######## fir_sample_serializer ########
**fir_sample_serializer: sequential cells grouped by signal name**

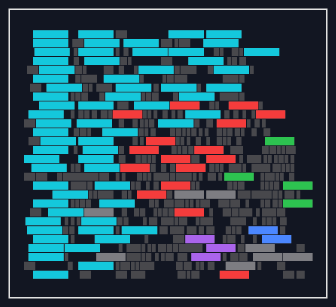

--- config.mk ---
export PLATFORM = sky130hd
export DESIGN_NAME = fir_sample_serializer
export DESIGN_NICKNAME = d
export VERILOG_FILES = /design/src/rtl/fir_sample_serializer.sv
export SDC_FILE = /design/constraint.sdc
export NUM_CORES = 1
export LEC_CHECK = 0
export ABC_AREA = 1
export CORE_ASPECT_RATIO = 0.9
export CORE_MARGIN = 4
export CORE_UTILIZATION = 60
export DETAILED_ROUTE_END_ITERATION = 7
export PLACE_DENSITY = 0.8
export SYNTH_ARGS = -nofsm -noshare
export SYNTH_HDL_FRONTEND = slang
export SYNTH_SLANG_ARGS = --single-unit
--- constraint.sdc ---
create_clock -name system1000 -period 3.3 [get_ports system1000]
set_input_delay 0.66 -clock system1000 [delete_from_list [all_inputs] [get_ports system1000]]
set_output_delay 0.66 -clock system1000 [all_outputs]
set_load 0.1 [all_outputs]
--- src/rtl/fir_sample_serializer.sv ---
`default_nettype none
// =============================================================================
// Module   : fir_sample_serializer
// Function : FIFO-buffered MSB-first serializer for FIR output samples onto a
//            three-wire link (sclk, frame, data). Define FIR_SER_PARITY_EN to
//            append an even-parity bit after the LSB.
// Revision : 1.0
// =============================================================================
module fir_sample_serializer #(
   parameter int DEPTH      = 4,
   parameter int BIT_CYCLES = 4
) (
   input  logic                   system1000,
   input  logic                   system1000_rstn,
   input  logic signed [15:0]     sample_in,
   input  logic                   sample_valid,
   output logic                   sample_ready,
   output logic                   ser_sclk,
   output logic                   ser_frame,
   output logic                   ser_data,
   output logic                   busy,
   output logic [$clog2(DEPTH):0] fifo_level
);

   localparam int c_aw = $clog2(DEPTH);
   localparam int c_lw = c_aw + 1;
`ifdef FIR_SER_PARITY_EN
   localparam int c_nbits = 17;
`else
   localparam int c_nbits = 16;
`endif
   localparam int c_bw = $clog2(c_nbits);
   localparam int c_dw = $clog2(BIT_CYCLES);

   localparam logic [c_lw-1:0] c_full     = c_lw'(DEPTH);
   localparam logic [c_bw-1:0] c_bit_msb  = c_bw'(c_nbits - 1);
   localparam logic [c_dw-1:0] c_div_last = c_dw'(BIT_CYCLES - 1);
   localparam logic [c_dw-1:0] c_div_half = c_dw'(BIT_CYCLES / 2);

   typedef enum logic [0:0] {
      IDLE  = 1'b0,
      SHIFT = 1'b1
   } state_t;

   logic [15:0]        r_mem [DEPTH];
   logic [c_aw-1:0]    r_wr_ptr;
   logic [c_aw-1:0]    r_rd_ptr;
   logic [c_lw-1:0]    r_level;

   state_t             r_state;
   state_t             w_state_n;
   logic [c_dw-1:0]    r_div;
   logic [c_dw-1:0]    w_div_n;
   logic [c_bw-1:0]    r_bit;
   logic [c_bw-1:0]    w_bit_n;
   logic [c_nbits-1:0] r_shreg;
   logic [c_nbits-1:0] w_shreg_n;
   logic [c_nbits-1:0] w_load;

   logic               w_push;
   logic               w_pop;
   logic               w_not_empty;
   logic [15:0]        w_head;

   // Ready depends only on the registered level, so a same-cycle pop never
   // makes room for a push into a full FIFO.
   assign sample_ready = (r_level != c_full);
   assign fifo_level   = r_level;
   assign busy         = (r_state == SHIFT);
   assign w_push       = sample_valid && sample_ready;
   assign w_not_empty  = (r_level != '0);
   assign w_head       = r_mem[r_rd_ptr];

`ifdef FIR_SER_PARITY_EN
   assign w_load = {w_head, ^w_head};
`else
   assign w_load = w_head;
`endif

   always_ff @(posedge system1000) begin
      if (w_push) begin
         r_mem[r_wr_ptr] <= sample_in;
      end
   end

   always_ff @(posedge system1000 or negedge system1000_rstn) begin
      if (!system1000_rstn) begin
         r_wr_ptr <= '0;
         r_rd_ptr <= '0;
         r_level  <= '0;
      end else begin
         if (w_push) begin
            r_wr_ptr <= r_wr_ptr + 1'b1;
         end
         if (w_pop) begin
            r_rd_ptr <= r_rd_ptr + 1'b1;
         end
         case ({w_push, w_pop})
            2'b10:   r_level <= r_level + 1'b1;
            2'b01:   r_level <= r_level - 1'b1;
            default: r_level <= r_level;
         endcase
      end
   end

   always_comb begin
      w_pop     = 1'b0;
      w_state_n = r_state;
      w_div_n   = r_div;
      w_bit_n   = r_bit;
      w_shreg_n = r_shreg;
      case (r_state)
         IDLE: begin
            if (w_not_empty) begin
               w_pop     = 1'b1;
               w_state_n = SHIFT;
               w_div_n   = '0;
               w_bit_n   = c_bit_msb;
               w_shreg_n = w_load;
            end
         end
         SHIFT: begin
            if (r_div == c_div_last) begin
               w_div_n = '0;
               if (r_bit == '0) begin
                  // Frame boundary: reload directly so frames run back to back.
                  if (w_not_empty) begin
                     w_pop     = 1'b1;
                     w_bit_n   = c_bit_msb;
                     w_shreg_n = w_load;
                  end else begin
                     w_state_n = IDLE;
                  end
               end else begin
                  w_bit_n   = r_bit - 1'b1;
                  w_shreg_n = {r_shreg[c_nbits-2:0], 1'b0};
               end
            end else begin
               w_div_n = r_div + 1'b1;
            end
         end
         default: w_state_n = IDLE;
      endcase
   end

   always_ff @(posedge system1000 or negedge system1000_rstn) begin
      if (!system1000_rstn) begin
         r_state   <= IDLE;
         r_div     <= '0;
         r_bit     <= '0;
         r_shreg   <= '0;
         ser_sclk  <= 1'b0;
         ser_frame <= 1'b0;
         ser_data  <= 1'b0;
      end else begin
         r_state   <= w_state_n;
         r_div     <= w_div_n;
         r_bit     <= w_bit_n;
         r_shreg   <= w_shreg_n;
         // Line outputs are registered from next-state values so they stay
         // aligned with the state registers updated on the same edge.
         ser_data  <= (w_state_n == SHIFT) && w_shreg_n[c_nbits-1];
         ser_frame <= (w_state_n == SHIFT) && (w_bit_n == c_bit_msb);
         ser_sclk  <= (w_state_n == SHIFT) && (w_div_n >= c_div_half);
      end
   end

endmodule
`default_nettype wire

######## mem_wb_reg ########
[config.mk]
export PLATFORM = sky130hd
export DESIGN_NAME = mem_wb_reg
export DESIGN_NICKNAME = d
export VERILOG_FILES = /design/src/rtl/mem_wb_reg_pkg.sv /design/src/rtl/mem_wb_reg_load.sv /design/src/rtl/mem_wb_reg.sv
export SDC_FILE = /design/constraint.sdc
export NUM_CORES = 1
export LEC_CHECK = 0
export CAP_MARGIN = 20
export CORE_ASPECT_RATIO = 0.75
export CORE_UTILIZATION = 35
export DETAILED_ROUTE_END_ITERATION = 6
export PLACE_DENSITY = 0.63
export SYNTH_ARGS = -nofsm -noshare
export SYNTH_HDL_FRONTEND = slang
export SYNTH_SLANG_ARGS = --single-unit
[constraint.sdc]
create_clock -name clk -period 6 [get_ports clk]
set_input_delay 0.9 -clock clk [delete_from_list [all_inputs] [get_ports clk]]
set_output_delay 0.9 -clock clk [all_outputs]
set_load 0.1 [all_outputs]
[src/rtl/mem_wb_reg_pkg.sv]
// Shared encodings for the MEM->WB boundary: write-back source selects,
// load opcodes and the reset PC.
// Pure declarations; no latency and no flow control.
package mem_wb_reg_pkg;

  // Write-back source select carried in Mem2Reg
  localparam logic [1:0] M2R_ALU = 2'b00;
  localparam logic [1:0] M2R_MEM = 2'b01;
  localparam logic [1:0] M2R_PC8 = 2'b10;
  localparam logic [1:0] M2R_RSV = 2'b11;

  // Primary opcodes (instr[31:26]) of the load family
  localparam logic [5:0] OP_LB  = 6'h20;
  localparam logic [5:0] OP_LH  = 6'h21;
  localparam logic [5:0] OP_LW  = 6'h23;
  localparam logic [5:0] OP_LBU = 6'h24;
  localparam logic [5:0] OP_LHU = 6'h25;

  // PC presented by the pipeline while in reset
  localparam logic [31:0] RESET_PC = 32'h0000_3000;

endpackage

[src/rtl/mem_wb_reg_load.sv]
// Load extractor: picks the byte/halfword addressed by off and extends it.
// Latency: purely combinational.
// Backpressure: none; output follows the inputs.
module load_ext
  import mem_wb_reg_pkg::*;
(
  input  logic [5:0]  i_opcode,
  input  logic [1:0]  i_off,
  input  logic [31:0] i_word,
  output logic [31:0] o_data
);

  logic [7:0]  w_byte;
  logic [15:0] w_half;

  // Byte lane select; halfword uses only the upper offset bit
  always_comb begin
    w_byte = i_word[7:0];
    case (i_off)
      2'd0: w_byte = i_word[7:0];
      2'd1: w_byte = i_word[15:8];
      2'd2: w_byte = i_word[23:16];
      2'd3: w_byte = i_word[31:24];
      default: w_byte = i_word[7:0];
    endcase
    w_half = i_off[1] ? i_word[31:16] : i_word[15:0];
  end

  // Extension by opcode; unknown opcodes pass the full word through
  always_comb begin
    o_data = i_word;
    case (i_opcode)
      OP_LB:   o_data = {{24{w_byte[7]}}, w_byte};
      OP_LBU:  o_data = {24'h0, w_byte};
      OP_LH:   o_data = {{16{w_half[15]}}, w_half};
      OP_LHU:  o_data = {16'h0, w_half};
      OP_LW:   o_data = i_word;
      default: o_data = i_word;
    endcase
  end

endmodule

[src/rtl/mem_wb_reg.sv]
// MEM->WB pipeline register: selects/extends the write-back value and
// registers it with control/debug fields; latency one cycle, all outputs registered.
// Backpressure: stall_W holds every register; flush_W (higher priority) loads a bubble.
module mem_wb_reg
  import mem_wb_reg_pkg::*;
#(
  parameter logic [31:0] RESET_PC = mem_wb_reg_pkg::RESET_PC,
  parameter int unsigned CNT_W    = 32
) (
  input  logic             clk,
  input  logic             reset,
  input  logic             stall_W,
  input  logic             flush_W,
  input  logic             valid_M,
  input  logic             RegWrite_M,
  input  logic [1:0]       Mem2Reg_M,
  input  logic [4:0]       WRegAdd_M,
  input  logic [31:0]      instr_M,
  input  logic [31:0]      ALUout_M,
  input  logic [31:0]      DMout_M,
  input  logic [31:0]      PC_M,
  output logic             valid_W,
  output logic             RegWrite_W,
  output logic [1:0]       Mem2Reg_W,
  output logic [4:0]       WRegAdd_W,
  output logic [31:0]      instr_W,
  output logic [31:0]      result_W,
  output logic [31:0]      PC_W,
  output logic [31:0]      PC8_W,
  output logic [CNT_W-1:0] retire_cnt
);

  logic             r_valid;
  logic             r_regwrite;
  logic [1:0]       r_mem2reg;
  logic [4:0]       r_wregadd;
  logic [31:0]      r_instr;
  logic [31:0]      r_result;
  logic [31:0]      r_pc;
  logic [31:0]      r_pc8;
  logic [CNT_W-1:0] r_retire_cnt;

  logic [31:0] w_load;
  logic [31:0] w_pc8;
  logic [31:0] w_result;
  logic        w_regwrite;

  load_ext u_load_ext (
    .i_opcode (instr_M[31:26]),
    .i_off    (ALUout_M[1:0]),
    .i_word   (DMout_M),
    .o_data   (w_load)
  );

  assign w_pc8 = PC_M + 32'd8;
  // $0 is hard-wired zero, so a write to it is dropped here rather than in the GRF
  assign w_regwrite = RegWrite_M & valid_M & (WRegAdd_M != 5'd0);

  // Write-back source mux; the reserved encoding yields zero
  always_comb begin
    w_result = 32'h0;
    case (Mem2Reg_M)
      M2R_ALU: w_result = ALUout_M;
      M2R_MEM: w_result = w_load;
      M2R_PC8: w_result = w_pc8;
      default: w_result = 32'h0;
    endcase
  end

  // Pipeline register bank: reset, then flush bubble, then stall hold, else capture
  always_ff @(posedge clk or posedge reset) begin
    if (reset) begin
      r_valid    <= 1'b0;
      r_regwrite <= 1'b0;
      r_mem2reg  <= 2'b00;
      r_wregadd  <= 5'd0;
      r_instr    <= 32'h0;
      r_result   <= 32'h0;
      r_pc       <= RESET_PC;
      r_pc8      <= RESET_PC + 32'd8;
    end else if (flush_W) begin
      // Bubble keeps the PC so the WB stage still shows where it came from
      r_valid    <= 1'b0;
      r_regwrite <= 1'b0;
      r_mem2reg  <= 2'b00;
      r_wregadd  <= 5'd0;
      r_instr    <= 32'h0;
      r_result   <= 32'h0;
      r_pc       <= PC_M;
      r_pc8      <= w_pc8;
    end else if (!stall_W) begin
      r_valid    <= valid_M;
      r_regwrite <= w_regwrite;
      r_mem2reg  <= Mem2Reg_M;
      r_wregadd  <= WRegAdd_M;
      r_instr    <= instr_M;
      r_result   <= w_result;
      r_pc       <= PC_M;
      r_pc8      <= w_pc8;
    end
  end

  // Retired-instruction counter: counts valid instructions actually entering WB
  always_ff @(posedge clk or posedge reset) begin
    if (reset) begin
      r_retire_cnt <= '0;
    end else if (!flush_W && !stall_W && valid_M) begin
      r_retire_cnt <= r_retire_cnt + CNT_W'(1);
    end
  end

  assign valid_W    = r_valid;
  assign RegWrite_W = r_regwrite;
  assign Mem2Reg_W  = r_mem2reg;
  assign WRegAdd_W  = r_wregadd;
  assign instr_W    = r_instr;
  assign result_W   = r_result;
  assign PC_W       = r_pc;
  assign PC8_W      = r_pc8;
  assign retire_cnt = r_retire_cnt;

endmodule

**mem_wb_reg: floorplan with the power grid**

Pins as bars on the die edge.
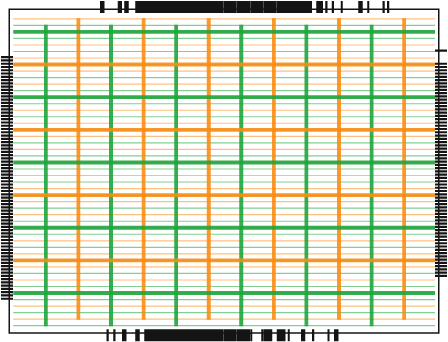
[VSS] green
[VDD] orange
rows: 47
met1 rails: 48
met4 straps: 12
met5 straps: 9

==> CHANGELOG.md, mem_wb_reg <==
### Physical design

- Leakage: 5.18 nW
- Total power: 3.48 mW
- Clock tree from TritonCTS: yes
- Clock tree buffer depth: 2
- Hold Crit Class: flop to flop
- Hold endpoint: PC_W[12]
- Level count of the clock H-tree: 4
- Global-route met1 utilization: 36.3%
- Share of synthesized registers carrying an async set or reset: 100%
- Maximum number of pins on one net before global-route repair: 77
- Final hold violation count: 0
- Worst Path Max Fanout: 23
- Reg-to-Reg End: retire_cnt[29]
- Top cells by instance count after synthesis: sky130_fd_sc_hd__dfrtp_1 (161), sky130_fd_sc_hd__nand2_1 (151), sky130_fd_sc_hd__nor2_1 (96), sky130_fd_sc_hd__mux2i_1 (43), sky130_fd_sc_hd__a21oi_1 (42)
- Residual DRC count: 7
- Count of synthesis-stage warnings from yosys: 0
- Status: complete, but fails checks
- Uppermost routed layer: met4
- Failing checks: DRC
- Share of the final layout cell area in multi-input gates: 31.1%
- Sequential cell area share: 34.5%
- Depth of the worst register-to-register path: 5
- Simple-gate share of the synthesized area: 20.9%
- Sum of met2 wire segment lengths after detailed routing: 12.7 mm
- Latest clock arrival within the worst-skew pair: 0.43 ns
- Post-synthesis cell type count: 67
- Dominant cell by count in the synthesized netlist: sky130_fd_sc_hd__dfrtp_1
- Dominant flop cell: sky130_fd_sc_hd__dfrtp_1
- Highest-count cells in the layout ignoring fill and taps: sky130_fd_sc_hd__clkdlybuf4s50_1 (307), sky130_fd_sc_hd__dfrtp_1 (161), sky130_fd_sc_hd__nand2_1 (151)
- Top power group: sequential cells
- Required time of the critical path: 6.33 ns
- Number of OpenROAD warnings: 26
- Data-path buffer share of cell area in the final layout: 26.1%
- Area of the multi-input gates: 0.00375 sq mm
- Portion of the post-synthesis area used by sequential elements: 51.0%
- Detailed-routing iteration count for the pre-antenna-repair pass: 7
- Registers, synthesis: 166
- Ratio of routed vias to standard cells: 5.29
- Placer congestion estimate: 0.910
- Actual slew at the worst max-slew pin: 1.08 ns
- Clock power share: 31.4%
- Floorplan utilization: 36.3%
- Mean cell area of the mapped netlist: 9.75 sq um
- Global routing usage on met2: 35.1%
- Fin Hold WS: 0.463 ns
- Nets: 1269
-- mem_wb_reg: stage by stage --
step                      util (%)  cells  setup WS [ns]
after CTS                     53.6   1432           2.55
after floorplan                  -    837          0.618
final                         53.7   1433           2.47
after global placement        51.0   1400           2.23
after global routing          53.7   1433           2.26
after detailed placement      51.0   1400           2.09
-- mem_wb_reg: tightest hold or removal path: cells and delay by family (launching register included) --
kind	cells	cell delay (ns)
DFF	1	0.37
and+or+nand+nor	2	0.09
**fir_sample_serializer: selected gate families**

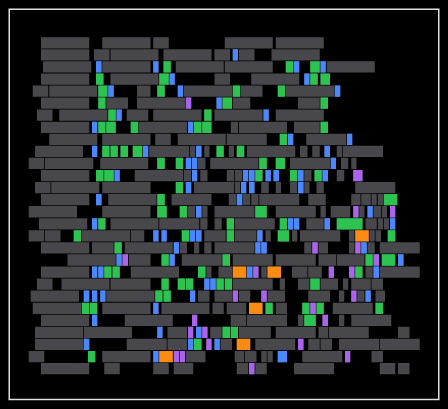
[NOR gates] blue | cells: 77 | most used: nor2_1
[XOR/XNOR gates] orange | cells: 6 | most used: xor2_1 | where: south
[inverting AOI/OAI gates] green | cells: 81 | most used: o21ai_1
[inverters] purple | cells: 25 | most used: inv_1

**fir_sample_serializer: the clock network**

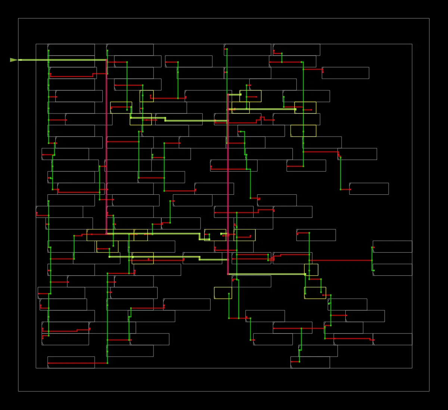
total clock buffers created by CTS: 9
Clock Buffer Count: 9
total number of clock tree sinks: 97
number of sequential cells in the layout: 97

## Picture notes: 'sequential cells grouped by signal name' of fir_sample_serializer
[`r_div`] blue | flops: 2
[`r_mem`] cyan | flops: 64
[`r_bit`] green | flops: 4 | where: east
[`r_shreg`] red | flops: 16 | where: centre
[`fifo_level`] purple | flops: 3

==> CHANGELOG.md, fir_sample_serializer <==
### Physical design

- Hold Crit Class: flop to flop
- Residual DRC count: 0
- Number of enable flip-flop cells: 64
- Largest stage delay on the critical path: 0.41 ns
- Tapcell Cnt: 90
- Cell taking the most area after synthesis: sky130_fd_sc_hd__edfxtp_1
- Latest clock arrival within the worst-skew pair: 0.36 ns
- Switching Power: 1.01 mW
- Area of all sequential standard cells: 0.00275 sq mm
- Number of nets in the synthesized netlist: 412
- X dimension of the die: 96.5 um
- Vertical extent of the die: 87.6 um
- Number of OpenROAD warnings: 29
- Crit-path cells: inv_1, ha_1, nand3_4, nand2_4, nand3_2, inv_2, ha_1, inv_1, fa_1, a21oi_1, o21ai_0, xor2_1
- Gate Count Post-Synth: 385
- Detailed-routing iteration count for the pre-antenna-repair pass: 5
- Drt total wl: 8.40 mm
- Hold-critical path depth: 1
- Ratio of routed vias to standard cells: 5.62
- Path type of the worst setup path: flop to flop
- Registers, synthesis: 97
- Minimum period implied by the final worst setup slack: 2.33 ns
- Critical path's top delay family: adder cells
- Top cells by area: sky130_fd_sc_hd__edfxtp_1 (45%), sky130_fd_sc_hd__dfrtp_1 (20%), sky130_fd_sc_hd__nor2_1 (6.7%)
- Setup Viol. Count Final: 0
- Status: finished clean
- Largest register FFs: 64
- Row Count: 28
- Signal arrival time at the worst endpoint: 2.57 ns
- Maximum number of pins on one net before global-route repair: 35
- ClkCell Share: 4.59%
- Nets: 440
- Startpoint of the worst register-to-register path: r_bit[0]
- Switching share of total power: 33.3%
- Setup slack of the critical path after layout: 0.974 ns
- Overflow left after global routing: 0
- Total die size: 0.00846 sq mm
- Unrepaired setup endpoints after global routing: no
- Multi-input logic cell count: 246
- Antenna violations before repair: 0
- Max Cap Viol: 0
- Layout fillers: 500
- Depth of the worst register-to-register path: 12
- Reg-to-Reg End: fifo_level[2]
- Post-placement setup slack: 0.910 ns
- Leakage: 1.93 nW
- Max IR drop VDD: 549 uV
- Standard cell with the maximum stage delay on the critical path: sky130_fd_sc_hd__dfrtp_1
- Portion of the post-synthesis area used by sequential elements: 65.0%
- Top cell class by occupied area: registers
- Root buffer cell: sky130_fd_sc_hd__clkbuf_8
- Dominant flop cell: sky130_fd_sc_hd__edfxtp_1
- Number of inserted diodes: 0
- Power of the sequential group: 1.56 mW
- Power attributed to combinational cells: 665 uW
- Setup slack of the worst register-to-register path: 0.97 ns
- Peak clock frequency supported by timing: 430 MHz
-- fir_sample_serializer: kinds of logic after synthesis --
group	share of synthesized area, %
AOI/OAI and AO/OA	10.8
xor gates and xnor gates	1.24
adders and majority gates	2.54
buffers and inverters	4.50
DFF	65.0
and+or+nand+nor	16.0
-- fir_sample_serializer: per-layer routing --
layer | routed length (um) | share of wire, %
met3 | 430 | 5.1
met2 | 4280 | 51
met1 | 3550 | 42
met4 | 149 | 1.8
met5 | 0 | 0

######## prng_roll_ctrl ########
**prng_roll_ctrl: selected gate families**

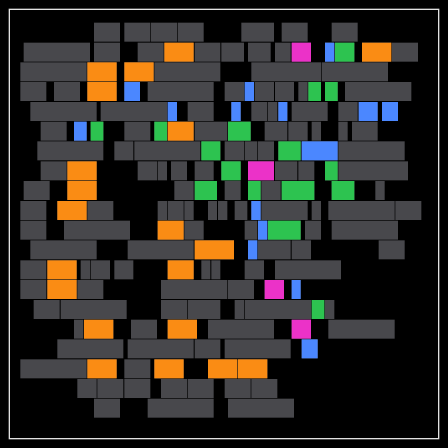

--- config.mk ---
export PLATFORM = sky130hd
export DESIGN_NAME = prng_roll_ctrl
export DESIGN_NICKNAME = d
export VERILOG_FILES = /design/src/rtl/prng_roll_ctrl.sv
export SDC_FILE = /design/constraint.sdc
export NUM_CORES = 1
export LEC_CHECK = 0
export CORE_MARGIN = 1
export CORE_UTILIZATION = 45
export CTS_CLUSTER_DIAMETER = 120
export CTS_CLUSTER_SIZE = 20
export DETAILED_ROUTE_END_ITERATION = 16
export HOLD_SLACK_MARGIN = 0.05
export PLACE_DENSITY = 0.84
export SYNTH_ARGS = -nofsm -noshare
export SYNTH_HDL_FRONTEND = slang
export SYNTH_SLANG_ARGS = --single-unit
--- constraint.sdc ---
create_clock -name CLK -period 2.3 [get_ports CLK]
set_clock_uncertainty 0.15 [all_clocks]
set_input_delay 0.46 -clock CLK [delete_from_list [all_inputs] [get_ports CLK]]
set_output_delay 0.46 -clock CLK [all_outputs]
set_load 0.01 [all_outputs]
--- src/rtl/prng_roll_ctrl.sv ---
// Roll sequencer for the 8-bit LFSR dice datapath: seeds the LFSR, runs a timed burst of steps,
// animates the result on display ticks and freezes the final value. Optional macro: PRNG_DICE_EN.
module prng_roll_ctrl #(
    parameter int PRESCALE   = 4,
    parameter int ROLL_TICKS = 8
) (
    input  logic       CLK,
    input  logic       reset,
    input  logic       EN,
    input  logic       roll,
    input  logic       seed_load,
    input  logic [7:0] seed_in,
    input  logic [7:0] lfsr_q,
    output logic       lfsr_step,
    output logic       lfsr_load,
    output logic [7:0] lfsr_seed,
    output logic [7:0] result,
    output logic       result_valid,
    output logic       busy,
    output logic       tick
);
    localparam int PW = $clog2(PRESCALE + 1);
    localparam int TW = $clog2(ROLL_TICKS + 1);

    typedef enum logic [2:0] {IDLE, SEED, ROLL, LATCH, HOLD} state_t;

    state_t        state_reg, state_next;
    logic          roll_d_reg;
    logic [PW-1:0] presc_reg;
    logic [TW-1:0] tcnt_reg;
    logic [7:0]    lfsr_seed_reg;
    logic [7:0]    result_reg;
    logic          result_valid_reg;
    logic          busy_reg;
    logic          tick_reg;

    logic          rise;
    logic          wrap;
    logic          last_tick;
    logic [7:0]    mapped;

    assign rise      = roll && !roll_d_reg;
    assign wrap      = (presc_reg == PW'(PRESCALE - 1));
    assign last_tick = (tcnt_reg == TW'(ROLL_TICKS - 1));

`ifdef PRNG_DICE_EN
    assign mapped = {5'd0, 3'(lfsr_q % 8'd6) + 3'd1};
`else
    assign mapped = lfsr_q;
`endif

    always_ff @(posedge CLK or posedge reset) begin
        if (reset) begin
            state_reg <= IDLE;
        end else begin
            state_reg <= state_next;
        end
    end

    always_comb begin
        state_next = state_reg;
        if (EN) begin
            case (state_reg)
                IDLE, HOLD: begin
                    // Seed request beats a simultaneous roll edge.
                    if (seed_load) begin
                        state_next = SEED;
                    end else if (rise) begin
                        state_next = ROLL;
                    end
                end
                SEED:    state_next = IDLE;
                ROLL:    if (wrap && last_tick) state_next = LATCH;
                LATCH:   state_next = HOLD;
                default: state_next = IDLE;
            endcase
        end
    end

    always_comb begin
        lfsr_step = EN && (state_reg == ROLL);
        lfsr_load = EN && (state_reg == SEED);
    end

    always_ff @(posedge CLK or posedge reset) begin
        if (reset) begin
            roll_d_reg       <= 1'b0;
            presc_reg        <= '0;
            tcnt_reg         <= '0;
            lfsr_seed_reg    <= 8'h00;
            result_reg       <= 8'h00;
            result_valid_reg <= 1'b0;
            busy_reg         <= 1'b0;
            tick_reg         <= 1'b0;
        end else if (EN) begin
            roll_d_reg <= roll;
            tick_reg   <= 1'b0;
            busy_reg   <= (state_next == SEED) || (state_next == ROLL) || (state_next == LATCH);
            case (state_reg)
                IDLE, HOLD: begin
                    if (seed_load) begin
                        // An all-zero seed would lock the LFSR.
                        lfsr_seed_reg    <= (seed_in == 8'h00) ? 8'h01 : seed_in;
                        result_valid_reg <= 1'b0;
                    end else if (rise) begin
                        presc_reg        <= '0;
                        tcnt_reg         <= '0;
                        result_valid_reg <= 1'b0;
                    end
                end
                ROLL: begin
                    if (wrap) begin
                        presc_reg  <= '0;
                        tick_reg   <= 1'b1;
                        result_reg <= mapped;
                        if (tcnt_reg != TW'(ROLL_TICKS)) begin
                            tcnt_reg <= tcnt_reg + TW'(1);
                        end
                    end else begin
                        presc_reg <= presc_reg + PW'(1);
                    end
                end
                LATCH: begin
                    result_reg       <= mapped;
                    result_valid_reg <= 1'b1;
                end
                default: ;
            endcase
        end else begin
            tick_reg <= 1'b0;
        end
    end

    assign lfsr_seed    = lfsr_seed_reg;
    assign result       = result_reg;
    assign result_valid = result_valid_reg;
    assign busy         = busy_reg;
    assign tick         = tick_reg;
endmodule

######## imem_boot_loader_flat ########
`config.mk`:
```
export PLATFORM = sky130hd
export DESIGN_NAME = imem_boot_loader_flat
export DESIGN_NICKNAME = d
export VERILOG_FILES = /design/src/rtl/imem_boot_loader_if.sv /design/src/rtl/imem_boot_loader.sv /design/src/flat_wrapper.sv
export SDC_FILE = /design/constraint.sdc
export NUM_CORES = 1
export LEC_CHECK = 0
export CAP_MARGIN = 30
export CORE_AREA = 2 2 60 62
export CTS_CLUSTER_DIAMETER = 120
export DETAILED_ROUTE_END_ITERATION = 7
export DIE_AREA = 0 0 62 64
export PLACE_DENSITY = 0.9
export SYNTH_ARGS = -nofsm -noshare
export SYNTH_HDL_FRONTEND = slang
export SYNTH_SLANG_ARGS = --single-unit
```
`constraint.sdc`:
```
create_clock -name clk -period 3.9 [get_ports clk]
set_input_delay 0.585 -clock clk [delete_from_list [all_inputs] [get_ports clk]]
set_output_delay 0.585 -clock clk [all_outputs]
set_load 0.02 [all_outputs]
```
`src/rtl/imem_boot_loader_if.sv`:
```
// Bus bundle between the boot loader and its neighbours. The first group of
// signals is the streaming word source (valid/ready). The second group is the
// fetch-stage instruction-memory load port.
// The loader uses the slave modport. The source/fetch side uses the master modport.
interface imem_boot_loader_if #(
    parameter int DATA_W = 32,
    parameter int ADDR_W = 5
);
    logic              in_valid;
    logic [DATA_W-1:0] in_data;
    logic              in_ready;
    logic              load_mem_en;
    logic [ADDR_W-1:0] load_mem_addr;
    logic [DATA_W-1:0] load_mem_data;

    modport master (
        output in_valid,
        output in_data,
        input  in_ready,
        input  load_mem_en,
        input  load_mem_addr,
        input  load_mem_data
    );

    modport slave (
        input  in_valid,
        input  in_data,
        output in_ready,
        output load_mem_en,
        output load_mem_addr,
        output load_mem_data
    );
endinterface

```
`src/rtl/imem_boot_loader.sv`:
```
// Boot loader for the 32-word fetch-stage instruction memory.
// It streams word_count words into the memory from address 0 upward. It then
// pulses the core reset for one cycle so the PC restarts at 0, and lets the core run.
// While the core runs, pipeline hazard stalls pass straight through to fetch.
module imem_boot_loader #(
    parameter int DATA_W = 32,
    parameter int ADDR_W = 5,
    parameter int DEPTH  = 32
) (
    input  logic              clk,
    input  logic              rst_n,
    input  logic              start,
    input  logic [ADDR_W:0]   word_count,
    input  logic              abort,
    imem_boot_loader_if.slave bus,
    output logic              core_rst_n,
    input  logic              stall_req,
    output logic              fetch_stall,
    output logic              busy,
    output logic              done,
    output logic              error
);

    localparam logic [1:0] ST_IDLE    = 2'd0;
    localparam logic [1:0] ST_LOAD    = 2'd1;
    localparam logic [1:0] ST_RELEASE = 2'd2;
    localparam logic [1:0] ST_RUN     = 2'd3;

    localparam logic [ADDR_W:0]   DEPTH_C = (ADDR_W+1)'(DEPTH);
    localparam logic [ADDR_W:0]   ONE_C   = (ADDR_W+1)'(1);
    localparam logic [ADDR_W-1:0] STEP_C  = ADDR_W'(1);

    logic [1:0]        state_r;
    logic [1:0]        state_s;
    logic [ADDR_W-1:0] addr_r;
    logic [ADDR_W-1:0] addr_s;
    logic [ADDR_W:0]   remaining_r;
    logic [ADDR_W:0]   remaining_s;
    logic              core_rst_n_r;
    logic              error_r;
    logic              error_s;
    logic              wc_legal_s;
    logic              in_ready_s;
    logic              load_fire_s;

    // A load length of 1..DEPTH words is legal.
    assign wc_legal_s = (word_count != '0) && (word_count <= DEPTH_C);

    // Abort wins over a handshake, so ready drops in the abort cycle and nothing is written.
    assign in_ready_s  = (state_r == ST_LOAD) && !abort;
    assign load_fire_s = bus.in_valid && in_ready_s;

    assign bus.in_ready      = in_ready_s;
    assign bus.load_mem_en   = load_fire_s;
    assign bus.load_mem_addr = addr_r;
    assign bus.load_mem_data = load_fire_s ? bus.in_data : '0;

    assign fetch_stall = (state_r == ST_RUN) ? stall_req : 1'b1;
    assign busy        = (state_r == ST_LOAD) || (state_r == ST_RELEASE);
    assign done        = (state_r == ST_RUN);
    assign core_rst_n  = core_rst_n_r;
    assign error       = error_r;

    // Next-state and counter logic. Abort overrides everything else.
    always_comb begin
        state_s     = state_r;
        addr_s      = addr_r;
        remaining_s = remaining_r;
        error_s     = 1'b0;
        if (abort) begin
            state_s     = ST_IDLE;
            addr_s      = '0;
            remaining_s = '0;
        end else begin
            case (state_r)
                ST_IDLE: begin
                    if (start && wc_legal_s) begin
                        state_s     = ST_LOAD;
                        addr_s      = '0;
                        remaining_s = word_count;
                    end else if (start) begin
                        error_s = 1'b1;
                    end else begin
                        state_s = ST_IDLE;
                    end
                end
                ST_LOAD: begin
                    if (load_fire_s) begin
                        addr_s      = addr_r + STEP_C;
                        remaining_s = remaining_r - ONE_C;
                        if (remaining_r == ONE_C) begin
                            state_s = ST_RELEASE;
                        end else begin
                            state_s = ST_LOAD;
                        end
                    end else begin
                        state_s = ST_LOAD;
                    end
                end
                ST_RELEASE: begin
                    state_s = ST_RUN;
                end
                ST_RUN: begin
                    state_s = ST_RUN;
                end
                default: begin
                    state_s     = ST_IDLE;
                    addr_s      = '0;
                    remaining_s = '0;
                end
            endcase
        end
    end

    // State, counters and registered outputs. The core is held in reset
    // except while loading or running, so RELEASE gives a one-cycle reset pulse.
    always_ff @(posedge clk or negedge rst_n) begin
        if (!rst_n) begin
            state_r      <= ST_IDLE;
            addr_r       <= '0;
            remaining_r  <= '0;
            core_rst_n_r <= 1'b0;
            error_r      <= 1'b0;
        end else begin
            state_r      <= state_s;
            addr_r       <= addr_s;
            remaining_r  <= remaining_s;
            core_rst_n_r <= (state_s == ST_LOAD) || (state_s == ST_RUN);
            error_r      <= error_s;
        end
    end

endmodule

```
`src/flat_wrapper.sv`:
```
// flat-port wrapper written by rule: the top's interface ports become plain ports
module imem_boot_loader_flat 
#(
    parameter int DATA_W = 32,
    parameter int ADDR_W = 5,
    parameter int DEPTH  = 32
)
  (clk, rst_n, start, word_count, abort, core_rst_n, stall_req, fetch_stall, busy, done, error, bus_in_valid, bus_in_data, bus_in_ready, bus_load_mem_en, bus_load_mem_addr, bus_load_mem_data);
  imem_boot_loader_if #(.DATA_W(DATA_W), .ADDR_W(ADDR_W)) bus_i ();
  input  logic clk;
  input  logic rst_n;
  input  logic start;
  input  logic [ADDR_W:0] word_count;
  input  logic abort;
  output logic core_rst_n;
  input  logic stall_req;
  output logic fetch_stall;
  output logic busy;
  output logic done;
  output logic error;
  input wire logic [$bits(bus_i.in_valid)-1:0] bus_in_valid;
  input wire logic [$bits(bus_i.in_data)-1:0] bus_in_data;
  output wire logic [$bits(bus_i.in_ready)-1:0] bus_in_ready;
  output wire logic [$bits(bus_i.load_mem_en)-1:0] bus_load_mem_en;
  output wire logic [$bits(bus_i.load_mem_addr)-1:0] bus_load_mem_addr;
  output wire logic [$bits(bus_i.load_mem_data)-1:0] bus_load_mem_data;
  assign bus_i.in_valid = bus_in_valid;
  assign bus_i.in_data = bus_in_data;
  assign bus_in_ready = bus_i.in_ready;
  assign bus_load_mem_en = bus_i.load_mem_en;
  assign bus_load_mem_addr = bus_i.load_mem_addr;
  assign bus_load_mem_data = bus_i.load_mem_data;
  imem_boot_loader #(.DATA_W(DATA_W), .ADDR_W(ADDR_W), .DEPTH(DEPTH)) u_core (.clk(clk), .rst_n(rst_n), .start(start), .word_count(word_count), .abort(abort), .bus(bus_i), .core_rst_n(core_rst_n), .stall_req(stall_req), .fetch_stall(fetch_stall), .busy(busy), .done(done), .error(error));
endmodule
```

==> gallery <==
Cell classes on the final placement.
Scale bar: 20 um. Fill, decap, tap and diode cells in grey.
panel A
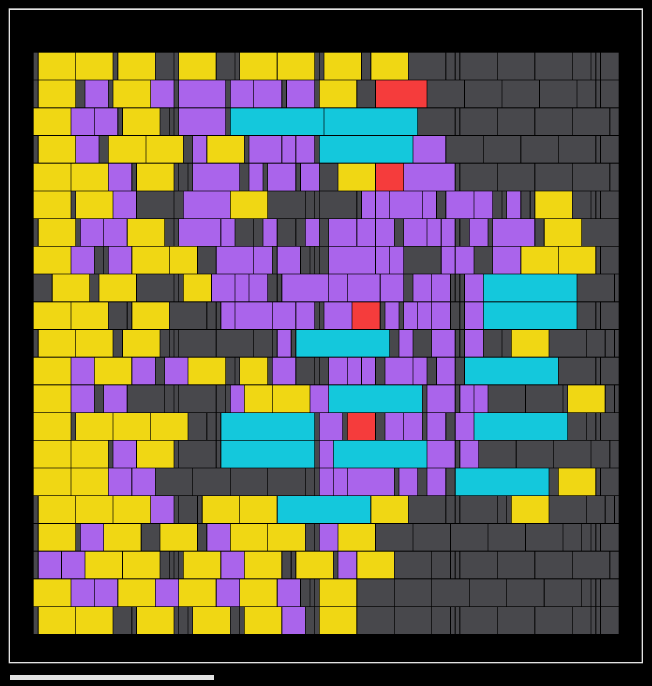
panel B
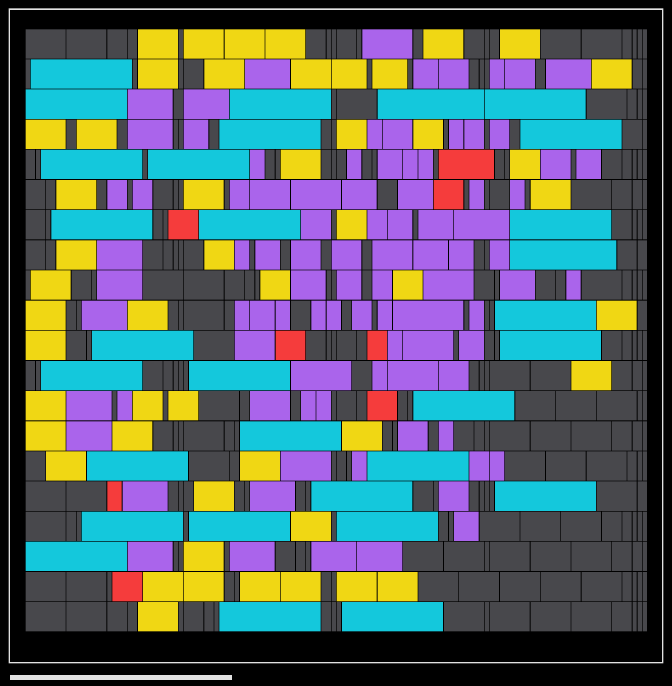
The one with the most sequential cells is panel B.
The one with the most cells is panel A.
panel A: imem_boot_loader_flat
panel B: prng_roll_ctrl

Key to panel B:
[clock drivers and dummy loads] red | cells: 8
[other buffers and delay cells] yellow | cells: 50
[all other logic] purple | cells: 91
[flip-flops] cyan | cells: 30

**imem_boot_loader_flat: sequential cells grouped by signal name**

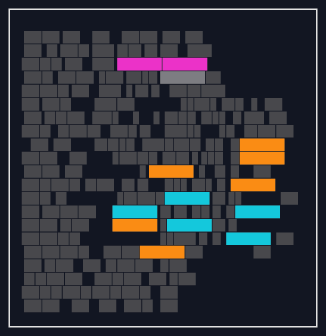
[`u_core.remaining_r`] orange | flops: 6
[`u_core.state_r`] magenta | flops: 2
[`u_core.bus.load_mem_addr`] cyan | flops: 5

**imem_boot_loader_flat: the clock network**

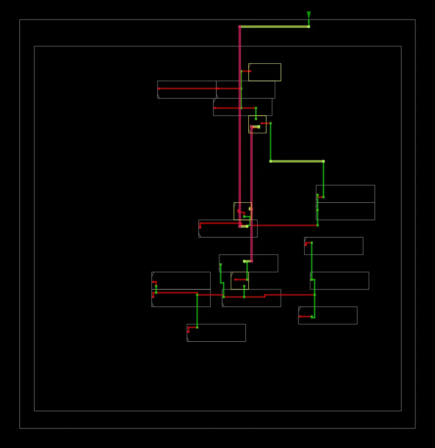
number of sequential cells in the layout: 14
Clock Buffer Count: 4
worst-case clock skew: 0.00752 ns
total number of clock tree sinks: 14

==> CHANGELOG.md, imem_boot_loader_flat <==
### Physical design

- Status: finished clean
- Mapped Area: 0.00116 sq mm
- Placer congestion estimate: 0.890
- Leakage: 0.980 nW
- Standard cell with the maximum stage delay on the critical path: sky130_fd_sc_hd__clkdlybuf4s50_1
- Path type of the worst setup path: flop to primary output
- Total clock buffers created by CTS: 3
- Number of buffers added on ports: 87
- Row Count: 21
- Post-synthesis cell type count: 32
- Maximum number of pins on one net before global-route repair: 26
- Post-placement setup slack: 0.757 ns
- Signal arrival time at the worst endpoint: 2.69 ns
- Nets: 287
- Post-cts hold-fix buffer tally: 0
- Required time of the critical path: 3.31 ns
- Dominant cell by count in the synthesized netlist: sky130_fd_sc_hd__and3_1
- Clock power share: 24.0%
- Fin Hold WS: 0.537 ns
- Number of enable flip-flop cells: 0
- Number of inserted diodes: 0
- Max IR drop VDD: 102 uV
- Drt total wl: 3.66 mm
- Number of OpenROAD warnings: 30
- Mean cell area of the mapped netlist: 7.65 sq um
- Post-Route M1 WL: 1.40 mm
- Hold endpoint: u_core.remaining_r[5]
- Critical path's top delay family: buffers and inverters
- Top cells by area: sky130_fd_sc_hd__dfrtp_1 (30%), sky130_fd_sc_hd__and3_1 (18%), sky130_fd_sc_hd__ha_1 (7.5%)
-- imem_boot_loader_flat: kinds of logic (layout without fill, tap and decap cells) --
family / count (synthesis) / in the layout
simple gates: 85 / 85
xor+xnor: 1 / 1
buf+inv: 19 / 102
compound gates: 24 / 24
fa+ha+maj: 7 / 7
flops: 14 / 14
mux: 2 / 2
-- imem_boot_loader_flat: layout make-up --
cell class	count	area (sq um)
clock buffers	4	36.3
fillers	261	1170
inverters	7	26.3
multi-input cells	119	739
flip-flops and latches	14	350
well taps	46	57.6
repair buffers	91	901
**prng_roll_ctrl: the clock network**

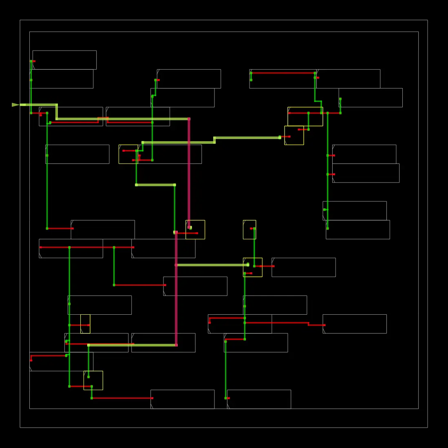
latest clock arrival within the worst-skew pair: 0.33 ns
number of sequential cells in the layout: 30
total clock buffers created by CTS: 5

## Picture notes: 'selected gate families' of prng_roll_ctrl
[AND-OR and OR-AND gates] magenta | cells: 4 | most used: o21a_1
[inverting AOI/OAI gates] green | cells: 16 | most used: a21oi_1
[NOR gates] blue | cells: 15 | most used: nor2_1
[multiplexers] orange | cells: 20 | most used: mux2_2

==> CHANGELOG.md, prng_roll_ctrl <==
### Physical design

- Met3 routed wirelength: 155 um
- Mapped Area: 0.00145 sq mm
- Top cells by instance count after synthesis: sky130_fd_sc_hd__dfrtp_1 (30), sky130_fd_sc_hd__mux2_2 (16), sky130_fd_sc_hd__nor2_1 (9), sky130_fd_sc_hd__inv_1 (8), sky130_fd_sc_hd__nand2_1 (8)
- Xor/xnor share: 0%
- Pwr per Cell Area: 836 mW/mm^2
- Dominant cell by count in the synthesized netlist: sky130_fd_sc_hd__dfrtp_1
- Detailed-routing iteration count for the pre-antenna-repair pass: 4
- Post-Synth Adder-Cell Area: 2.58%
- Peak clock frequency supported by timing: 483 MHz
- Simple-gate share of the synthesized area: 16.5%
- Floorplan utilization: 47.6%
- Share of the final layout cell area in multi-input gates: 32.2%
- Leakage: 0.893 nW
- Global-route met1 utilization: 25.4%
- Tapcell Cnt: 44
- Registers, synthesis: 30
- Top cell area share: 51.7%
- Area fraction in compound gates after synthesis: 10.3%
- Path length in cells of the critical path: 3
- Sum of met2 wire segment lengths after detailed routing: 1.62 mm
- Top power group: sequential cells
- Clock tree from TritonCTS: yes
- Vias in the first global route: 1207
- Most Crowded Layer GR: met2
- Top cell class by occupied area: registers
- Via total after detailed routing: 1136
- Mean cell area of the mapped netlist: 11.7 sq um
- Clock power share: 19.2%
- Switching share of total power: 29.8%
- Switching Power: 505 uW
- Largest stage delay on the critical path: 0.51 ns
- Actual slew at the worst max-slew pin: 0.540 ns
- Portion of the post-synthesis area used by sequential elements: 51.7%
- Path type of the worst setup path: input port to primary output
- Signal arrival time at the worst endpoint: 1.46 ns
- Floorplan Core Area: 0.00305 sq mm
- Area added between synthesis and finish: 39.4%
- Startpoint of the worst register-to-register path: presc_reg[0]
- Status: finished clean
- Depth of the worst register-to-register path: 4
- Uppermost routed layer: met4
- Global routing met3 resource utilization: 6.59%
- Critical Path End Type: primary output
- Number of buffers added on ports: 41
- Average routed wire per standard cell: 14.1 um
-- prng_roll_ctrl: through the flow --
step | TNS, ns | area (sq um) | std cells | power, mW | setup WS [ns]
2_1_floorplan | 0 | 1450 | 124 | 1.03 | 0.550
3_5_place_dp | -0.0655 | 1970 | 215 | 1.38 | -0.0447
3_3_place_gp | -0.0509 | 1970 | 215 | 1.35 | -0.0432
5_1_grt | 0 | 2030 | 223 | 1.79 | 0.186
4_1_cts | 0 | 2030 | 223 | 1.71 | 0.221
6_report | 0 | 2030 | 223 | 1.69 | 0.228

######## pipe_stage_reg ########
**pipe_stage_reg: sequential cells grouped by signal name**

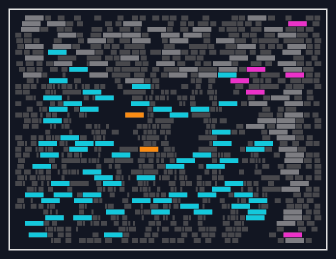

==> src/rtl/pipe_pkg.sv <==
// Shared definitions for pipeline stage buffers: occupancy state encoding
// and the default exception-code width.
package pipe_pkg;

    localparam int PIPE_EX_W = 6;

    typedef enum logic [1:0] {
        STG_EMPTY = 2'd0,
        STG_WAIT  = 2'd1,
        STG_FULL  = 2'd2
    } stg_state_e;

endpackage

==> src/rtl/pipe_stage_reg.sv <==
// Inter-stage pipeline register with valid/allow handshake, multi-source
// flush and capture of a late (multicycle) result for the current occupant.
module pipe_stage_reg
    import pipe_pkg::*;
#(
    parameter int DATA_W  = 64,
    parameter int EX_W    = PIPE_EX_W,
    parameter int LATE_W  = 64,
    parameter int FLUSH_N = 3
) (
    input  logic                clock,
    input  logic                resetn,
    input  logic                in_valid,
    input  logic [DATA_W-1:0]   in_payload,
    input  logic [EX_W-1:0]     in_ex,
    input  logic                in_need_late,
    output logic                in_allow,
    output logic                out_valid,
    output logic [DATA_W-1:0]   out_payload,
    output logic [EX_W-1:0]     out_ex,
    output logic [LATE_W-1:0]   out_late_data,
    input  logic                out_allow,
    input  logic                late_valid,
    input  logic [LATE_W-1:0]   late_data,
    input  logic [FLUSH_N-1:0]  flush_req
);

    stg_state_e              state_q, state_d;
    logic [DATA_W-1:0]       payload_q;
    logic [EX_W-1:0]         ex_q;
    logic [LATE_W-1:0]       late_q;
    logic                    kill;
    logic                    load;

    assign kill      = |flush_req;
    assign out_valid = (state_q == STG_FULL);
    assign in_allow  = (state_q == STG_EMPTY) | ((state_q == STG_FULL) & out_allow);
    assign load      = in_allow & in_valid & ~kill;

    always_ff @(posedge clock or negedge resetn) begin
        if (!resetn) begin
            state_q <= STG_EMPTY;
        end else begin
            state_q <= state_d;
        end
    end

    always_comb begin
        state_d = state_q;
        case (state_q)
            STG_EMPTY: begin
                if (load) state_d = in_need_late ? STG_WAIT : STG_FULL;
            end
            STG_WAIT: begin
                if (kill)            state_d = STG_EMPTY;
                else if (late_valid) state_d = STG_FULL;
            end
            STG_FULL: begin
                if (kill) begin
                    state_d = STG_EMPTY;
                end else if (out_allow) begin
                    if (load) state_d = in_need_late ? STG_WAIT : STG_FULL;
                    else      state_d = STG_EMPTY;
                end
            end
            default: state_d = STG_EMPTY;
        endcase
    end

    // Late result is taken only while waiting, and never in a flush cycle.
    always_ff @(posedge clock or negedge resetn) begin
        if (!resetn) begin
            payload_q <= '0;
            ex_q      <= '0;
            late_q    <= '0;
        end else if (load) begin
            payload_q <= in_payload;
            ex_q      <= in_ex;
            late_q    <= '0;
        end else if ((state_q == STG_WAIT) && late_valid && !kill) begin
            late_q    <= late_data;
        end
    end

    assign out_payload   = payload_q;
    assign out_ex        = ex_q;
    assign out_late_data = late_q;

endmodule

==> config.mk <==
export PLATFORM = sky130hd
export DESIGN_NAME = pipe_stage_reg
export DESIGN_NICKNAME = d
export VERILOG_FILES = /design/src/rtl/pipe_pkg.sv /design/src/rtl/pipe_stage_reg.sv
export SDC_FILE = /design/constraint.sdc
export NUM_CORES = 1
export LEC_CHECK = 0
export CAP_MARGIN = 20
export CORE_ASPECT_RATIO = 0.75
export CORE_MARGIN = 2
export CORE_UTILIZATION = 37
export CTS_CLUSTER_DIAMETER = 60
export DETAILED_ROUTE_END_ITERATION = 16
export GPL_TIMING_DRIVEN = 0
export PLACE_DENSITY_LB_ADDON = 0.05
export SYNTH_ARGS = -nofsm -noshare
export SYNTH_HDL_FRONTEND = slang
export SYNTH_SLANG_ARGS = --single-unit
export TNS_END_PERCENT = 30
==> constraint.sdc <==
create_clock -name clock -period 1.8 [get_ports clock]
set_clock_uncertainty 0.2 [all_clocks]
set_input_delay 0.36 -clock clock [delete_from_list [all_inputs] [get_ports clock]]
set_output_delay 0.36 -clock clock [all_outputs]
set_load 0.01 [all_outputs]
######## vga_timing ########
### src/rtl/vga_timing.sv
// 640x480@60 VGA raster timing: divides the system clock to the pixel rate and
// produces pixel counters, active-video flag and active-low sync pulses.
module vga_timing #(
  parameter int H_VISIBLE = 640,
  parameter int H_FP      = 16,
  parameter int H_SYNC    = 96,
  parameter int H_BP      = 48,
  parameter int V_VISIBLE = 480,
  parameter int V_FP      = 10,
  parameter int V_SYNC    = 2,
  parameter int V_BP      = 33,
  parameter int CLK_DIV   = 2
) (
  input  logic       clk,
  input  logic       rst_n,
  input  logic       en,
  output logic [9:0] hcount,
  output logic [9:0] vcount,
  output logic       bright,
  output logic       hsync,
  output logic       vsync,
  output logic       pix_en,
  output logic       line_start,
  output logic       frame_start
);

  localparam int H_TOTAL = H_VISIBLE + H_FP + H_SYNC + H_BP;
  localparam int V_TOTAL = V_VISIBLE + V_FP + V_SYNC + V_BP;

  localparam logic [9:0] H_LAST   = 10'(H_TOTAL - 1);
  localparam logic [9:0] V_LAST   = 10'(V_TOTAL - 1);
  localparam logic [9:0] H_VIS    = 10'(H_VISIBLE);
  localparam logic [9:0] V_VIS    = 10'(V_VISIBLE);
  localparam logic [9:0] HS_START = 10'(H_VISIBLE + H_FP);
  localparam logic [9:0] HS_END   = 10'(H_VISIBLE + H_FP + H_SYNC);
  localparam logic [9:0] VS_START = 10'(V_VISIBLE + V_FP);
  localparam logic [9:0] VS_END   = 10'(V_VISIBLE + V_FP + V_SYNC);

  logic       tick;
  logic [9:0] hcount_reg, hcount_next;
  logic [9:0] vcount_reg, vcount_next;
  logic       bright_reg, hsync_reg, vsync_reg;
  logic       pix_en_reg, line_start_reg, frame_start_reg;

  // Pixel-rate divider; with CLK_DIV=1 every enabled clock is a pixel.
  generate
    if (CLK_DIV == 1) begin : g_nodiv
      assign tick = en;
    end else begin : g_div
      localparam int DIV_W = $clog2(CLK_DIV);
      localparam logic [DIV_W-1:0] DIV_LAST = DIV_W'(CLK_DIV - 1);

      logic [DIV_W-1:0] div_reg;

      always_ff @(posedge clk or negedge rst_n) begin
        if (!rst_n) begin
          div_reg <= '0;
        end else if (en) begin
          div_reg <= (div_reg == DIV_LAST) ? '0 : div_reg + DIV_W'(1);
        end
      end

      assign tick = en && (div_reg == DIV_LAST);
    end
  endgenerate

  always_comb begin
    hcount_next = hcount_reg + 10'd1;
    vcount_next = vcount_reg;
    if (hcount_reg == H_LAST) begin
      hcount_next = '0;
      vcount_next = (vcount_reg == V_LAST) ? '0 : vcount_reg + 10'd1;
    end
  end

  // Reset parks on the last blanked pixel so the first tick lands on (0,0).
  always_ff @(posedge clk or negedge rst_n) begin
    if (!rst_n) begin
      hcount_reg      <= H_LAST;
      vcount_reg      <= V_LAST;
      bright_reg      <= 1'b0;
      hsync_reg       <= 1'b1;
      vsync_reg       <= 1'b1;
      pix_en_reg      <= 1'b0;
      line_start_reg  <= 1'b0;
      frame_start_reg <= 1'b0;
    end else begin
      pix_en_reg      <= tick;
      line_start_reg  <= tick && (hcount_next == 10'd0);
      frame_start_reg <= tick && (hcount_next == 10'd0) && (vcount_next == 10'd0);
      if (tick) begin
        hcount_reg <= hcount_next;
        vcount_reg <= vcount_next;
        // Decode the new position so flags never lag the counters.
        bright_reg <= (hcount_next < H_VIS) && (vcount_next < V_VIS);
        hsync_reg  <= !((hcount_next >= HS_START) && (hcount_next < HS_END));
        vsync_reg  <= !((vcount_next >= VS_START) && (vcount_next < VS_END));
      end
    end
  end

  assign hcount      = hcount_reg;
  assign vcount      = vcount_reg;
  assign bright      = bright_reg;
  assign hsync       = hsync_reg;
  assign vsync       = vsync_reg;
  assign pix_en      = pix_en_reg;
  assign line_start  = line_start_reg;
  assign frame_start = frame_start_reg;

endmodule
### config.mk
export PLATFORM = sky130hd
export DESIGN_NAME = vga_timing
export DESIGN_NICKNAME = d
export VERILOG_FILES = /design/src/rtl/vga_timing.sv
export SDC_FILE = /design/constraint.sdc
export NUM_CORES = 1
export LEC_CHECK = 0
export ABC_AREA = 0
export CAP_MARGIN = 10
export CORE_MARGIN = 5
export CORE_UTILIZATION = 40
export CTS_BUF_LIST = sky130_fd_sc_hd__clkbuf_2 sky130_fd_sc_hd__clkbuf_4 sky130_fd_sc_hd__clkbuf_8
export DETAILED_ROUTE_END_ITERATION = 12
export SYNTH_ARGS = -nofsm -noshare
export SYNTH_HDL_FRONTEND = slang
export SYNTH_SLANG_ARGS = --single-unit
### constraint.sdc
create_clock -name clk -period 2.6 [get_ports clk]
set_input_delay 0.52 -clock clk [delete_from_list [all_inputs] [get_ports clk]]
set_output_delay 0.52 -clock clk [all_outputs]
set_load 0.02 [all_outputs]
######## md_window_accumulator_flat ########
$ cat src/rtl/md_window_accumulator_pkg.sv
// Shared definitions for the window accumulator: FSM encoding and the
// sample width common with the upstream adder stage.
package md_window_accumulator_pkg;

  // Width of one sample coming from the adder stage's OUT_E.
  localparam int SAMPLE_W = 2;

  // 2'd3 is unused; the FSM treats it as illegal and returns to IDLE.
  typedef enum logic [1:0] {
    ST_IDLE  = 2'd0,
    ST_ACCUM = 2'd1,
    ST_DONE  = 2'd2
  } state_t;

endpackage

$ cat src/rtl/md_window_accumulator_if.sv
// Sample input / result output bundle of the window accumulator.
// master drives samples and acknowledges, slave is the accumulator.
interface md_window_accumulator_if
  import md_window_accumulator_pkg::*;
#(
  parameter int SUM_W = 6
);
  logic [SAMPLE_W-1:0] IN_E;
  logic                IN_VALID;
  logic                IN_START;
  logic                IN_ACK;
  logic [SUM_W-1:0]    OUT_SUM;
  logic                OUT_VALID;
  logic                OUT_BUSY;
  logic                OUT_OVF;
  logic                OUT_DROP;

  modport master (
    output IN_E, IN_VALID, IN_START, IN_ACK,
    input  OUT_SUM, OUT_VALID, OUT_BUSY, OUT_OVF, OUT_DROP
  );

  modport slave (
    input  IN_E, IN_VALID, IN_START, IN_ACK,
    output OUT_SUM, OUT_VALID, OUT_BUSY, OUT_OVF, OUT_DROP
  );
endinterface

$ cat src/rtl/md_window_accumulator_sat_adder.sv
// Unsigned saturating adder: acc + inc, clamped to all-ones on carry-out.
module md_sat_adder
  import md_window_accumulator_pkg::*;
#(
  parameter int W = 6
) (
  input  logic [W-1:0]        acc,
  input  logic [SAMPLE_W-1:0] inc,
  output logic [W-1:0]        sum,
  output logic                sat
);

  // Returns {saturated, result}; the extra carry bit of the widened add
  // is exactly the overflow indication.
  function automatic logic [W:0] sat_add(input logic [W-1:0] a,
                                         input logic [SAMPLE_W-1:0] b);
    logic [W:0] wide;
    wide = {1'b0, a} + (W+1)'(b);
    if (wide[W]) sat_add = {1'b1, {W{1'b1}}};
    else         sat_add = {1'b0, wide[W-1:0]};
  endfunction

  // Purely combinational; the top registers the result.
  always_comb begin
    {sat, sum} = sat_add(acc, inc);
  end

endmodule

$ cat src/rtl/md_window_accumulator.sv
// Sums WIN_LEN valid samples into a saturating total and holds it for a
// valid/ack consumer. Tracks sticky overflow and dropped-sample flags.
module md_window_accumulator
  import md_window_accumulator_pkg::*;
#(
  parameter int WIN_LEN = 4,
  parameter int SUM_W   = 6
) (
  input  logic                    clk,
  input  logic                    rst,
  md_window_accumulator_if.slave  bus
);

  localparam int CNT_W = $clog2(WIN_LEN + 1);
  // Count value held just before the edge that accepts the final sample.
  localparam logic [CNT_W-1:0] LAST_CNT = CNT_W'(WIN_LEN - 1);

  state_t           state;
  logic [SUM_W-1:0] acc;
  logic [CNT_W-1:0] cnt;
  logic [SUM_W-1:0] sum_r;
  logic             valid_r;
  logic             busy_r;
  logic             ovf_r;
  logic             drop_r;

  logic [SUM_W-1:0] acc_next;
  logic             acc_sat;

  md_sat_adder #(.W(SUM_W)) u_sat_adder (
    .acc (acc),
    .inc (bus.IN_E),
    .sum (acc_next),
    .sat (acc_sat)
  );

  // Window FSM with accumulator, counter and registered outputs.
  always_ff @(posedge clk or posedge rst) begin
    if (rst) begin
      state   <= ST_IDLE;
      acc     <= '0;
      cnt     <= '0;
      sum_r   <= '0;
      valid_r <= 1'b0;
      busy_r  <= 1'b0;
      ovf_r   <= 1'b0;
      drop_r  <= 1'b0;
    end else begin
      case (state)
        ST_IDLE: begin
          if (bus.IN_START) begin
            state   <= ST_ACCUM;
            acc     <= '0;
            cnt     <= '0;
            ovf_r   <= 1'b0;
            drop_r  <= 1'b0;
            busy_r  <= 1'b1;
            valid_r <= 1'b0;
          end
        end
        ST_ACCUM: begin
          // START is deliberately ignored here: a window is never truncated.
          if (bus.IN_VALID) begin
            acc <= acc_next;
            cnt <= cnt + 1'b1;
            if (acc_sat) ovf_r <= 1'b1;
            if (cnt == LAST_CNT) begin
              sum_r   <= acc_next;
              state   <= ST_DONE;
              busy_r  <= 1'b0;
              valid_r <= 1'b1;
            end
          end
        end
        ST_DONE: begin
          if (bus.IN_VALID) drop_r <= 1'b1;
          if (bus.IN_ACK) begin
            valid_r <= 1'b0;
            if (bus.IN_START) begin
              // Back-to-back window: clearing wins over a same-edge drop.
              state  <= ST_ACCUM;
              acc    <= '0;
              cnt    <= '0;
              ovf_r  <= 1'b0;
              drop_r <= 1'b0;
              busy_r <= 1'b1;
            end else begin
              state <= ST_IDLE;
            end
          end
        end
        default: begin
          state   <= ST_IDLE;
          valid_r <= 1'b0;
          busy_r  <= 1'b0;
        end
      endcase
    end
  end

  assign bus.OUT_SUM   = sum_r;
  assign bus.OUT_VALID = valid_r;
  assign bus.OUT_BUSY  = busy_r;
  assign bus.OUT_OVF   = ovf_r;
  assign bus.OUT_DROP  = drop_r;

endmodule

$ cat src/flat_wrapper.sv
// flat-port wrapper written by rule: the top's interface ports become plain ports
module md_window_accumulator_flat import md_window_accumulator_pkg::*;
#(
  parameter int WIN_LEN = 4,
  parameter int SUM_W   = 6
)
  (clk, rst, bus_IN_E, bus_IN_VALID, bus_IN_START, bus_IN_ACK, bus_OUT_SUM, bus_OUT_VALID, bus_OUT_BUSY, bus_OUT_OVF, bus_OUT_DROP);
  md_window_accumulator_if #(.SUM_W(SUM_W)) bus_i ();
  input  logic clk;
  input  logic rst;
  input wire logic [$bits(bus_i.IN_E)-1:0] bus_IN_E;
  input wire logic [$bits(bus_i.IN_VALID)-1:0] bus_IN_VALID;
  input wire logic [$bits(bus_i.IN_START)-1:0] bus_IN_START;
  input wire logic [$bits(bus_i.IN_ACK)-1:0] bus_IN_ACK;
  output wire logic [$bits(bus_i.OUT_SUM)-1:0] bus_OUT_SUM;
  output wire logic [$bits(bus_i.OUT_VALID)-1:0] bus_OUT_VALID;
  output wire logic [$bits(bus_i.OUT_BUSY)-1:0] bus_OUT_BUSY;
  output wire logic [$bits(bus_i.OUT_OVF)-1:0] bus_OUT_OVF;
  output wire logic [$bits(bus_i.OUT_DROP)-1:0] bus_OUT_DROP;
  assign bus_i.IN_E = bus_IN_E;
  assign bus_i.IN_VALID = bus_IN_VALID;
  assign bus_i.IN_START = bus_IN_START;
  assign bus_i.IN_ACK = bus_IN_ACK;
  assign bus_OUT_SUM = bus_i.OUT_SUM;
  assign bus_OUT_VALID = bus_i.OUT_VALID;
  assign bus_OUT_BUSY = bus_i.OUT_BUSY;
  assign bus_OUT_OVF = bus_i.OUT_OVF;
  assign bus_OUT_DROP = bus_i.OUT_DROP;
  md_window_accumulator #(.WIN_LEN(WIN_LEN), .SUM_W(SUM_W)) u_core (.clk(clk), .rst(rst), .bus(bus_i));
endmodule
$ cat config.mk
export PLATFORM = sky130hd
export DESIGN_NAME = md_window_accumulator_flat
export DESIGN_NICKNAME = d
export VERILOG_FILES = /design/src/rtl/md_window_accumulator_pkg.sv /design/src/rtl/md_window_accumulator_if.sv /design/src/rtl/md_window_accumulator_sat_adder.sv /design/src/rtl/md_window_accumulator.sv /design/src/flat_wrapper.sv
export SDC_FILE = /design/constraint.sdc
export NUM_CORES = 1
export LEC_CHECK = 0
export CAP_MARGIN = 10
export CORE_MARGIN = 1
export CORE_UTILIZATION = 51
export CTS_BUF_LIST = sky130_fd_sc_hd__clkbuf_16
export DETAILED_ROUTE_END_ITERATION = 10
export PLACE_DENSITY = 0.77
export REMOVE_ABC_BUFFERS = 1
export SETUP_SLACK_MARGIN = 0.05
export SLEW_MARGIN = 20
export SYNTH_ARGS = -nofsm -noshare
export SYNTH_HDL_FRONTEND = slang
export SYNTH_SLANG_ARGS = --single-unit
export TNS_END_PERCENT = 5
$ cat constraint.sdc
create_clock -name clk -period 2.05 [get_ports clk]
set_input_delay 0.3075 -clock clk [delete_from_list [all_inputs] [get_ports clk]]
set_output_delay 0.3075 -clock clk [all_outputs]
set_load 0.01 [all_outputs]
######## ob_cntrl_mk_seq ########
File: src/rtl/ob_pkg.sv
// rtl/ob_pkg.sv - shared order-book types for the market-order matching datapath
`timescale 1ns/1ps
package ob_pkg;

    typedef logic [15:0] quantity_t;
    typedef logic [15:0] price_t;

    // Exactly one of the three kind flags is set in a well-formed result.
    typedef struct packed {
        logic      mk_ask_lm_bid;
        logic      lm_ask_mk_bid;
        logic      mk_ask_mk_bid;
        logic      ask_consumed;
        logic      bid_consumed;
        price_t    price;
        quantity_t quantity;
        quantity_t remainder;
    } search_result_t;

endpackage

File: src/rtl/ob_cntrl_mk_seq.sv
// rtl/ob_cntrl_mk_seq.sv - market-order match sequencer: query, capture, table commands, trade egress
`timescale 1ns/1ps
module ob_cntrl_mk_seq #(
    parameter int SETTLE_CYCLES = 2,
    parameter int CNT_W         = 32
) (
    input  logic                   clk,
    input  logic                   rst,
    input  logic                   en,
    output logic                   busy,
    output logic                   trade_qry,
    input  logic                   trade_vld_r,
    input  ob_pkg::search_result_t trade_r,
    output logic                   cmd_vld,
    input  logic                   cmd_rdy,
    output logic                   mk_bid_pop,
    output logic                   mk_ask_pop,
    output logic                   lm_bid_pop,
    output logic                   lm_ask_pop,
    output logic                   mk_bid_upd,
    output logic                   mk_ask_upd,
    output logic                   lm_bid_upd,
    output logic                   lm_ask_upd,
    output ob_pkg::quantity_t      upd_quantity,
    output logic                   trade_out_vld,
    output ob_pkg::search_result_t trade_out_r,
    input  logic                   trade_out_rdy,
    output logic [CNT_W-1:0]       trade_cnt_r,
    output logic                   err_r
);

    localparam int SC_W = (SETTLE_CYCLES > 1) ? $clog2(SETTLE_CYCLES) : 1;

    typedef enum logic [2:0] {
        S_IDLE,
        S_QRY,
        S_WAIT,
        S_ISSUE,
        S_SETTLE
    } state_t;

    state_t                 state;
    state_t                 state_nxt;
    ob_pkg::search_result_t hold_r;
    logic                   cmd_done_r;
    logic                   out_done_r;
    logic [SC_W-1:0]        settle_r;
    logic [7:0]             cmd_r;
    logic [7:0]             dec_cmd;
    ob_pkg::quantity_t      dec_qty;
    logic                   kind_ok;
    logic                   result_ok;
    logic                   result_bad;
    logic                   cmd_hs;
    logic                   out_hs;
    logic                   cmd_fin;
    logic                   out_fin;

    // cmd_r bit order: mk_ask_pop, mk_bid_pop, lm_ask_pop, lm_bid_pop, then the four *_upd in the same order
    assign {mk_ask_pop, mk_bid_pop, lm_ask_pop, lm_bid_pop,
            mk_ask_upd, mk_bid_upd, lm_ask_upd, lm_bid_upd} = cmd_r;

    assign busy        = (state != S_IDLE);
    assign trade_qry   = (state == S_QRY);
    assign trade_out_r = hold_r;

    assign kind_ok    = ($countones({trade_r.mk_ask_lm_bid, trade_r.lm_ask_mk_bid,
                                     trade_r.mk_ask_mk_bid}) == 1);
    assign result_ok  = (state == S_WAIT) && trade_vld_r && kind_ok;
    assign result_bad = (state == S_WAIT) && trade_vld_r && !kind_ok;
    assign cmd_hs     = cmd_vld && cmd_rdy;
    assign out_hs     = trade_out_vld && trade_out_rdy;
    assign cmd_fin    = cmd_done_r || cmd_hs;
    assign out_fin    = out_done_r || out_hs;

    // Map the incoming result's kind and consumed flags onto per-table pop/update commands
    always_comb begin
        logic ask_mk, ask_lm, bid_mk, bid_lm;
        ask_mk  = trade_r.mk_ask_lm_bid || trade_r.mk_ask_mk_bid;
        ask_lm  = trade_r.lm_ask_mk_bid;
        bid_lm  = trade_r.mk_ask_lm_bid;
        bid_mk  = trade_r.lm_ask_mk_bid || trade_r.mk_ask_mk_bid;
        dec_cmd = {ask_mk &&  trade_r.ask_consumed, bid_mk &&  trade_r.bid_consumed,
                   ask_lm &&  trade_r.ask_consumed, bid_lm &&  trade_r.bid_consumed,
                   ask_mk && !trade_r.ask_consumed, bid_mk && !trade_r.bid_consumed,
                   ask_lm && !trade_r.ask_consumed, bid_lm && !trade_r.bid_consumed};
        dec_qty = (|dec_cmd[3:0]) ? trade_r.remainder : '0;
    end

    // State register
    always_ff @(posedge clk or negedge rst) begin
        if (!rst) state <= S_IDLE;
        else      state <= state_nxt;
    end

    // Next-state logic; en only gates the start of a new query
    always_comb begin
        state_nxt = state;
        case (state)
            S_IDLE:   if (en) state_nxt = S_QRY;
            S_QRY:    state_nxt = S_WAIT;
            S_WAIT:   state_nxt = result_ok ? S_ISSUE : S_IDLE;
            S_ISSUE:  if (cmd_fin && out_fin) state_nxt = S_SETTLE;
            S_SETTLE: if (settle_r == '0) state_nxt = en ? S_QRY : S_IDLE;
            default:  state_nxt = S_IDLE;
        endcase
    end

    // Capture the trade and launch both outputs together; each drops on its own handshake
    always_ff @(posedge clk or negedge rst) begin
        if (!rst) begin
            hold_r        <= '0;
            cmd_vld       <= 1'b0;
            cmd_r         <= '0;
            upd_quantity  <= '0;
            trade_out_vld <= 1'b0;
            cmd_done_r    <= 1'b0;
            out_done_r    <= 1'b0;
        end else if (result_ok) begin
            hold_r        <= trade_r;
            cmd_vld       <= 1'b1;
            cmd_r         <= dec_cmd;
            upd_quantity  <= dec_qty;
            trade_out_vld <= 1'b1;
            cmd_done_r    <= 1'b0;
            out_done_r    <= 1'b0;
        end else begin
            if (cmd_hs) begin
                cmd_vld      <= 1'b0;
                cmd_r        <= '0;
                upd_quantity <= '0;
                cmd_done_r   <= 1'b1;
            end
            if (out_hs) begin
                trade_out_vld <= 1'b0;
                out_done_r    <= 1'b1;
            end
        end
    end

    // Settle countdown between the end of a trade and the next query
    always_ff @(posedge clk or negedge rst) begin
        if (!rst)
            settle_r <= '0;
        else if (state == S_ISSUE && state_nxt == S_SETTLE)
            settle_r <= SC_W'(SETTLE_CYCLES - 1);
        else if (state == S_SETTLE && settle_r != '0)
            settle_r <= settle_r - SC_W'(1);
    end

    // Saturating executed-trade counter and sticky malformed-result flag
    always_ff @(posedge clk or negedge rst) begin
        if (!rst) begin
            trade_cnt_r <= '0;
            err_r       <= 1'b0;
        end else begin
            if (out_hs && trade_cnt_r != '1)
                trade_cnt_r <= trade_cnt_r + CNT_W'(1);
            if (result_bad)
                err_r <= 1'b1;
        end
    end

endmodule

File: config.mk
export PLATFORM = sky130hd
export DESIGN_NAME = ob_cntrl_mk_seq
export DESIGN_NICKNAME = d
export VERILOG_FILES = /design/src/rtl/ob_pkg.sv /design/src/rtl/ob_cntrl_mk_seq.sv
export SDC_FILE = /design/constraint.sdc
export NUM_CORES = 1
export LEC_CHECK = 0
export CAP_MARGIN = 20
export CORE_MARGIN = 3
export CORE_UTILIZATION = 30
export CTS_CLUSTER_SIZE = 12
export DETAILED_ROUTE_END_ITERATION = 10
export DONT_BUFFER_PORTS = 1
export PLACE_DENSITY = 0.54
export SLEW_MARGIN = 25
export SYNTH_ARGS = -nofsm -noshare
export SYNTH_HDL_FRONTEND = slang
export SYNTH_SLANG_ARGS = --single-unit
File: constraint.sdc
create_clock -name clk -period 4.6 [get_ports clk]
set_input_delay 0.92 -clock clk [delete_from_list [all_inputs] [get_ports clk]]
set_output_delay 0.92 -clock clk [all_outputs]
set_load 0.02 [all_outputs]
######## reg_file ########
===== config.mk =====
export PLATFORM = sky130hd
export DESIGN_NAME = reg_file
export DESIGN_NICKNAME = d
export VERILOG_FILES = /design/src/rtl/reg_file.sv
export SDC_FILE = /design/constraint.sdc
export NUM_CORES = 1
export LEC_CHECK = 0
export ABC_CLOCK_PERIOD_IN_PS = 8900
export CAP_MARGIN = 20
export CORE_UTILIZATION = 50
export CTS_CLUSTER_DIAMETER = 150
export CTS_CLUSTER_SIZE = 14
export DETAILED_ROUTE_END_ITERATION = 6
export PLACE_DENSITY = 0.67
export SLEW_MARGIN = 5
export SYNTH_ARGS = -nofsm -noshare
export SYNTH_HDL_FRONTEND = slang
export SYNTH_SLANG_ARGS = --single-unit

===== constraint.sdc =====
create_clock -name clk -period 8.9 [get_ports clk]
set_input_delay 1.78 -clock clk [delete_from_list [all_inputs] [get_ports clk]]
set_output_delay 1.78 -clock clk [all_outputs]
set_load 0.02 [all_outputs]

===== src/rtl/reg_file.sv =====
// 32 x 32 general-purpose register file with a sequential post-reset clear sweep.
// Storage is a plain array without reset so it can map onto distributed RAM.
//
// state  | meaning
// -------+--------------------------------------------------------------
// S_INIT | clear sweep: zero mem[cnt] each cycle, reads forced to 0
// S_RUN  | normal operation: writes accepted, reads from array or bypass
module reg_file #(
  parameter int DATA_W = 32,
  parameter int ADDR_W = 5,
  parameter int BYPASS = 1
) (
  input  logic              clk,
  input  logic              rst,
  input  logic [ADDR_W-1:0] ReadReg1,
  input  logic [ADDR_W-1:0] ReadReg2,
  input  logic [ADDR_W-1:0] WriteReg,
  input  logic [DATA_W-1:0] WriteData,
  input  logic              RegWrite,
  output logic [DATA_W-1:0] ReadData1,
  output logic [DATA_W-1:0] ReadData2,
  output logic              ready
);

  localparam int DEPTH = 2 ** ADDR_W;
  localparam logic [0:0] S_INIT = 1'b0;
  localparam logic [0:0] S_RUN  = 1'b1;
  localparam logic [ADDR_W-1:0] CNT_LAST = {ADDR_W{1'b1}};

  logic [0:0]        state_q, state_d;
  logic [ADDR_W-1:0] cnt_q, cnt_d;
  logic              mem_we;
  logic [ADDR_W-1:0] mem_waddr;
  logic [DATA_W-1:0] mem_wdata;
  logic [DATA_W-1:0] mem_q [DEPTH];

  // The sweep owns the write port in INIT, so user writes are simply dropped.
  always_comb begin
    state_d   = state_q;
    cnt_d     = cnt_q;
    mem_we    = 1'b0;
    mem_waddr = WriteReg;
    mem_wdata = WriteData;
    if (state_q == S_INIT) begin
      mem_we    = 1'b1;
      mem_waddr = cnt_q;
      mem_wdata = '0;
      cnt_d     = cnt_q + 1'b1;
      if (cnt_q == CNT_LAST) state_d = S_RUN;
    end else if (RegWrite && (WriteReg != '0)) begin
      mem_we = 1'b1;
    end
  end

  always_ff @(posedge clk) begin
    if (rst) begin
      state_q <= S_INIT;
      cnt_q   <= '0;
    end else begin
      state_q <= state_d;
      cnt_q   <= cnt_d;
    end
  end

  always_ff @(posedge clk) begin
    if (!rst && mem_we) mem_q[mem_waddr] <= mem_wdata;
  end

  assign ready = (state_q == S_RUN);

  always_comb begin
    ReadData1 = '0;
    if (ready && (ReadReg1 != '0)) begin
      if ((BYPASS != 0) && RegWrite && (WriteReg == ReadReg1)) ReadData1 = WriteData;
      else                                                     ReadData1 = mem_q[ReadReg1];
    end
  end

  always_comb begin
    ReadData2 = '0;
    if (ready && (ReadReg2 != '0)) begin
      if ((BYPASS != 0) && RegWrite && (WriteReg == ReadReg2)) ReadData2 = WriteData;
      else                                                     ReadData2 = mem_q[ReadReg2];
    end
  end

endmodule


**ob_cntrl_mk_seq: floorplan with the power grid**

Pins as bars on the die edge.
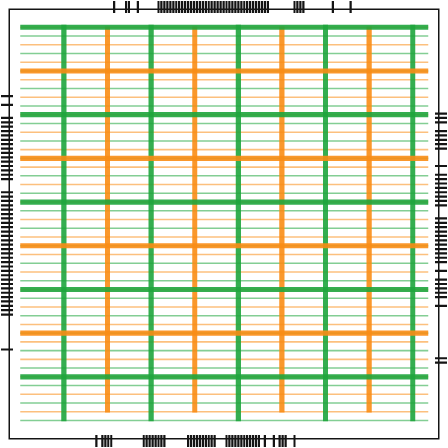
[VSS] green
[VDD] orange
rows: 45
met5 straps: 9
met1 rails: 46
signal pins: 173

==> CHANGELOG.md, ob_cntrl_mk_seq <==
### Physical design

- Cell total in the yosys stat output: 473
- Path length in cells of the critical path: 6
- Setup slack of the worst register-to-register path: 2.24 ns
- Dominant flop cell: sky130_fd_sc_hd__dfrtp_1
- Area figure in the yosys stat output: 0.00486 sq mm
- Gate Count Post-Synth: 473
- Number of enable flip-flop cells: 0
- Buffers excl. clock: 4
- Depth of the worst register-to-register path: 6
- Switching share of total power: 37.8%
- Tapcell Cnt: 211
- Mapped Area: 0.00486 sq mm
- Unrepaired setup endpoints after global routing: no
- Sequential share of power: 56.2%
- Number of OpenROAD warnings: 29
- Clock group: 1.21 mW
- Post-cts sizing count: 0
- Highest-count cells in the layout ignoring fill and taps: sky130_fd_sc_hd__nand2_1 (182), sky130_fd_sc_hd__dfrtp_1 (118), sky130_fd_sc_hd__xnor2_1 (25)
- Top cell area share: 60.8%
- Clock Buffer Count: 22
- Multi-input logic cell count: 329
- Status: finished clean
- Startpoint of the worst register-to-register path: trade_cnt_r[0]
- Critical path's top delay family: simple AND/OR/NAND/NOR gates
- Via total after detailed routing: 3438
- Crit-path cells: inv_1, fa_1, nand2b_1, nor2b_4, buf_4, a32o_1
- Area added between synthesis and finish: 15.8%
- Post-Synth Adder-Cell Area: 0.928%
- Max Cap Viol: 0
- ClkCell Share: 9.66%
- Post-cts hold-fix buffer tally: 0
- Overflow left after global routing: 0
- Count of nets left with antenna violations after detail routing: 0
==> ob_cntrl_mk_seq: layer usage <==
layer,wire (um),GRT usage (%)
met5,13,0
met4,195,5.37
met3,1360,7.82
met2,5980,21.8
met1,4760,15.8
==> ob_cntrl_mk_seq: per-stage QoR <==
stage,cells,instance area [sq um],utilization (%),hold slack [ns],power (mW)
final,700,5620,36.2,0.213,3.78
after global routing,700,5620,36.2,0.180,4.00
after CTS,700,5620,36.2,0.187,3.84
after detailed placement,669,5080,32.7,0.491,2.61
after global placement,669,5080,32.7,0.485,2.58
after floorplan,473,4860,-,0.460,2.40
**reg_file: floorplan with the power grid**

Pins as bars on the die edge.
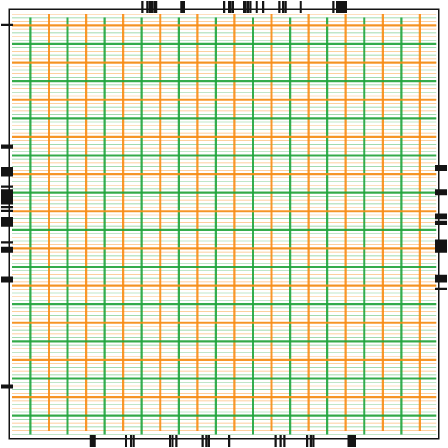
[VSS] green
[VDD] orange
rows: 113
signal pins: 115
met5 straps: 22
met1 rails: 114

==> CHANGELOG.md, reg_file <==
### Physical design

- Path length in cells of the critical path: 7
- Total clock buffers created by CTS: 83
- Clock Pin Slew Worst Setup and Hold Paths: 0.06 ns
- Total GRT Usage: 31.5%
- Number of sequential cells in the layout: 1030
- Overflow left after global routing: 0
- Number of inserted diodes: 2
- Nets: 2798
- Cycle use final: 86.8%
- Post-cts hold-fix buffer tally: 0
- Dominant flop cell: sky130_fd_sc_hd__edfxtp_1
- Pwr per Cell Area: 177 mW/mm^2
- Status: finished clean
- Worst-case clock skew: 0.0198 ns
- Final Max Slew Viols: 0
- Number of enable flip-flop cells: 1024
- Fin util: 55.7%
- Sum of met2 wire segment lengths after detailed routing: 70.9 mm
- Floorplan utilization: 50.7%
- Critical path's top delay family: buffers and inverters
- Reg-to-Reg End: mem_q[26][1]
- ClkCell Share: 4.18%
[reg_file: cells by family (layout without fill, tap and decap cells)]
logic type | Yosys count | count (layout) | synth area share [%]
mux | 644 | 644 | 23.3
simple gates | 317 | 317 | 3.05
xor+xnor | 12 | 12 | 0.217
flops | 1030 | 1030 | 63.8
fa+ha+maj | 2 | 2 | 0.0517
compound gates | 453 | 453 | 7.12
other cells | 0 | 2 | 0
buf+inv | 239 | 302 | 2.51
[reg_file: flip-flops by register name (all words and copies together) (netlist names)]
signal,count
ready,1
cnt_q,5
mem_q,1024
**pipe_stage_reg: selected gate families**

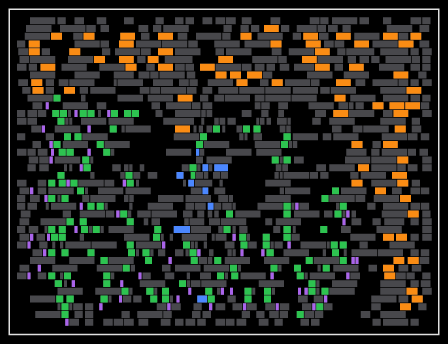
[inverting AOI/OAI gates] green | cells: 121 | most used: o211ai_1
[multiplexers] orange | cells: 70 | most used: mux2_2 | where: all over the die
[inverters] purple | cells: 55 | most used: inv_1
[NOR gates] blue | cells: 9 | most used: nor2b_1 | where: centre

About 'sequential cells grouped by signal name' of pipe_stage_reg:
[`out_late_data`] cyan | flops: 64
[`out_ex`] magenta | flops: 6
[`state_q`] orange | flops: 2
not coloured: 64

==> CHANGELOG.md, pipe_stage_reg <==
### Physical design

- Number of sequential cells in the layout: 136
- Portion of the post-synthesis area used by sequential elements: 57.0%
- Mapped Area: 0.00597 sq mm
- Met3 routed wirelength: 1.44 mm
- Cell area after layout: 0.00986 sq mm
- Final hold violation count: 0
- Post-placement setup slack: -1.18 ns
- Data-path buffer share of cell area in the final layout: 32.1%
- Clock Buffer Count: 17
- Total number of clock tree sinks: 136
- Top cell area share: 57.0%
- Global routing usage on met2: 35.2%
- Xor/xnor share: 0%
- Post-synthesis cell type count: 23
- Power of the sequential group: 3.82 mW
- Setup slack of the worst register-to-register path: -0.16 ns
- Count of nets left with antenna violations after detail routing: 0
- Most Crowded Layer GR: met2
- Post-Route M1 WL: 8.31 mm
- Hold Crit Class: input port to asynchronous set/reset pin
- Total die size: 0.0172 sq mm
- Most frequent standard cell in the layout excluding fill and tap cells: sky130_fd_sc_hd__clkdlybuf4s50_1
- Vias in the first global route: 5412
- Startpoint of the worst register-to-register path: state_q[1]
- Clock tree buffer depth: 2
- Top power group: sequential cells
- Sum of met2 wire segment lengths after detailed routing: 9.09 mm
- Unrepaired setup endpoints after global routing: yes
- Critical Path Start Type: input port
- Multi-input logic cell count: 287
- Path type of the worst setup path: input port to flop
- Post-cts hold-fix buffer tally: 1
- Dominant non-sequential cell family after synthesis: AND-OR/OR-AND gates
- Multiplexer share of the synthesized area: 13.2%
- Drt total wl: 19.1 mm
- Setup Viol. Count Final: 72
- Post-cts sizing count: 174
- Failing checks: setup timing
- Fin util: 61.9%
- Iter 0 DRT Violations: 273
- Status: complete, but fails checks
- Reg-to-Reg End: out_ex[0]
- Post-Synth Adder-Cell Area: 0%
- Setup slack of the critical path after layout: -0.174 ns
- Critical path launch point: flush_req[2]
- Area figure in the yosys stat output: 0.00597 sq mm
- Clock group: 3.18 mW
- Vertical extent of the die: 114 um
- Actual slew at the worst max-slew pin: 0.536 ns
- Number of inserted diodes: 0
- Nets: 976
==> pipe_stage_reg: cell usage after synthesis, drive strengths merged <==
cell type and number:
clkbuf 27, nand3b 1, nand4 9, o21a 1
mux2 70, o211ai 119, nor2b 5, buf 17
o21bai 1, dfrtp 136, nor2 1, nand3 10
a21oi 1, inv 55, nand2 64, or3 1
nand2b 1, nor3b 1, nor3 2
==> pipe_stage_reg: cells by family (layout without fill, tap and decap cells) <==
group / after synthesis / after routing
flops: 136 / 136
mux: 70 / 70
compound gates: 122 / 122
buf+inv: 99 / 421
simple gates: 95 / 95
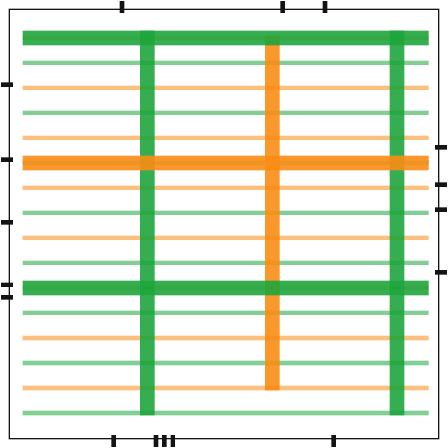
**Above:** md_window_accumulator_flat (floorplan with the power grid).
Pins as bars on the die edge.
[VDD] orange
[VSS] green
met5 straps: 3
met1 rails: 16
met4 straps: 3
rows: 15
signal pins: 17

==> CHANGELOG.md, md_window_accumulator_flat <==
### Physical design

- Actual slew at the worst max-slew pin: 0.343 ns
- Startpoint of the worst register-to-register path: u_core.acc[0]
- Critical path's top delay family: buffers and inverters
- Minimum period implied by the final worst setup slack: 1.85 ns
- Dominant non-sequential cell family after synthesis: AND-OR/OR-AND gates
- Top power group: sequential cells
- Share of the final layout cell area in multi-input gates: 35.9%
- Via total after detailed routing: 813
- Placer congestion estimate: 0.829
- Ports placed on the boundary: 17
- Status: finished clean
- Layout fillers: 142
- Cell total in the yosys stat output: 100
- Maximum number of pins on one net before global-route repair: 21
- Dominant cell by count in the synthesized netlist: sky130_fd_sc_hd__dfrtp_1
- Total number of clock tree sinks: 20
- Largest stage delay on the critical path: 0.46 ns
==> md_window_accumulator_flat: per-layer routing <==
layer | up-vias | routed length, um | track usage (%)
met3 | 4 | 74 | 3.53
li1 | 402 | - | -
met5 | - | 0 | 0
met4 | 0 | 26 | 8.82
met2 | 23 | 992 | 35.8
met1 | 384 | 1000 | 32.7
==> md_window_accumulator_flat: flip-flops by register name, indices dropped and copies added (netlist names) <==
signal                cells
u_core.state              1
u_core.bus.OUT_OVF        1
u_core.cnt                3
u_core.bus.OUT_DROP       1
u_core.bus.OUT_BUSY       1
u_core.bus.OUT_VALID      1
u_core.bus.OUT_SUM        6
u_core.acc                6
**vga_timing: cell classes on the final placement**

Scale bar: 20 um. Fill, decap, tap and diode cells in grey.
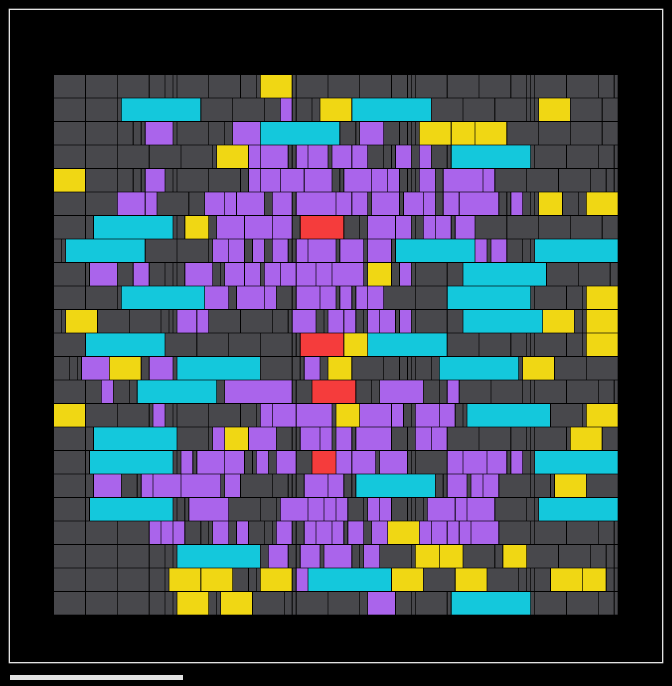
[flip-flops] cyan | cells: 27
[other buffers and delay cells] yellow | cells: 40
[clock drivers and dummy loads] red | cells: 4
[all other logic] purple | cells: 160

==> CHANGELOG.md, vga_timing <==
### Physical design

- Status: finished clean
- Area of the multi-input gates: 962 sq um
- Total power: 1.25 mW
- Remaining max-slew budget at the tightest pin: 60.3%
- Setup slack of the critical path after layout: 0.127 ns
- Share of total power in combinational logic: 30.8%
- Hold-critical path depth: 1
- Required time of the critical path: 2.76 ns
- Worst-case clock skew: 0.00284 ns
- Sum of negative setup slack: 0 ns
- Placed instance count: 277
- Critical Path Start Type: flop
- Pwr per Cell Area: 579 mW/mm^2
- Data-path buffer share of cell area in the final layout: 17.2%
- Post CTS Setup Buffer Count: 0
- Critical path launch point: vcount[4]
- Final Max Slew Viols: 0
- Area fraction in compound gates after synthesis: 16.9%
- Area added between synthesis and finish: 25.6%
- Top cell class by occupied area: logic gates
- Total GRT Usage: 16.7%
- Worst Path Max Fanout: 11
- Number of nets in the synthesized netlist: 207
- Post-Route M1 WL: 2.13 mm
- Global-route met1 utilization: 25.6%
- Gate Count Post-Synth: 200
- Post-placement setup slack: 0.0859 ns
- Highest-count cells in the layout ignoring fill and taps: sky130_fd_sc_hd__clkdlybuf4s50_1 (28), sky130_fd_sc_hd__nand2_1 (27), sky130_fd_sc_hd__o21ai_0 (20)
- Iter 0 DRT Violations: 148
- Signal arrival time at the worst endpoint: 2.63 ns
- Drt total wl: 4.41 mm
- Registers, synthesis: 27
- Cell taking the most area after synthesis: sky130_fd_sc_hd__dfrtp_1
- Clock tree from TritonCTS: yes
- Peak clock frequency supported by timing: 404 MHz
- Number of buffers added on ports: 28
- Total clock buffers created by CTS: 3
- Uppermost routed layer: met4
- Layout fillers: 380
- Final hold violation count: 0
- Area figure in the yosys stat output: 0.00171 sq mm
- Multi-input logic cell count: 155
- Minimum period implied by the final worst setup slack: 2.47 ns
- Max IR drop VDD: 510 uV
- X dimension of the die: 75.5 um
- Latest clock arrival within the worst-skew pair: 0.27 ns
- Global routing usage on met2: 24.0%
==> vga_timing: repair_timing <==
item	4_1_cts	5_1_grt
endpoints found under the setup margin	0	1
gates resized	0	3
hold buffers	0	0
==> vga_timing: worst max-delay path, cell delays in order (launching register included) <==
cell and delay [ns]:
sky130_fd_sc_hd__dfrtp_1 0.51, sky130_fd_sc_hd__or3_1 0.43, sky130_fd_sc_hd__nor4_1 0.46, sky130_fd_sc_hd__o21ai_0 0.22
sky130_fd_sc_hd__a22oi_2 0.28, sky130_fd_sc_hd__nand4_1 0.12, sky130_fd_sc_hd__nor4bb_1 0.32

## Gallery

The clock network.
Plate I
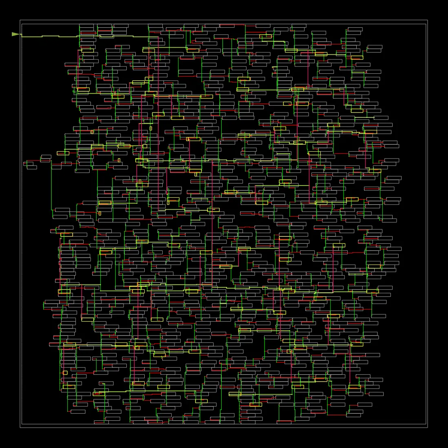
Plate II
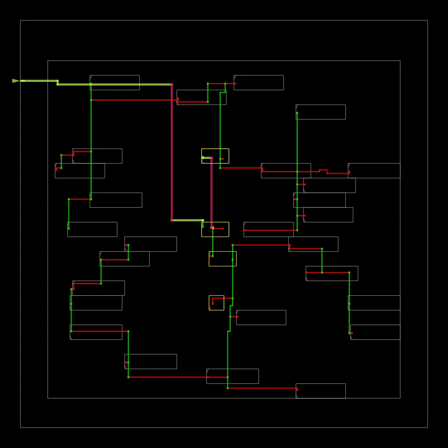
Plate III
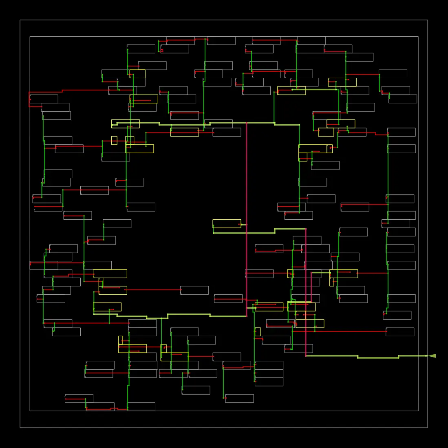
Plate IV
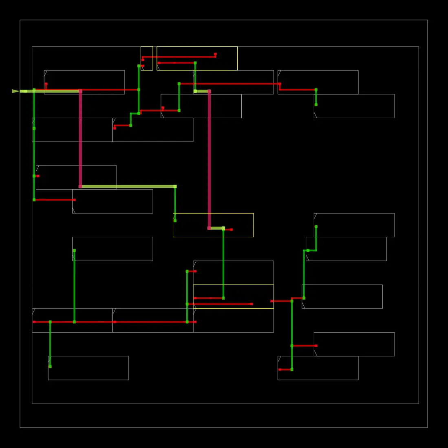
Plate V
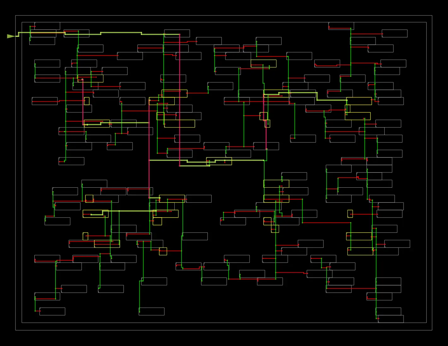
Plate IV: md_window_accumulator_flat
Plate II: vga_timing
Plate I: reg_file
Plate III: ob_cntrl_mk_seq
Plate V: pipe_stage_reg
The one with the most clock buffers is Plate I.
The one with the fewest sequential cells is Plate IV.


######## fcc_way_arbiter ########
**src/rtl/fcc_way_arbiter.sv**
```systemverilog
// fcc_way_arbiter
//   Arbitrates NAND ways for a flash channel controller. Each way runs its own
//   IDLE/WAIT/LOCK/FIN sequence; a round-robin arbiter moves one WAIT way into
//   LOCK at a time. It only does so while no way holds LOCK. Ways in FIN do not
//   block grants, so array operations on different ways overlap.
//
// Parameters
//   WAY_NUM  number of NAND ways (1..8)
//   LOCK_TO  max cycles a way may sit in LOCK with its executer still ready (2..255)
//
// Ports
//   usr_clk        rising-edge clock
//   usr_rst_n      asynchronous active-low reset
//   i_sched_valid  per-way page-command valid from the scheduler
//   o_sched_ready  per-way prefetch ready (registered)
//   i_exec_ready   per-way executer command ready
//   o_exec_valid   per-way one-cycle launch pulse, first cycle of LOCK
//   i_exec_status  per-way executer status, 2 bits per way, 2'h1 = BUSY
//   i_io_busy      per-way flag that the way is driving the NAND bus
//   o_keep_wait    per-way hold request: some other way reports BUSY
//   o_bus_sel      index of the way owning the PHY bus mux
//   o_lock_err     per-way one-cycle LOCK timeout pulse
module fcc_way_arbiter #(
    parameter int unsigned  WAY_NUM = 2,
    parameter int unsigned  LOCK_TO = 16,
    localparam int unsigned WAY_W   = (WAY_NUM > 1) ? $clog2(WAY_NUM) : 1
) (
    input  logic                 usr_clk,
    input  logic                 usr_rst_n,
    input  logic [WAY_NUM-1:0]   i_sched_valid,
    output logic [WAY_NUM-1:0]   o_sched_ready,
    input  logic [WAY_NUM-1:0]   i_exec_ready,
    output logic [WAY_NUM-1:0]   o_exec_valid,
    input  logic [2*WAY_NUM-1:0] i_exec_status,
    input  logic [WAY_NUM-1:0]   i_io_busy,
    output logic [WAY_NUM-1:0]   o_keep_wait,
    output logic [WAY_W-1:0]     o_bus_sel,
    output logic [WAY_NUM-1:0]   o_lock_err
);

    typedef enum logic [1:0] {
        ST_IDLE,
        ST_WAIT,
        ST_LOCK,
        ST_FIN
    } state_e;

    // Counter value at which the next increment reaches LOCK_TO.
    localparam logic [7:0]       LOCK_LAST = 8'(LOCK_TO - 1);
    // Pointer starts at the last way so the first search begins at way 0.
    localparam logic [WAY_W-1:0] PTR_RST   = WAY_W'(WAY_NUM - 1);

    state_e             state_q [WAY_NUM];
    state_e             state_d [WAY_NUM];
    logic [7:0]         cnt_q   [WAY_NUM];
    logic [7:0]         cnt_d   [WAY_NUM];
    logic [WAY_W-1:0]   ptr_q, ptr_d;
    logic [WAY_NUM-1:0] sched_ready_q, sched_ready_d;
    logic [WAY_NUM-1:0] exec_valid_q, exec_valid_d;
    logic [WAY_NUM-1:0] keep_wait_q, keep_wait_d;
    logic [WAY_NUM-1:0] lock_err_q, lock_err_d;
    logic [WAY_W-1:0]   bus_sel_q, bus_sel_d;

    logic [WAY_NUM-1:0] grant;
    logic [WAY_NUM-1:0] st_busy;
    logic               any_lock;
    logic               gnt_found;
    logic [WAY_W-1:0]   gnt_idx;
    logic [WAY_W-1:0]   cand;
    logic               bus_found;

    // Round-robin search from ptr+1, wrapping modulo WAY_NUM so non-power-of-two
    // way counts never visit an unused index.
    always_comb begin
        any_lock  = 1'b0;
        gnt_found = 1'b0;
        gnt_idx   = ptr_q;
        cand      = ptr_q;
        grant     = '0;
        for (int unsigned i = 0; i < WAY_NUM; i++) begin
            if (state_q[i] == ST_LOCK) begin
                any_lock = 1'b1;
            end
        end
        for (int unsigned k = 1; k <= WAY_NUM; k++) begin
            cand = WAY_W'((32'(ptr_q) + k) % WAY_NUM);
            if (!gnt_found && !any_lock && (state_q[cand] == ST_WAIT)) begin
                gnt_found = 1'b1;
                gnt_idx   = cand;
            end
        end
        for (int unsigned i = 0; i < WAY_NUM; i++) begin
            grant[i] = gnt_found && (32'(gnt_idx) == i);
        end
        ptr_d = gnt_found ? gnt_idx : ptr_q;
    end

    // Per-way sequencing. In LOCK a dropped ready wins over the timeout.
    always_comb begin
        sched_ready_d = '0;
        lock_err_d    = '0;
        exec_valid_d  = grant;
        for (int unsigned i = 0; i < WAY_NUM; i++) begin
            state_d[i]       = state_q[i];
            cnt_d[i]         = cnt_q[i];
            sched_ready_d[i] = (state_q[i] == ST_IDLE) && !i_sched_valid[i];
            case (state_q[i])
                ST_IDLE: begin
                    if (i_sched_valid[i]) begin
                        state_d[i] = ST_WAIT;
                    end
                end
                ST_WAIT: begin
                    if (grant[i]) begin
                        state_d[i] = ST_LOCK;
                        cnt_d[i]   = '0;
                    end
                end
                ST_LOCK: begin
                    cnt_d[i] = cnt_q[i] + 8'd1;
                    if (!i_exec_ready[i]) begin
                        state_d[i] = ST_FIN;
                    end else if (cnt_q[i] == LOCK_LAST) begin
                        state_d[i]    = ST_IDLE;
                        lock_err_d[i] = 1'b1;
                    end
                end
                ST_FIN: begin
                    if (i_exec_ready[i]) begin
                        state_d[i] = ST_IDLE;
                    end
                end
                default: state_d[i] = ST_IDLE;
            endcase
        end
    end

    // Keep-wait excludes the way's own status; bus select takes the lowest
    // busy index and otherwise holds.
    always_comb begin
        st_busy     = '0;
        keep_wait_d = '0;
        bus_sel_d   = bus_sel_q;
        bus_found   = 1'b0;
        for (int unsigned j = 0; j < WAY_NUM; j++) begin
            st_busy[j] = (i_exec_status[2*j +: 2] == 2'h1);
        end
        for (int unsigned i = 0; i < WAY_NUM; i++) begin
            for (int unsigned j = 0; j < WAY_NUM; j++) begin
                if ((j != i) && st_busy[j]) begin
                    keep_wait_d[i] = 1'b1;
                end
            end
        end
        for (int unsigned j = 0; j < WAY_NUM; j++) begin
            if (!bus_found && i_io_busy[j]) begin
                bus_found = 1'b1;
                bus_sel_d = WAY_W'(j);
            end
        end
    end

    always_ff @(posedge usr_clk or negedge usr_rst_n) begin
        if (!usr_rst_n) begin
            for (int unsigned i = 0; i < WAY_NUM; i++) begin
                state_q[i] <= ST_IDLE;
                cnt_q[i]   <= '0;
            end
            ptr_q         <= PTR_RST;
            sched_ready_q <= '0;
            exec_valid_q  <= '0;
            keep_wait_q   <= '0;
            lock_err_q    <= '0;
            bus_sel_q     <= '0;
        end else begin
            for (int unsigned i = 0; i < WAY_NUM; i++) begin
                state_q[i] <= state_d[i];
                cnt_q[i]   <= cnt_d[i];
            end
            ptr_q         <= ptr_d;
            sched_ready_q <= sched_ready_d;
            exec_valid_q  <= exec_valid_d;
            keep_wait_q   <= keep_wait_d;
            lock_err_q    <= lock_err_d;
            bus_sel_q     <= bus_sel_d;
        end
    end

    assign o_sched_ready = sched_ready_q;
    assign o_exec_valid  = exec_valid_q;
    assign o_keep_wait   = keep_wait_q;
    assign o_lock_err    = lock_err_q;
    assign o_bus_sel     = bus_sel_q;

endmodule

```
**config.mk**
```make
export PLATFORM = sky130hd
export DESIGN_NAME = fcc_way_arbiter
export DESIGN_NICKNAME = d
export VERILOG_FILES = /design/src/rtl/fcc_way_arbiter.sv
export SDC_FILE = /design/constraint.sdc
export NUM_CORES = 1
export LEC_CHECK = 0
export ABC_AREA = 1
export ABC_CLOCK_PERIOD_IN_PS = 2700
export CAP_MARGIN = 25
export CORE_MARGIN = 2
export CORE_UTILIZATION = 46
export DETAILED_ROUTE_END_ITERATION = 16
export GPL_TIMING_DRIVEN = 0
export HOLD_SLACK_MARGIN = 0.02
export PLACE_DENSITY = 0.78
export SYNTH_ARGS = -nofsm -noshare
export SYNTH_HDL_FRONTEND = slang
export SYNTH_SLANG_ARGS = --single-unit
```
**constraint.sdc**
```tcl
create_clock -name usr_clk -period 2.7 [get_ports usr_clk]
set_input_delay 0.27 -clock usr_clk [delete_from_list [all_inputs] [get_ports usr_clk]]
set_output_delay 0.27 -clock usr_clk [all_outputs]
set_load 0.02 [all_outputs]
```
######## bias_act_stage ########
File: src/rtl/bias_act_stage_pkg.sv
// Shared fixed-point defaults, activation encodings and FSM state type for bias_act_stage.
package bias_act_stage_pkg;
  localparam int QN_DEF       = 6;
  localparam int QM_DEF       = 11;
  localparam int BITWIDTH_DEF = QN_DEF + QM_DEF + 1;

  localparam logic ACT_SIGMOID = 1'b0;
  localparam logic ACT_TANH    = 1'b1;

  typedef enum logic [1:0] {IDLE, RUN, FLUSH} stateT;
endpackage

File: src/rtl/bias_act_stage_pwl.sv
// pwl_act: combinational hard sigmoid / hard tanh on one signed fixed-point element.
module pwl_act
  import bias_act_stage_pkg::*;
#(
  parameter int QM       = QM_DEF,
  parameter int BITWIDTH = BITWIDTH_DEF
) (
  input  logic signed [BITWIDTH-1:0] s,
  input  logic                       actSel,
  output logic signed [BITWIDTH-1:0] y
);
  localparam logic signed [BITWIDTH-1:0] ONE = BITWIDTH'(1 << QM);

  logic signed [BITWIDTH-1:0] sig;

  always_comb begin
    // |s>>>2| <= 2^(BITWIDTH-3), so adding ONE/2 cannot overflow
    sig = (s >>> 2) + (ONE >>> 1);
    y   = s;
    if (actSel == ACT_TANH) begin
      if (s > ONE)       y = ONE;
      else if (s < -ONE) y = -ONE;
      else               y = s;
    end else begin
      if (sig < 0)        y = '0;
      else if (sig > ONE) y = ONE;
      else                y = sig;
    end
  end
endmodule

File: src/rtl/bias_act_stage.sv
// Bias add + piecewise-linear activation over a captured dot_prod vector, one element per cycle.
// Optional BIAS_SAT_COUNT_EN adds satCount, counting saturated bias adds.
module bias_act_stage
  import bias_act_stage_pkg::*;
#(
  parameter int NROW              = 32,
  parameter int QN                = QN_DEF,
  parameter int QM                = QM_DEF,
  parameter int BITWIDTH          = QN + QM + 1,
  parameter int ROW_ADDR_BITWIDTH = $clog2(NROW)
) (
  input  logic                         clock,
  input  logic                         reset,
  input  logic                         dataReady,
  input  logic [NROW*BITWIDTH-1:0]     inVec,
  input  logic                         actSel,
  input  logic                         biasWriteEn,
  input  logic [ROW_ADDR_BITWIDTH-1:0] biasAddr,
  input  logic [BITWIDTH-1:0]          biasIn,
  output logic [NROW*BITWIDTH-1:0]     actVec,
  output logic                         actReady,
  output logic                         busy,
  output logic                         overrun
`ifdef BIAS_SAT_COUNT_EN
  ,
  output logic [15:0]                  satCount
`endif
);
  localparam logic [BITWIDTH-1:0] MAXV = {1'b0, {(BITWIDTH-1){1'b1}}};
  localparam logic [BITWIDTH-1:0] MINV = {1'b1, {(BITWIDTH-1){1'b0}}};

  stateT state, stateNext;
  logic dataReadyQ, edgeDet, issue, done, capSel, sumSat;
  logic [NROW-1:0][BITWIDTH-1:0] capVec, biasReg;
  logic [ROW_ADDR_BITWIDTH-1:0] elemIdx, s1Idx;
  logic [BITWIDTH:0] sumWide;
  logic signed [BITWIDTH-1:0] sumClamp, s1Sum, actOut;
  logic [1:0] vldPipe;

  assign edgeDet = dataReady & ~dataReadyQ;

  always_comb begin
    stateNext = state;
    issue     = 1'b0;
    done      = 1'b0;
    case (state)
      IDLE:  if (edgeDet) stateNext = RUN;
      RUN: begin
        issue = 1'b1;
        if (elemIdx == ROW_ADDR_BITWIDTH'(NROW - 1)) stateNext = FLUSH;
      end
      FLUSH: begin
        // last element has been written into actVec
        if (vldPipe[1] && !vldPipe[0]) begin
          done      = 1'b1;
          stateNext = IDLE;
        end
      end
      default: stateNext = IDLE;
    endcase
  end

  always_comb begin
    sumWide  = {capVec[elemIdx][BITWIDTH-1], capVec[elemIdx]} +
               {biasReg[elemIdx][BITWIDTH-1], biasReg[elemIdx]};
    sumSat   = sumWide[BITWIDTH] ^ sumWide[BITWIDTH-1];
    sumClamp = sumSat ? (sumWide[BITWIDTH] ? MINV : MAXV) : sumWide[BITWIDTH-1:0];
  end

  pwl_act #(.QM(QM), .BITWIDTH(BITWIDTH)) uAct (
    .s      (s1Sum),
    .actSel (capSel),
    .y      (actOut)
  );

  always_ff @(posedge clock) begin
    if (reset) begin
      state      <= IDLE;
      dataReadyQ <= 1'b0;
      capVec     <= '0;
      biasReg    <= '0;
      capSel     <= 1'b0;
      elemIdx    <= '0;
      s1Idx      <= '0;
      s1Sum      <= '0;
      vldPipe    <= '0;
      actVec     <= '0;
      actReady   <= 1'b0;
      busy       <= 1'b0;
      overrun    <= 1'b0;
    end else begin
      state      <= stateNext;
      dataReadyQ <= dataReady;
      actReady   <= done;
      overrun    <= edgeDet && (state != IDLE);
      vldPipe    <= {vldPipe[0], issue};
      if (state == IDLE && edgeDet) begin
        capVec  <= inVec;
        capSel  <= actSel;
        elemIdx <= '0;
        busy    <= 1'b1;
      end else if (done) begin
        busy <= 1'b0;
      end
      if (biasWriteEn && state == IDLE && !edgeDet && (32'(biasAddr) < NROW))
        biasReg[biasAddr] <= biasIn;
      if (issue) begin
        elemIdx <= elemIdx + 1'b1;
        s1Idx   <= elemIdx;
        s1Sum   <= sumClamp;
      end
      if (vldPipe[0]) actVec[s1Idx*BITWIDTH +: BITWIDTH] <= actOut;
    end
  end

`ifdef BIAS_SAT_COUNT_EN
  always_ff @(posedge clock) begin
    if (reset) satCount <= '0;
    else if (issue && sumSat && satCount != 16'hFFFF) satCount <= satCount + 16'd1;
  end
`endif
endmodule
File: config.mk
export PLATFORM = sky130hd
export DESIGN_NAME = bias_act_stage
export DESIGN_NICKNAME = d
export VERILOG_FILES = /design/src/rtl/bias_act_stage_pkg.sv /design/src/rtl/bias_act_stage_pwl.sv /design/src/rtl/bias_act_stage.sv
export SDC_FILE = /design/constraint.sdc
export NUM_CORES = 2
export LEC_CHECK = 0
export CAP_MARGIN = 20
export CORE_AREA = 5 5 458 460
export CTS_CLUSTER_SIZE = 40
export DETAILED_ROUTE_END_ITERATION = 10
export DIE_AREA = 0 0 463 465
export GPL_TIMING_DRIVEN = 0
export PLACE_DENSITY_LB_ADDON = 0.12
export SLEW_MARGIN = 0
export SYNTH_ARGS = -nofsm -noshare
export SYNTH_HDL_FRONTEND = slang
export SYNTH_SLANG_ARGS = --single-unit
File: constraint.sdc
create_clock -name clock -period 10.8 [get_ports clock]
set_input_delay 1.08 -clock clock [delete_from_list [all_inputs] [get_ports clock]]
set_output_delay 1.08 -clock clock [all_outputs]
set_load 0.01 [all_outputs]
**fcc_way_arbiter: sequential cells grouped by signal name**

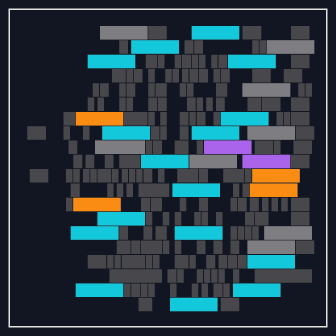
[`o_exec_valid`] purple | flops: 2
[`state_q`] orange | flops: 4
[`cnt_q`] cyan | flops: 16
not coloured: 8

==> CHANGELOG.md, fcc_way_arbiter <==
### Physical design

- Clock Pin Slew Worst Setup and Hold Paths: 0.09 ns
- Status: finished clean
- Detailed-routing iteration count for the pre-antenna-repair pass: 4
- Setup slack of the critical path after layout: 1.15 ns
- Cycle use final: 57.5%
- Dominant flop cell: sky130_fd_sc_hd__dfrtp_1
- Worst Path Max Fanout: 2
- Vertical extent of the die: 60.1 um
- Floorplan Core Area: 0.00303 sq mm
- Overflow left after global routing: 0
- Power attributed to combinational cells: 618 uW
- Count of synthesis-stage warnings from yosys: 0
- Count of nets left with antenna violations after detail routing: 0
- Vias in the first global route: 1059
- Sequential share of power: 40.8%
- Area figure in the yosys stat output: 0.00145 sq mm
- Number of OpenROAD warnings: 26
- Final Max Slew Viols: 0
==> fcc_way_arbiter: synthesized netlist by cell type, types with 3 or more instances <==
cell type and number:
sky130_fd_sc_hd__nand2_1 35, sky130_fd_sc_hd__nand3_1 18, sky130_fd_sc_hd__nor2_1 28, sky130_fd_sc_hd__a21oi_1 8, sky130_fd_sc_hd__dfrtp_1 29, sky130_fd_sc_hd__o21ai_0 11
sky130_fd_sc_hd__nand2_4 4, sky130_fd_sc_hd__inv_1 24, sky130_fd_sc_hd__nor3_1 4, sky130_fd_sc_hd__o22ai_1 3
**bias_act_stage: sequential cells grouped by signal name**

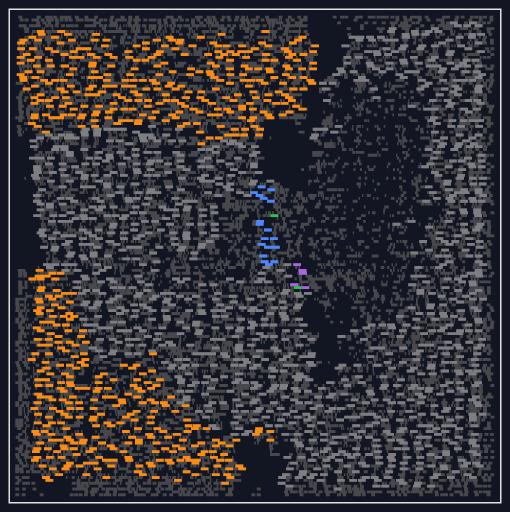
[`vldPipe`] green | flops: 2
[`s1Sum`] blue | flops: 18 | where: centre
[`s1Idx`] purple | flops: 5 | where: centre
[`capVec`] orange | flops: 576

==> CHANGELOG.md, bias_act_stage <==
### Physical design

- Gate Count Post-Synth: 8973
- Status: finished clean
- Critical Path Start Type: flop
- Number of inserted diodes: 33
- Maximum number of pins on one net before global-route repair: 17
- Max IR drop VDD: 161 uV
- Data-path buffer share of cell area in the final layout: 15.7%
- Via total after detailed routing: 77500
- Remaining max-slew budget at the tightest pin: 11.7%
- Number of nets in the synthesized netlist: 9612
- Nets: 11100
- Startpoint of the worst register-to-register path: s1Idx[0]
- Post-Route M1 WL: 153 mm
- Standard cell with the maximum stage delay on the critical path: sky130_fd_sc_hd__clkbuf_1
- Cell taking the most area after synthesis: sky130_fd_sc_hd__dfxtp_1
- Antenna violations before repair: 50
- Global routing usage on met2: 62.4%
- Placer congestion estimate: 1.03
- Cycle use final: 69.6%
- Root buffer cell: sky130_fd_sc_hd__clkbuf_16
- Number of sequential cells in the layout: 1765
- Layout cells sized above 1: 8.38%
- Fin Hold WS: 0.452 ns
- Row Count: 167
- Dominant non-sequential cell family after synthesis: simple AND/OR/NAND/NOR gates
- Ratio of routed vias to standard cells: 5.82
- Depth of the worst register-to-register path: 17
- Clock tree buffer depth: 3
- Path length in cells of the critical path: 17
- Cell area after layout: 0.0988 sq mm
- Leakage: 32.1 nW
- Area of the multi-input gates: 0.0374 sq mm
- Top cells by area: sky130_fd_sc_hd__dfxtp_1 (47%), sky130_fd_sc_hd__nand2_1 (13%), sky130_fd_sc_hd__mux4_2 (11%)
- Average routed wire per standard cell: 31.6 um
- Registers, synthesis: 1765
- Reg-to-Reg End: actVec[475]
- Hold-critical path depth: 2
- Clock Buffer Count: 279
- Clock tree from TritonCTS: yes
- Worst-case clock skew: 0.0569 ns
- Top cell area share: 46.6%
- Residual DRC count: 0
- Setup slack of the critical path after layout: 3.29 ns
- Wire length of the first global-routing pass: 576 mm
- ClkCell Share: 6.58%
- Uppermost routed layer: met5
- Launch instance of the worst min-delay path: capVec[41]
- Peak clock frequency supported by timing: 133 MHz
- Required time of the critical path: 11.55 ns
- Sum of negative setup slack: 0 ns
- Mean cell area of the mapped netlist: 8.45 sq um
- Critical Path End Type: flop
bias_act_stage: power breakdown:
group          leakage (nW)  internal, mW  switching (mW)
clock                  3.19          3.98            2.91
combinational          14.6         0.570            1.10
sequential             14.3          6.66          0.0902
total                  32.1          11.2            4.10
bias_act_stage: synth_stat cells, drive strengths merged, types with 21 or more instances:
cell and n:
dfxtp 1765, ha 33, nand3 151, a22oi 43, nand2 2662, o22ai 39
nor2 573, mux2 36, o31ai 28, clkbuf 632, a21oi 1422, inv 131
nor3 94, buf 54, or3 21, o32ai 109, a211oi 170, o21ai 229
mux2i 46, nand4 43, mux4 361


==> notes/layouts.md <==
Pictures saved along the way, in no particular order.

Floorplan with the power grid.
Pins as bars on the die edge.
shot_01.png
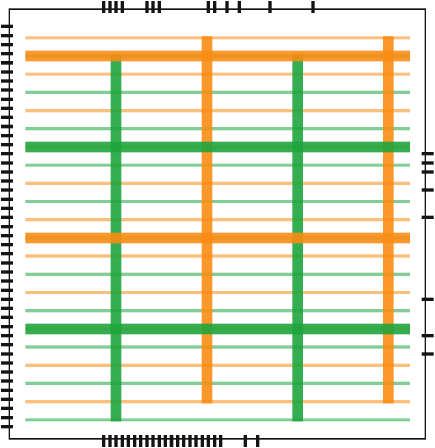
shot_02.png
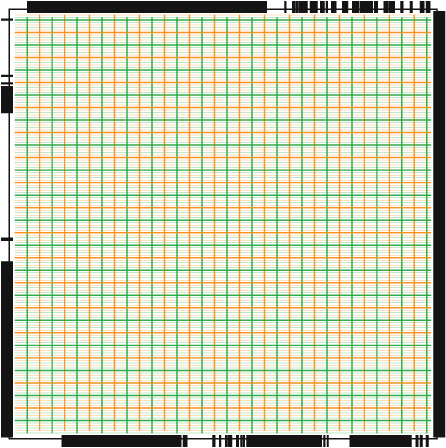
shot_03.png
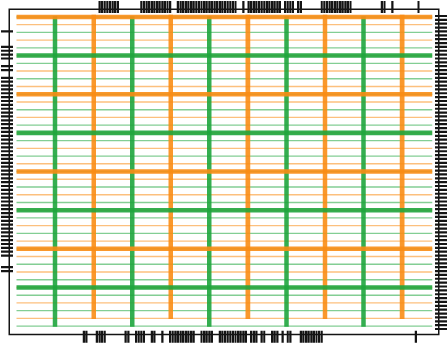
shot_04.png
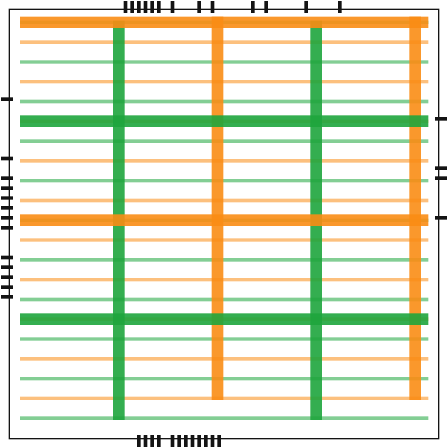
shot_05.png
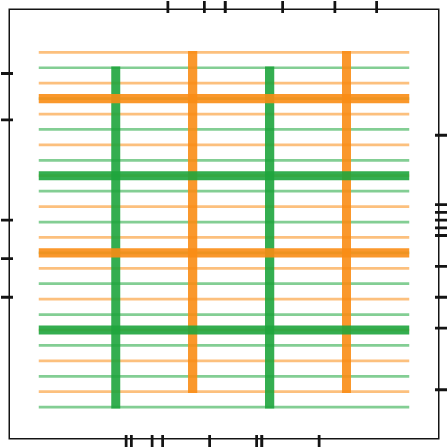
shot_06.png
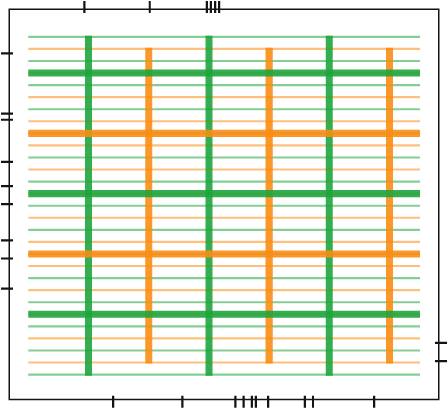
- shot_06.png = fir_sample_serializer
- shot_03.png = pipe_stage_reg
- shot_01.png = imem_boot_loader_flat
- shot_05.png = vga_timing
- shot_02.png = bias_act_stage
- shot_04.png = prng_roll_ctrl
- most pins: shot_02.png

Key to shot_05.png:
[VDD] orange
[VSS] green
met1 rails: 24
signal pins: 29
met5 straps: 4
met4 straps: 4
rows: 23


==> layout pictures side by side <==
Close-up of the layout.
(a)
Region (20, 76) to (70, 126) um. Cells in grey, sequential cells in the stronger grey; small squares are vias.
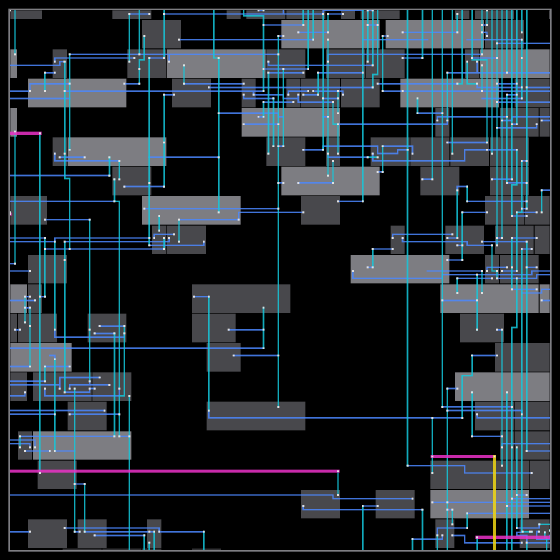
(b)
Region (13, 60) to (63, 110) um. Cells in grey, sequential cells in the stronger grey; small squares are vias.
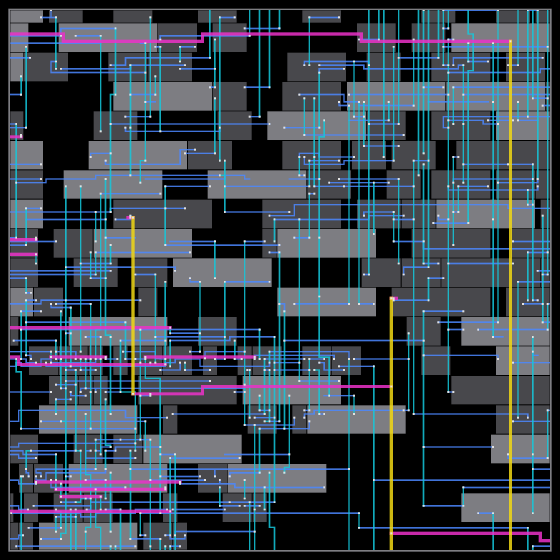
(c)
Region (0, 25) to (50, 75) um. Cells in grey, sequential cells in the stronger grey; small squares are vias.
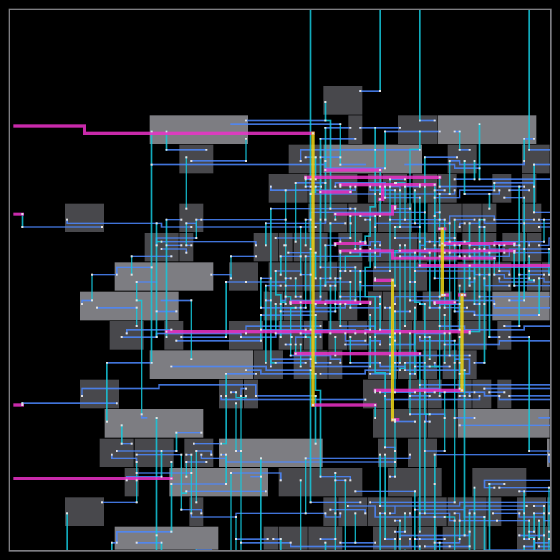
(d)
Region (0, 38) to (50, 88) um. Cells in grey, sequential cells in the stronger grey; small squares are vias.
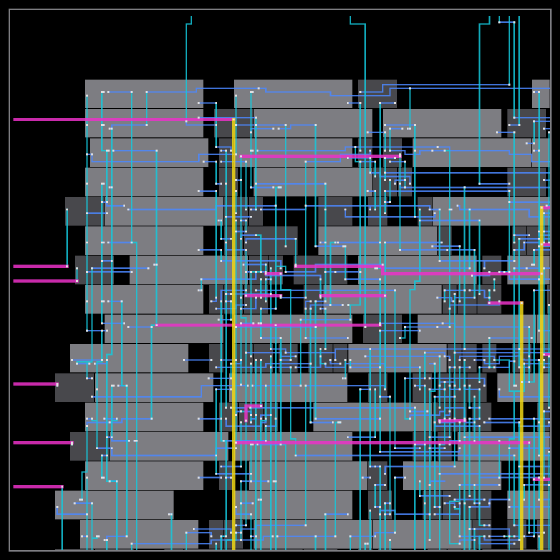
(e)
Region (53, 210) to (103, 260) um. Cells in grey, sequential cells in the stronger grey; small squares are vias.
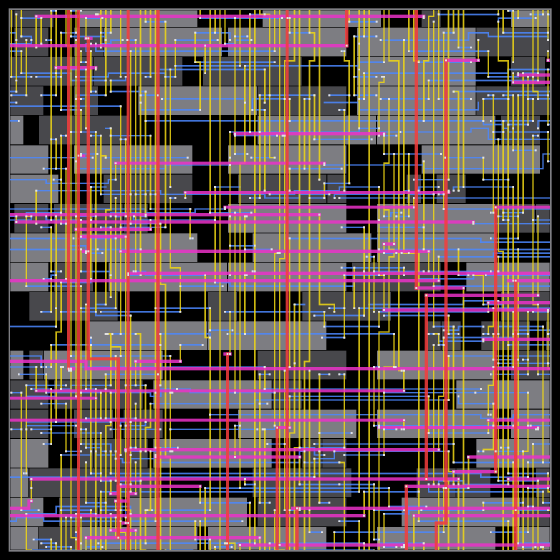
(f)
Region (8, 75) to (58, 125) um. Cells in grey, sequential cells in the stronger grey; small squares are vias.
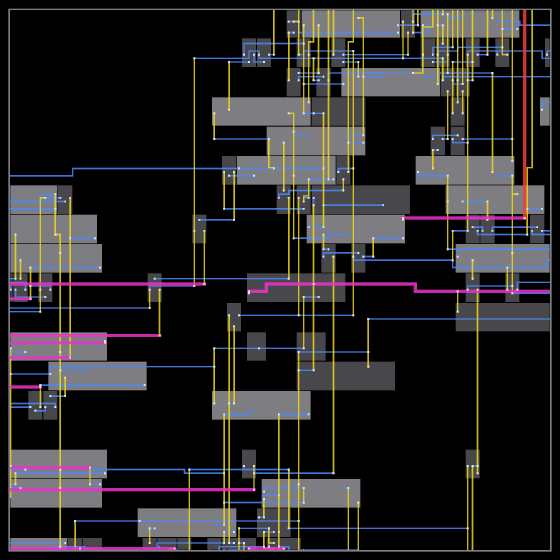
reg_file -> (e)
fir_sample_serializer -> (d)
mem_wb_reg -> (a)
ob_cntrl_mk_seq -> (f)
vga_timing -> (c)
pipe_stage_reg -> (b)

Power figures rest on the tool's default switching activity, not on a simulated workload.
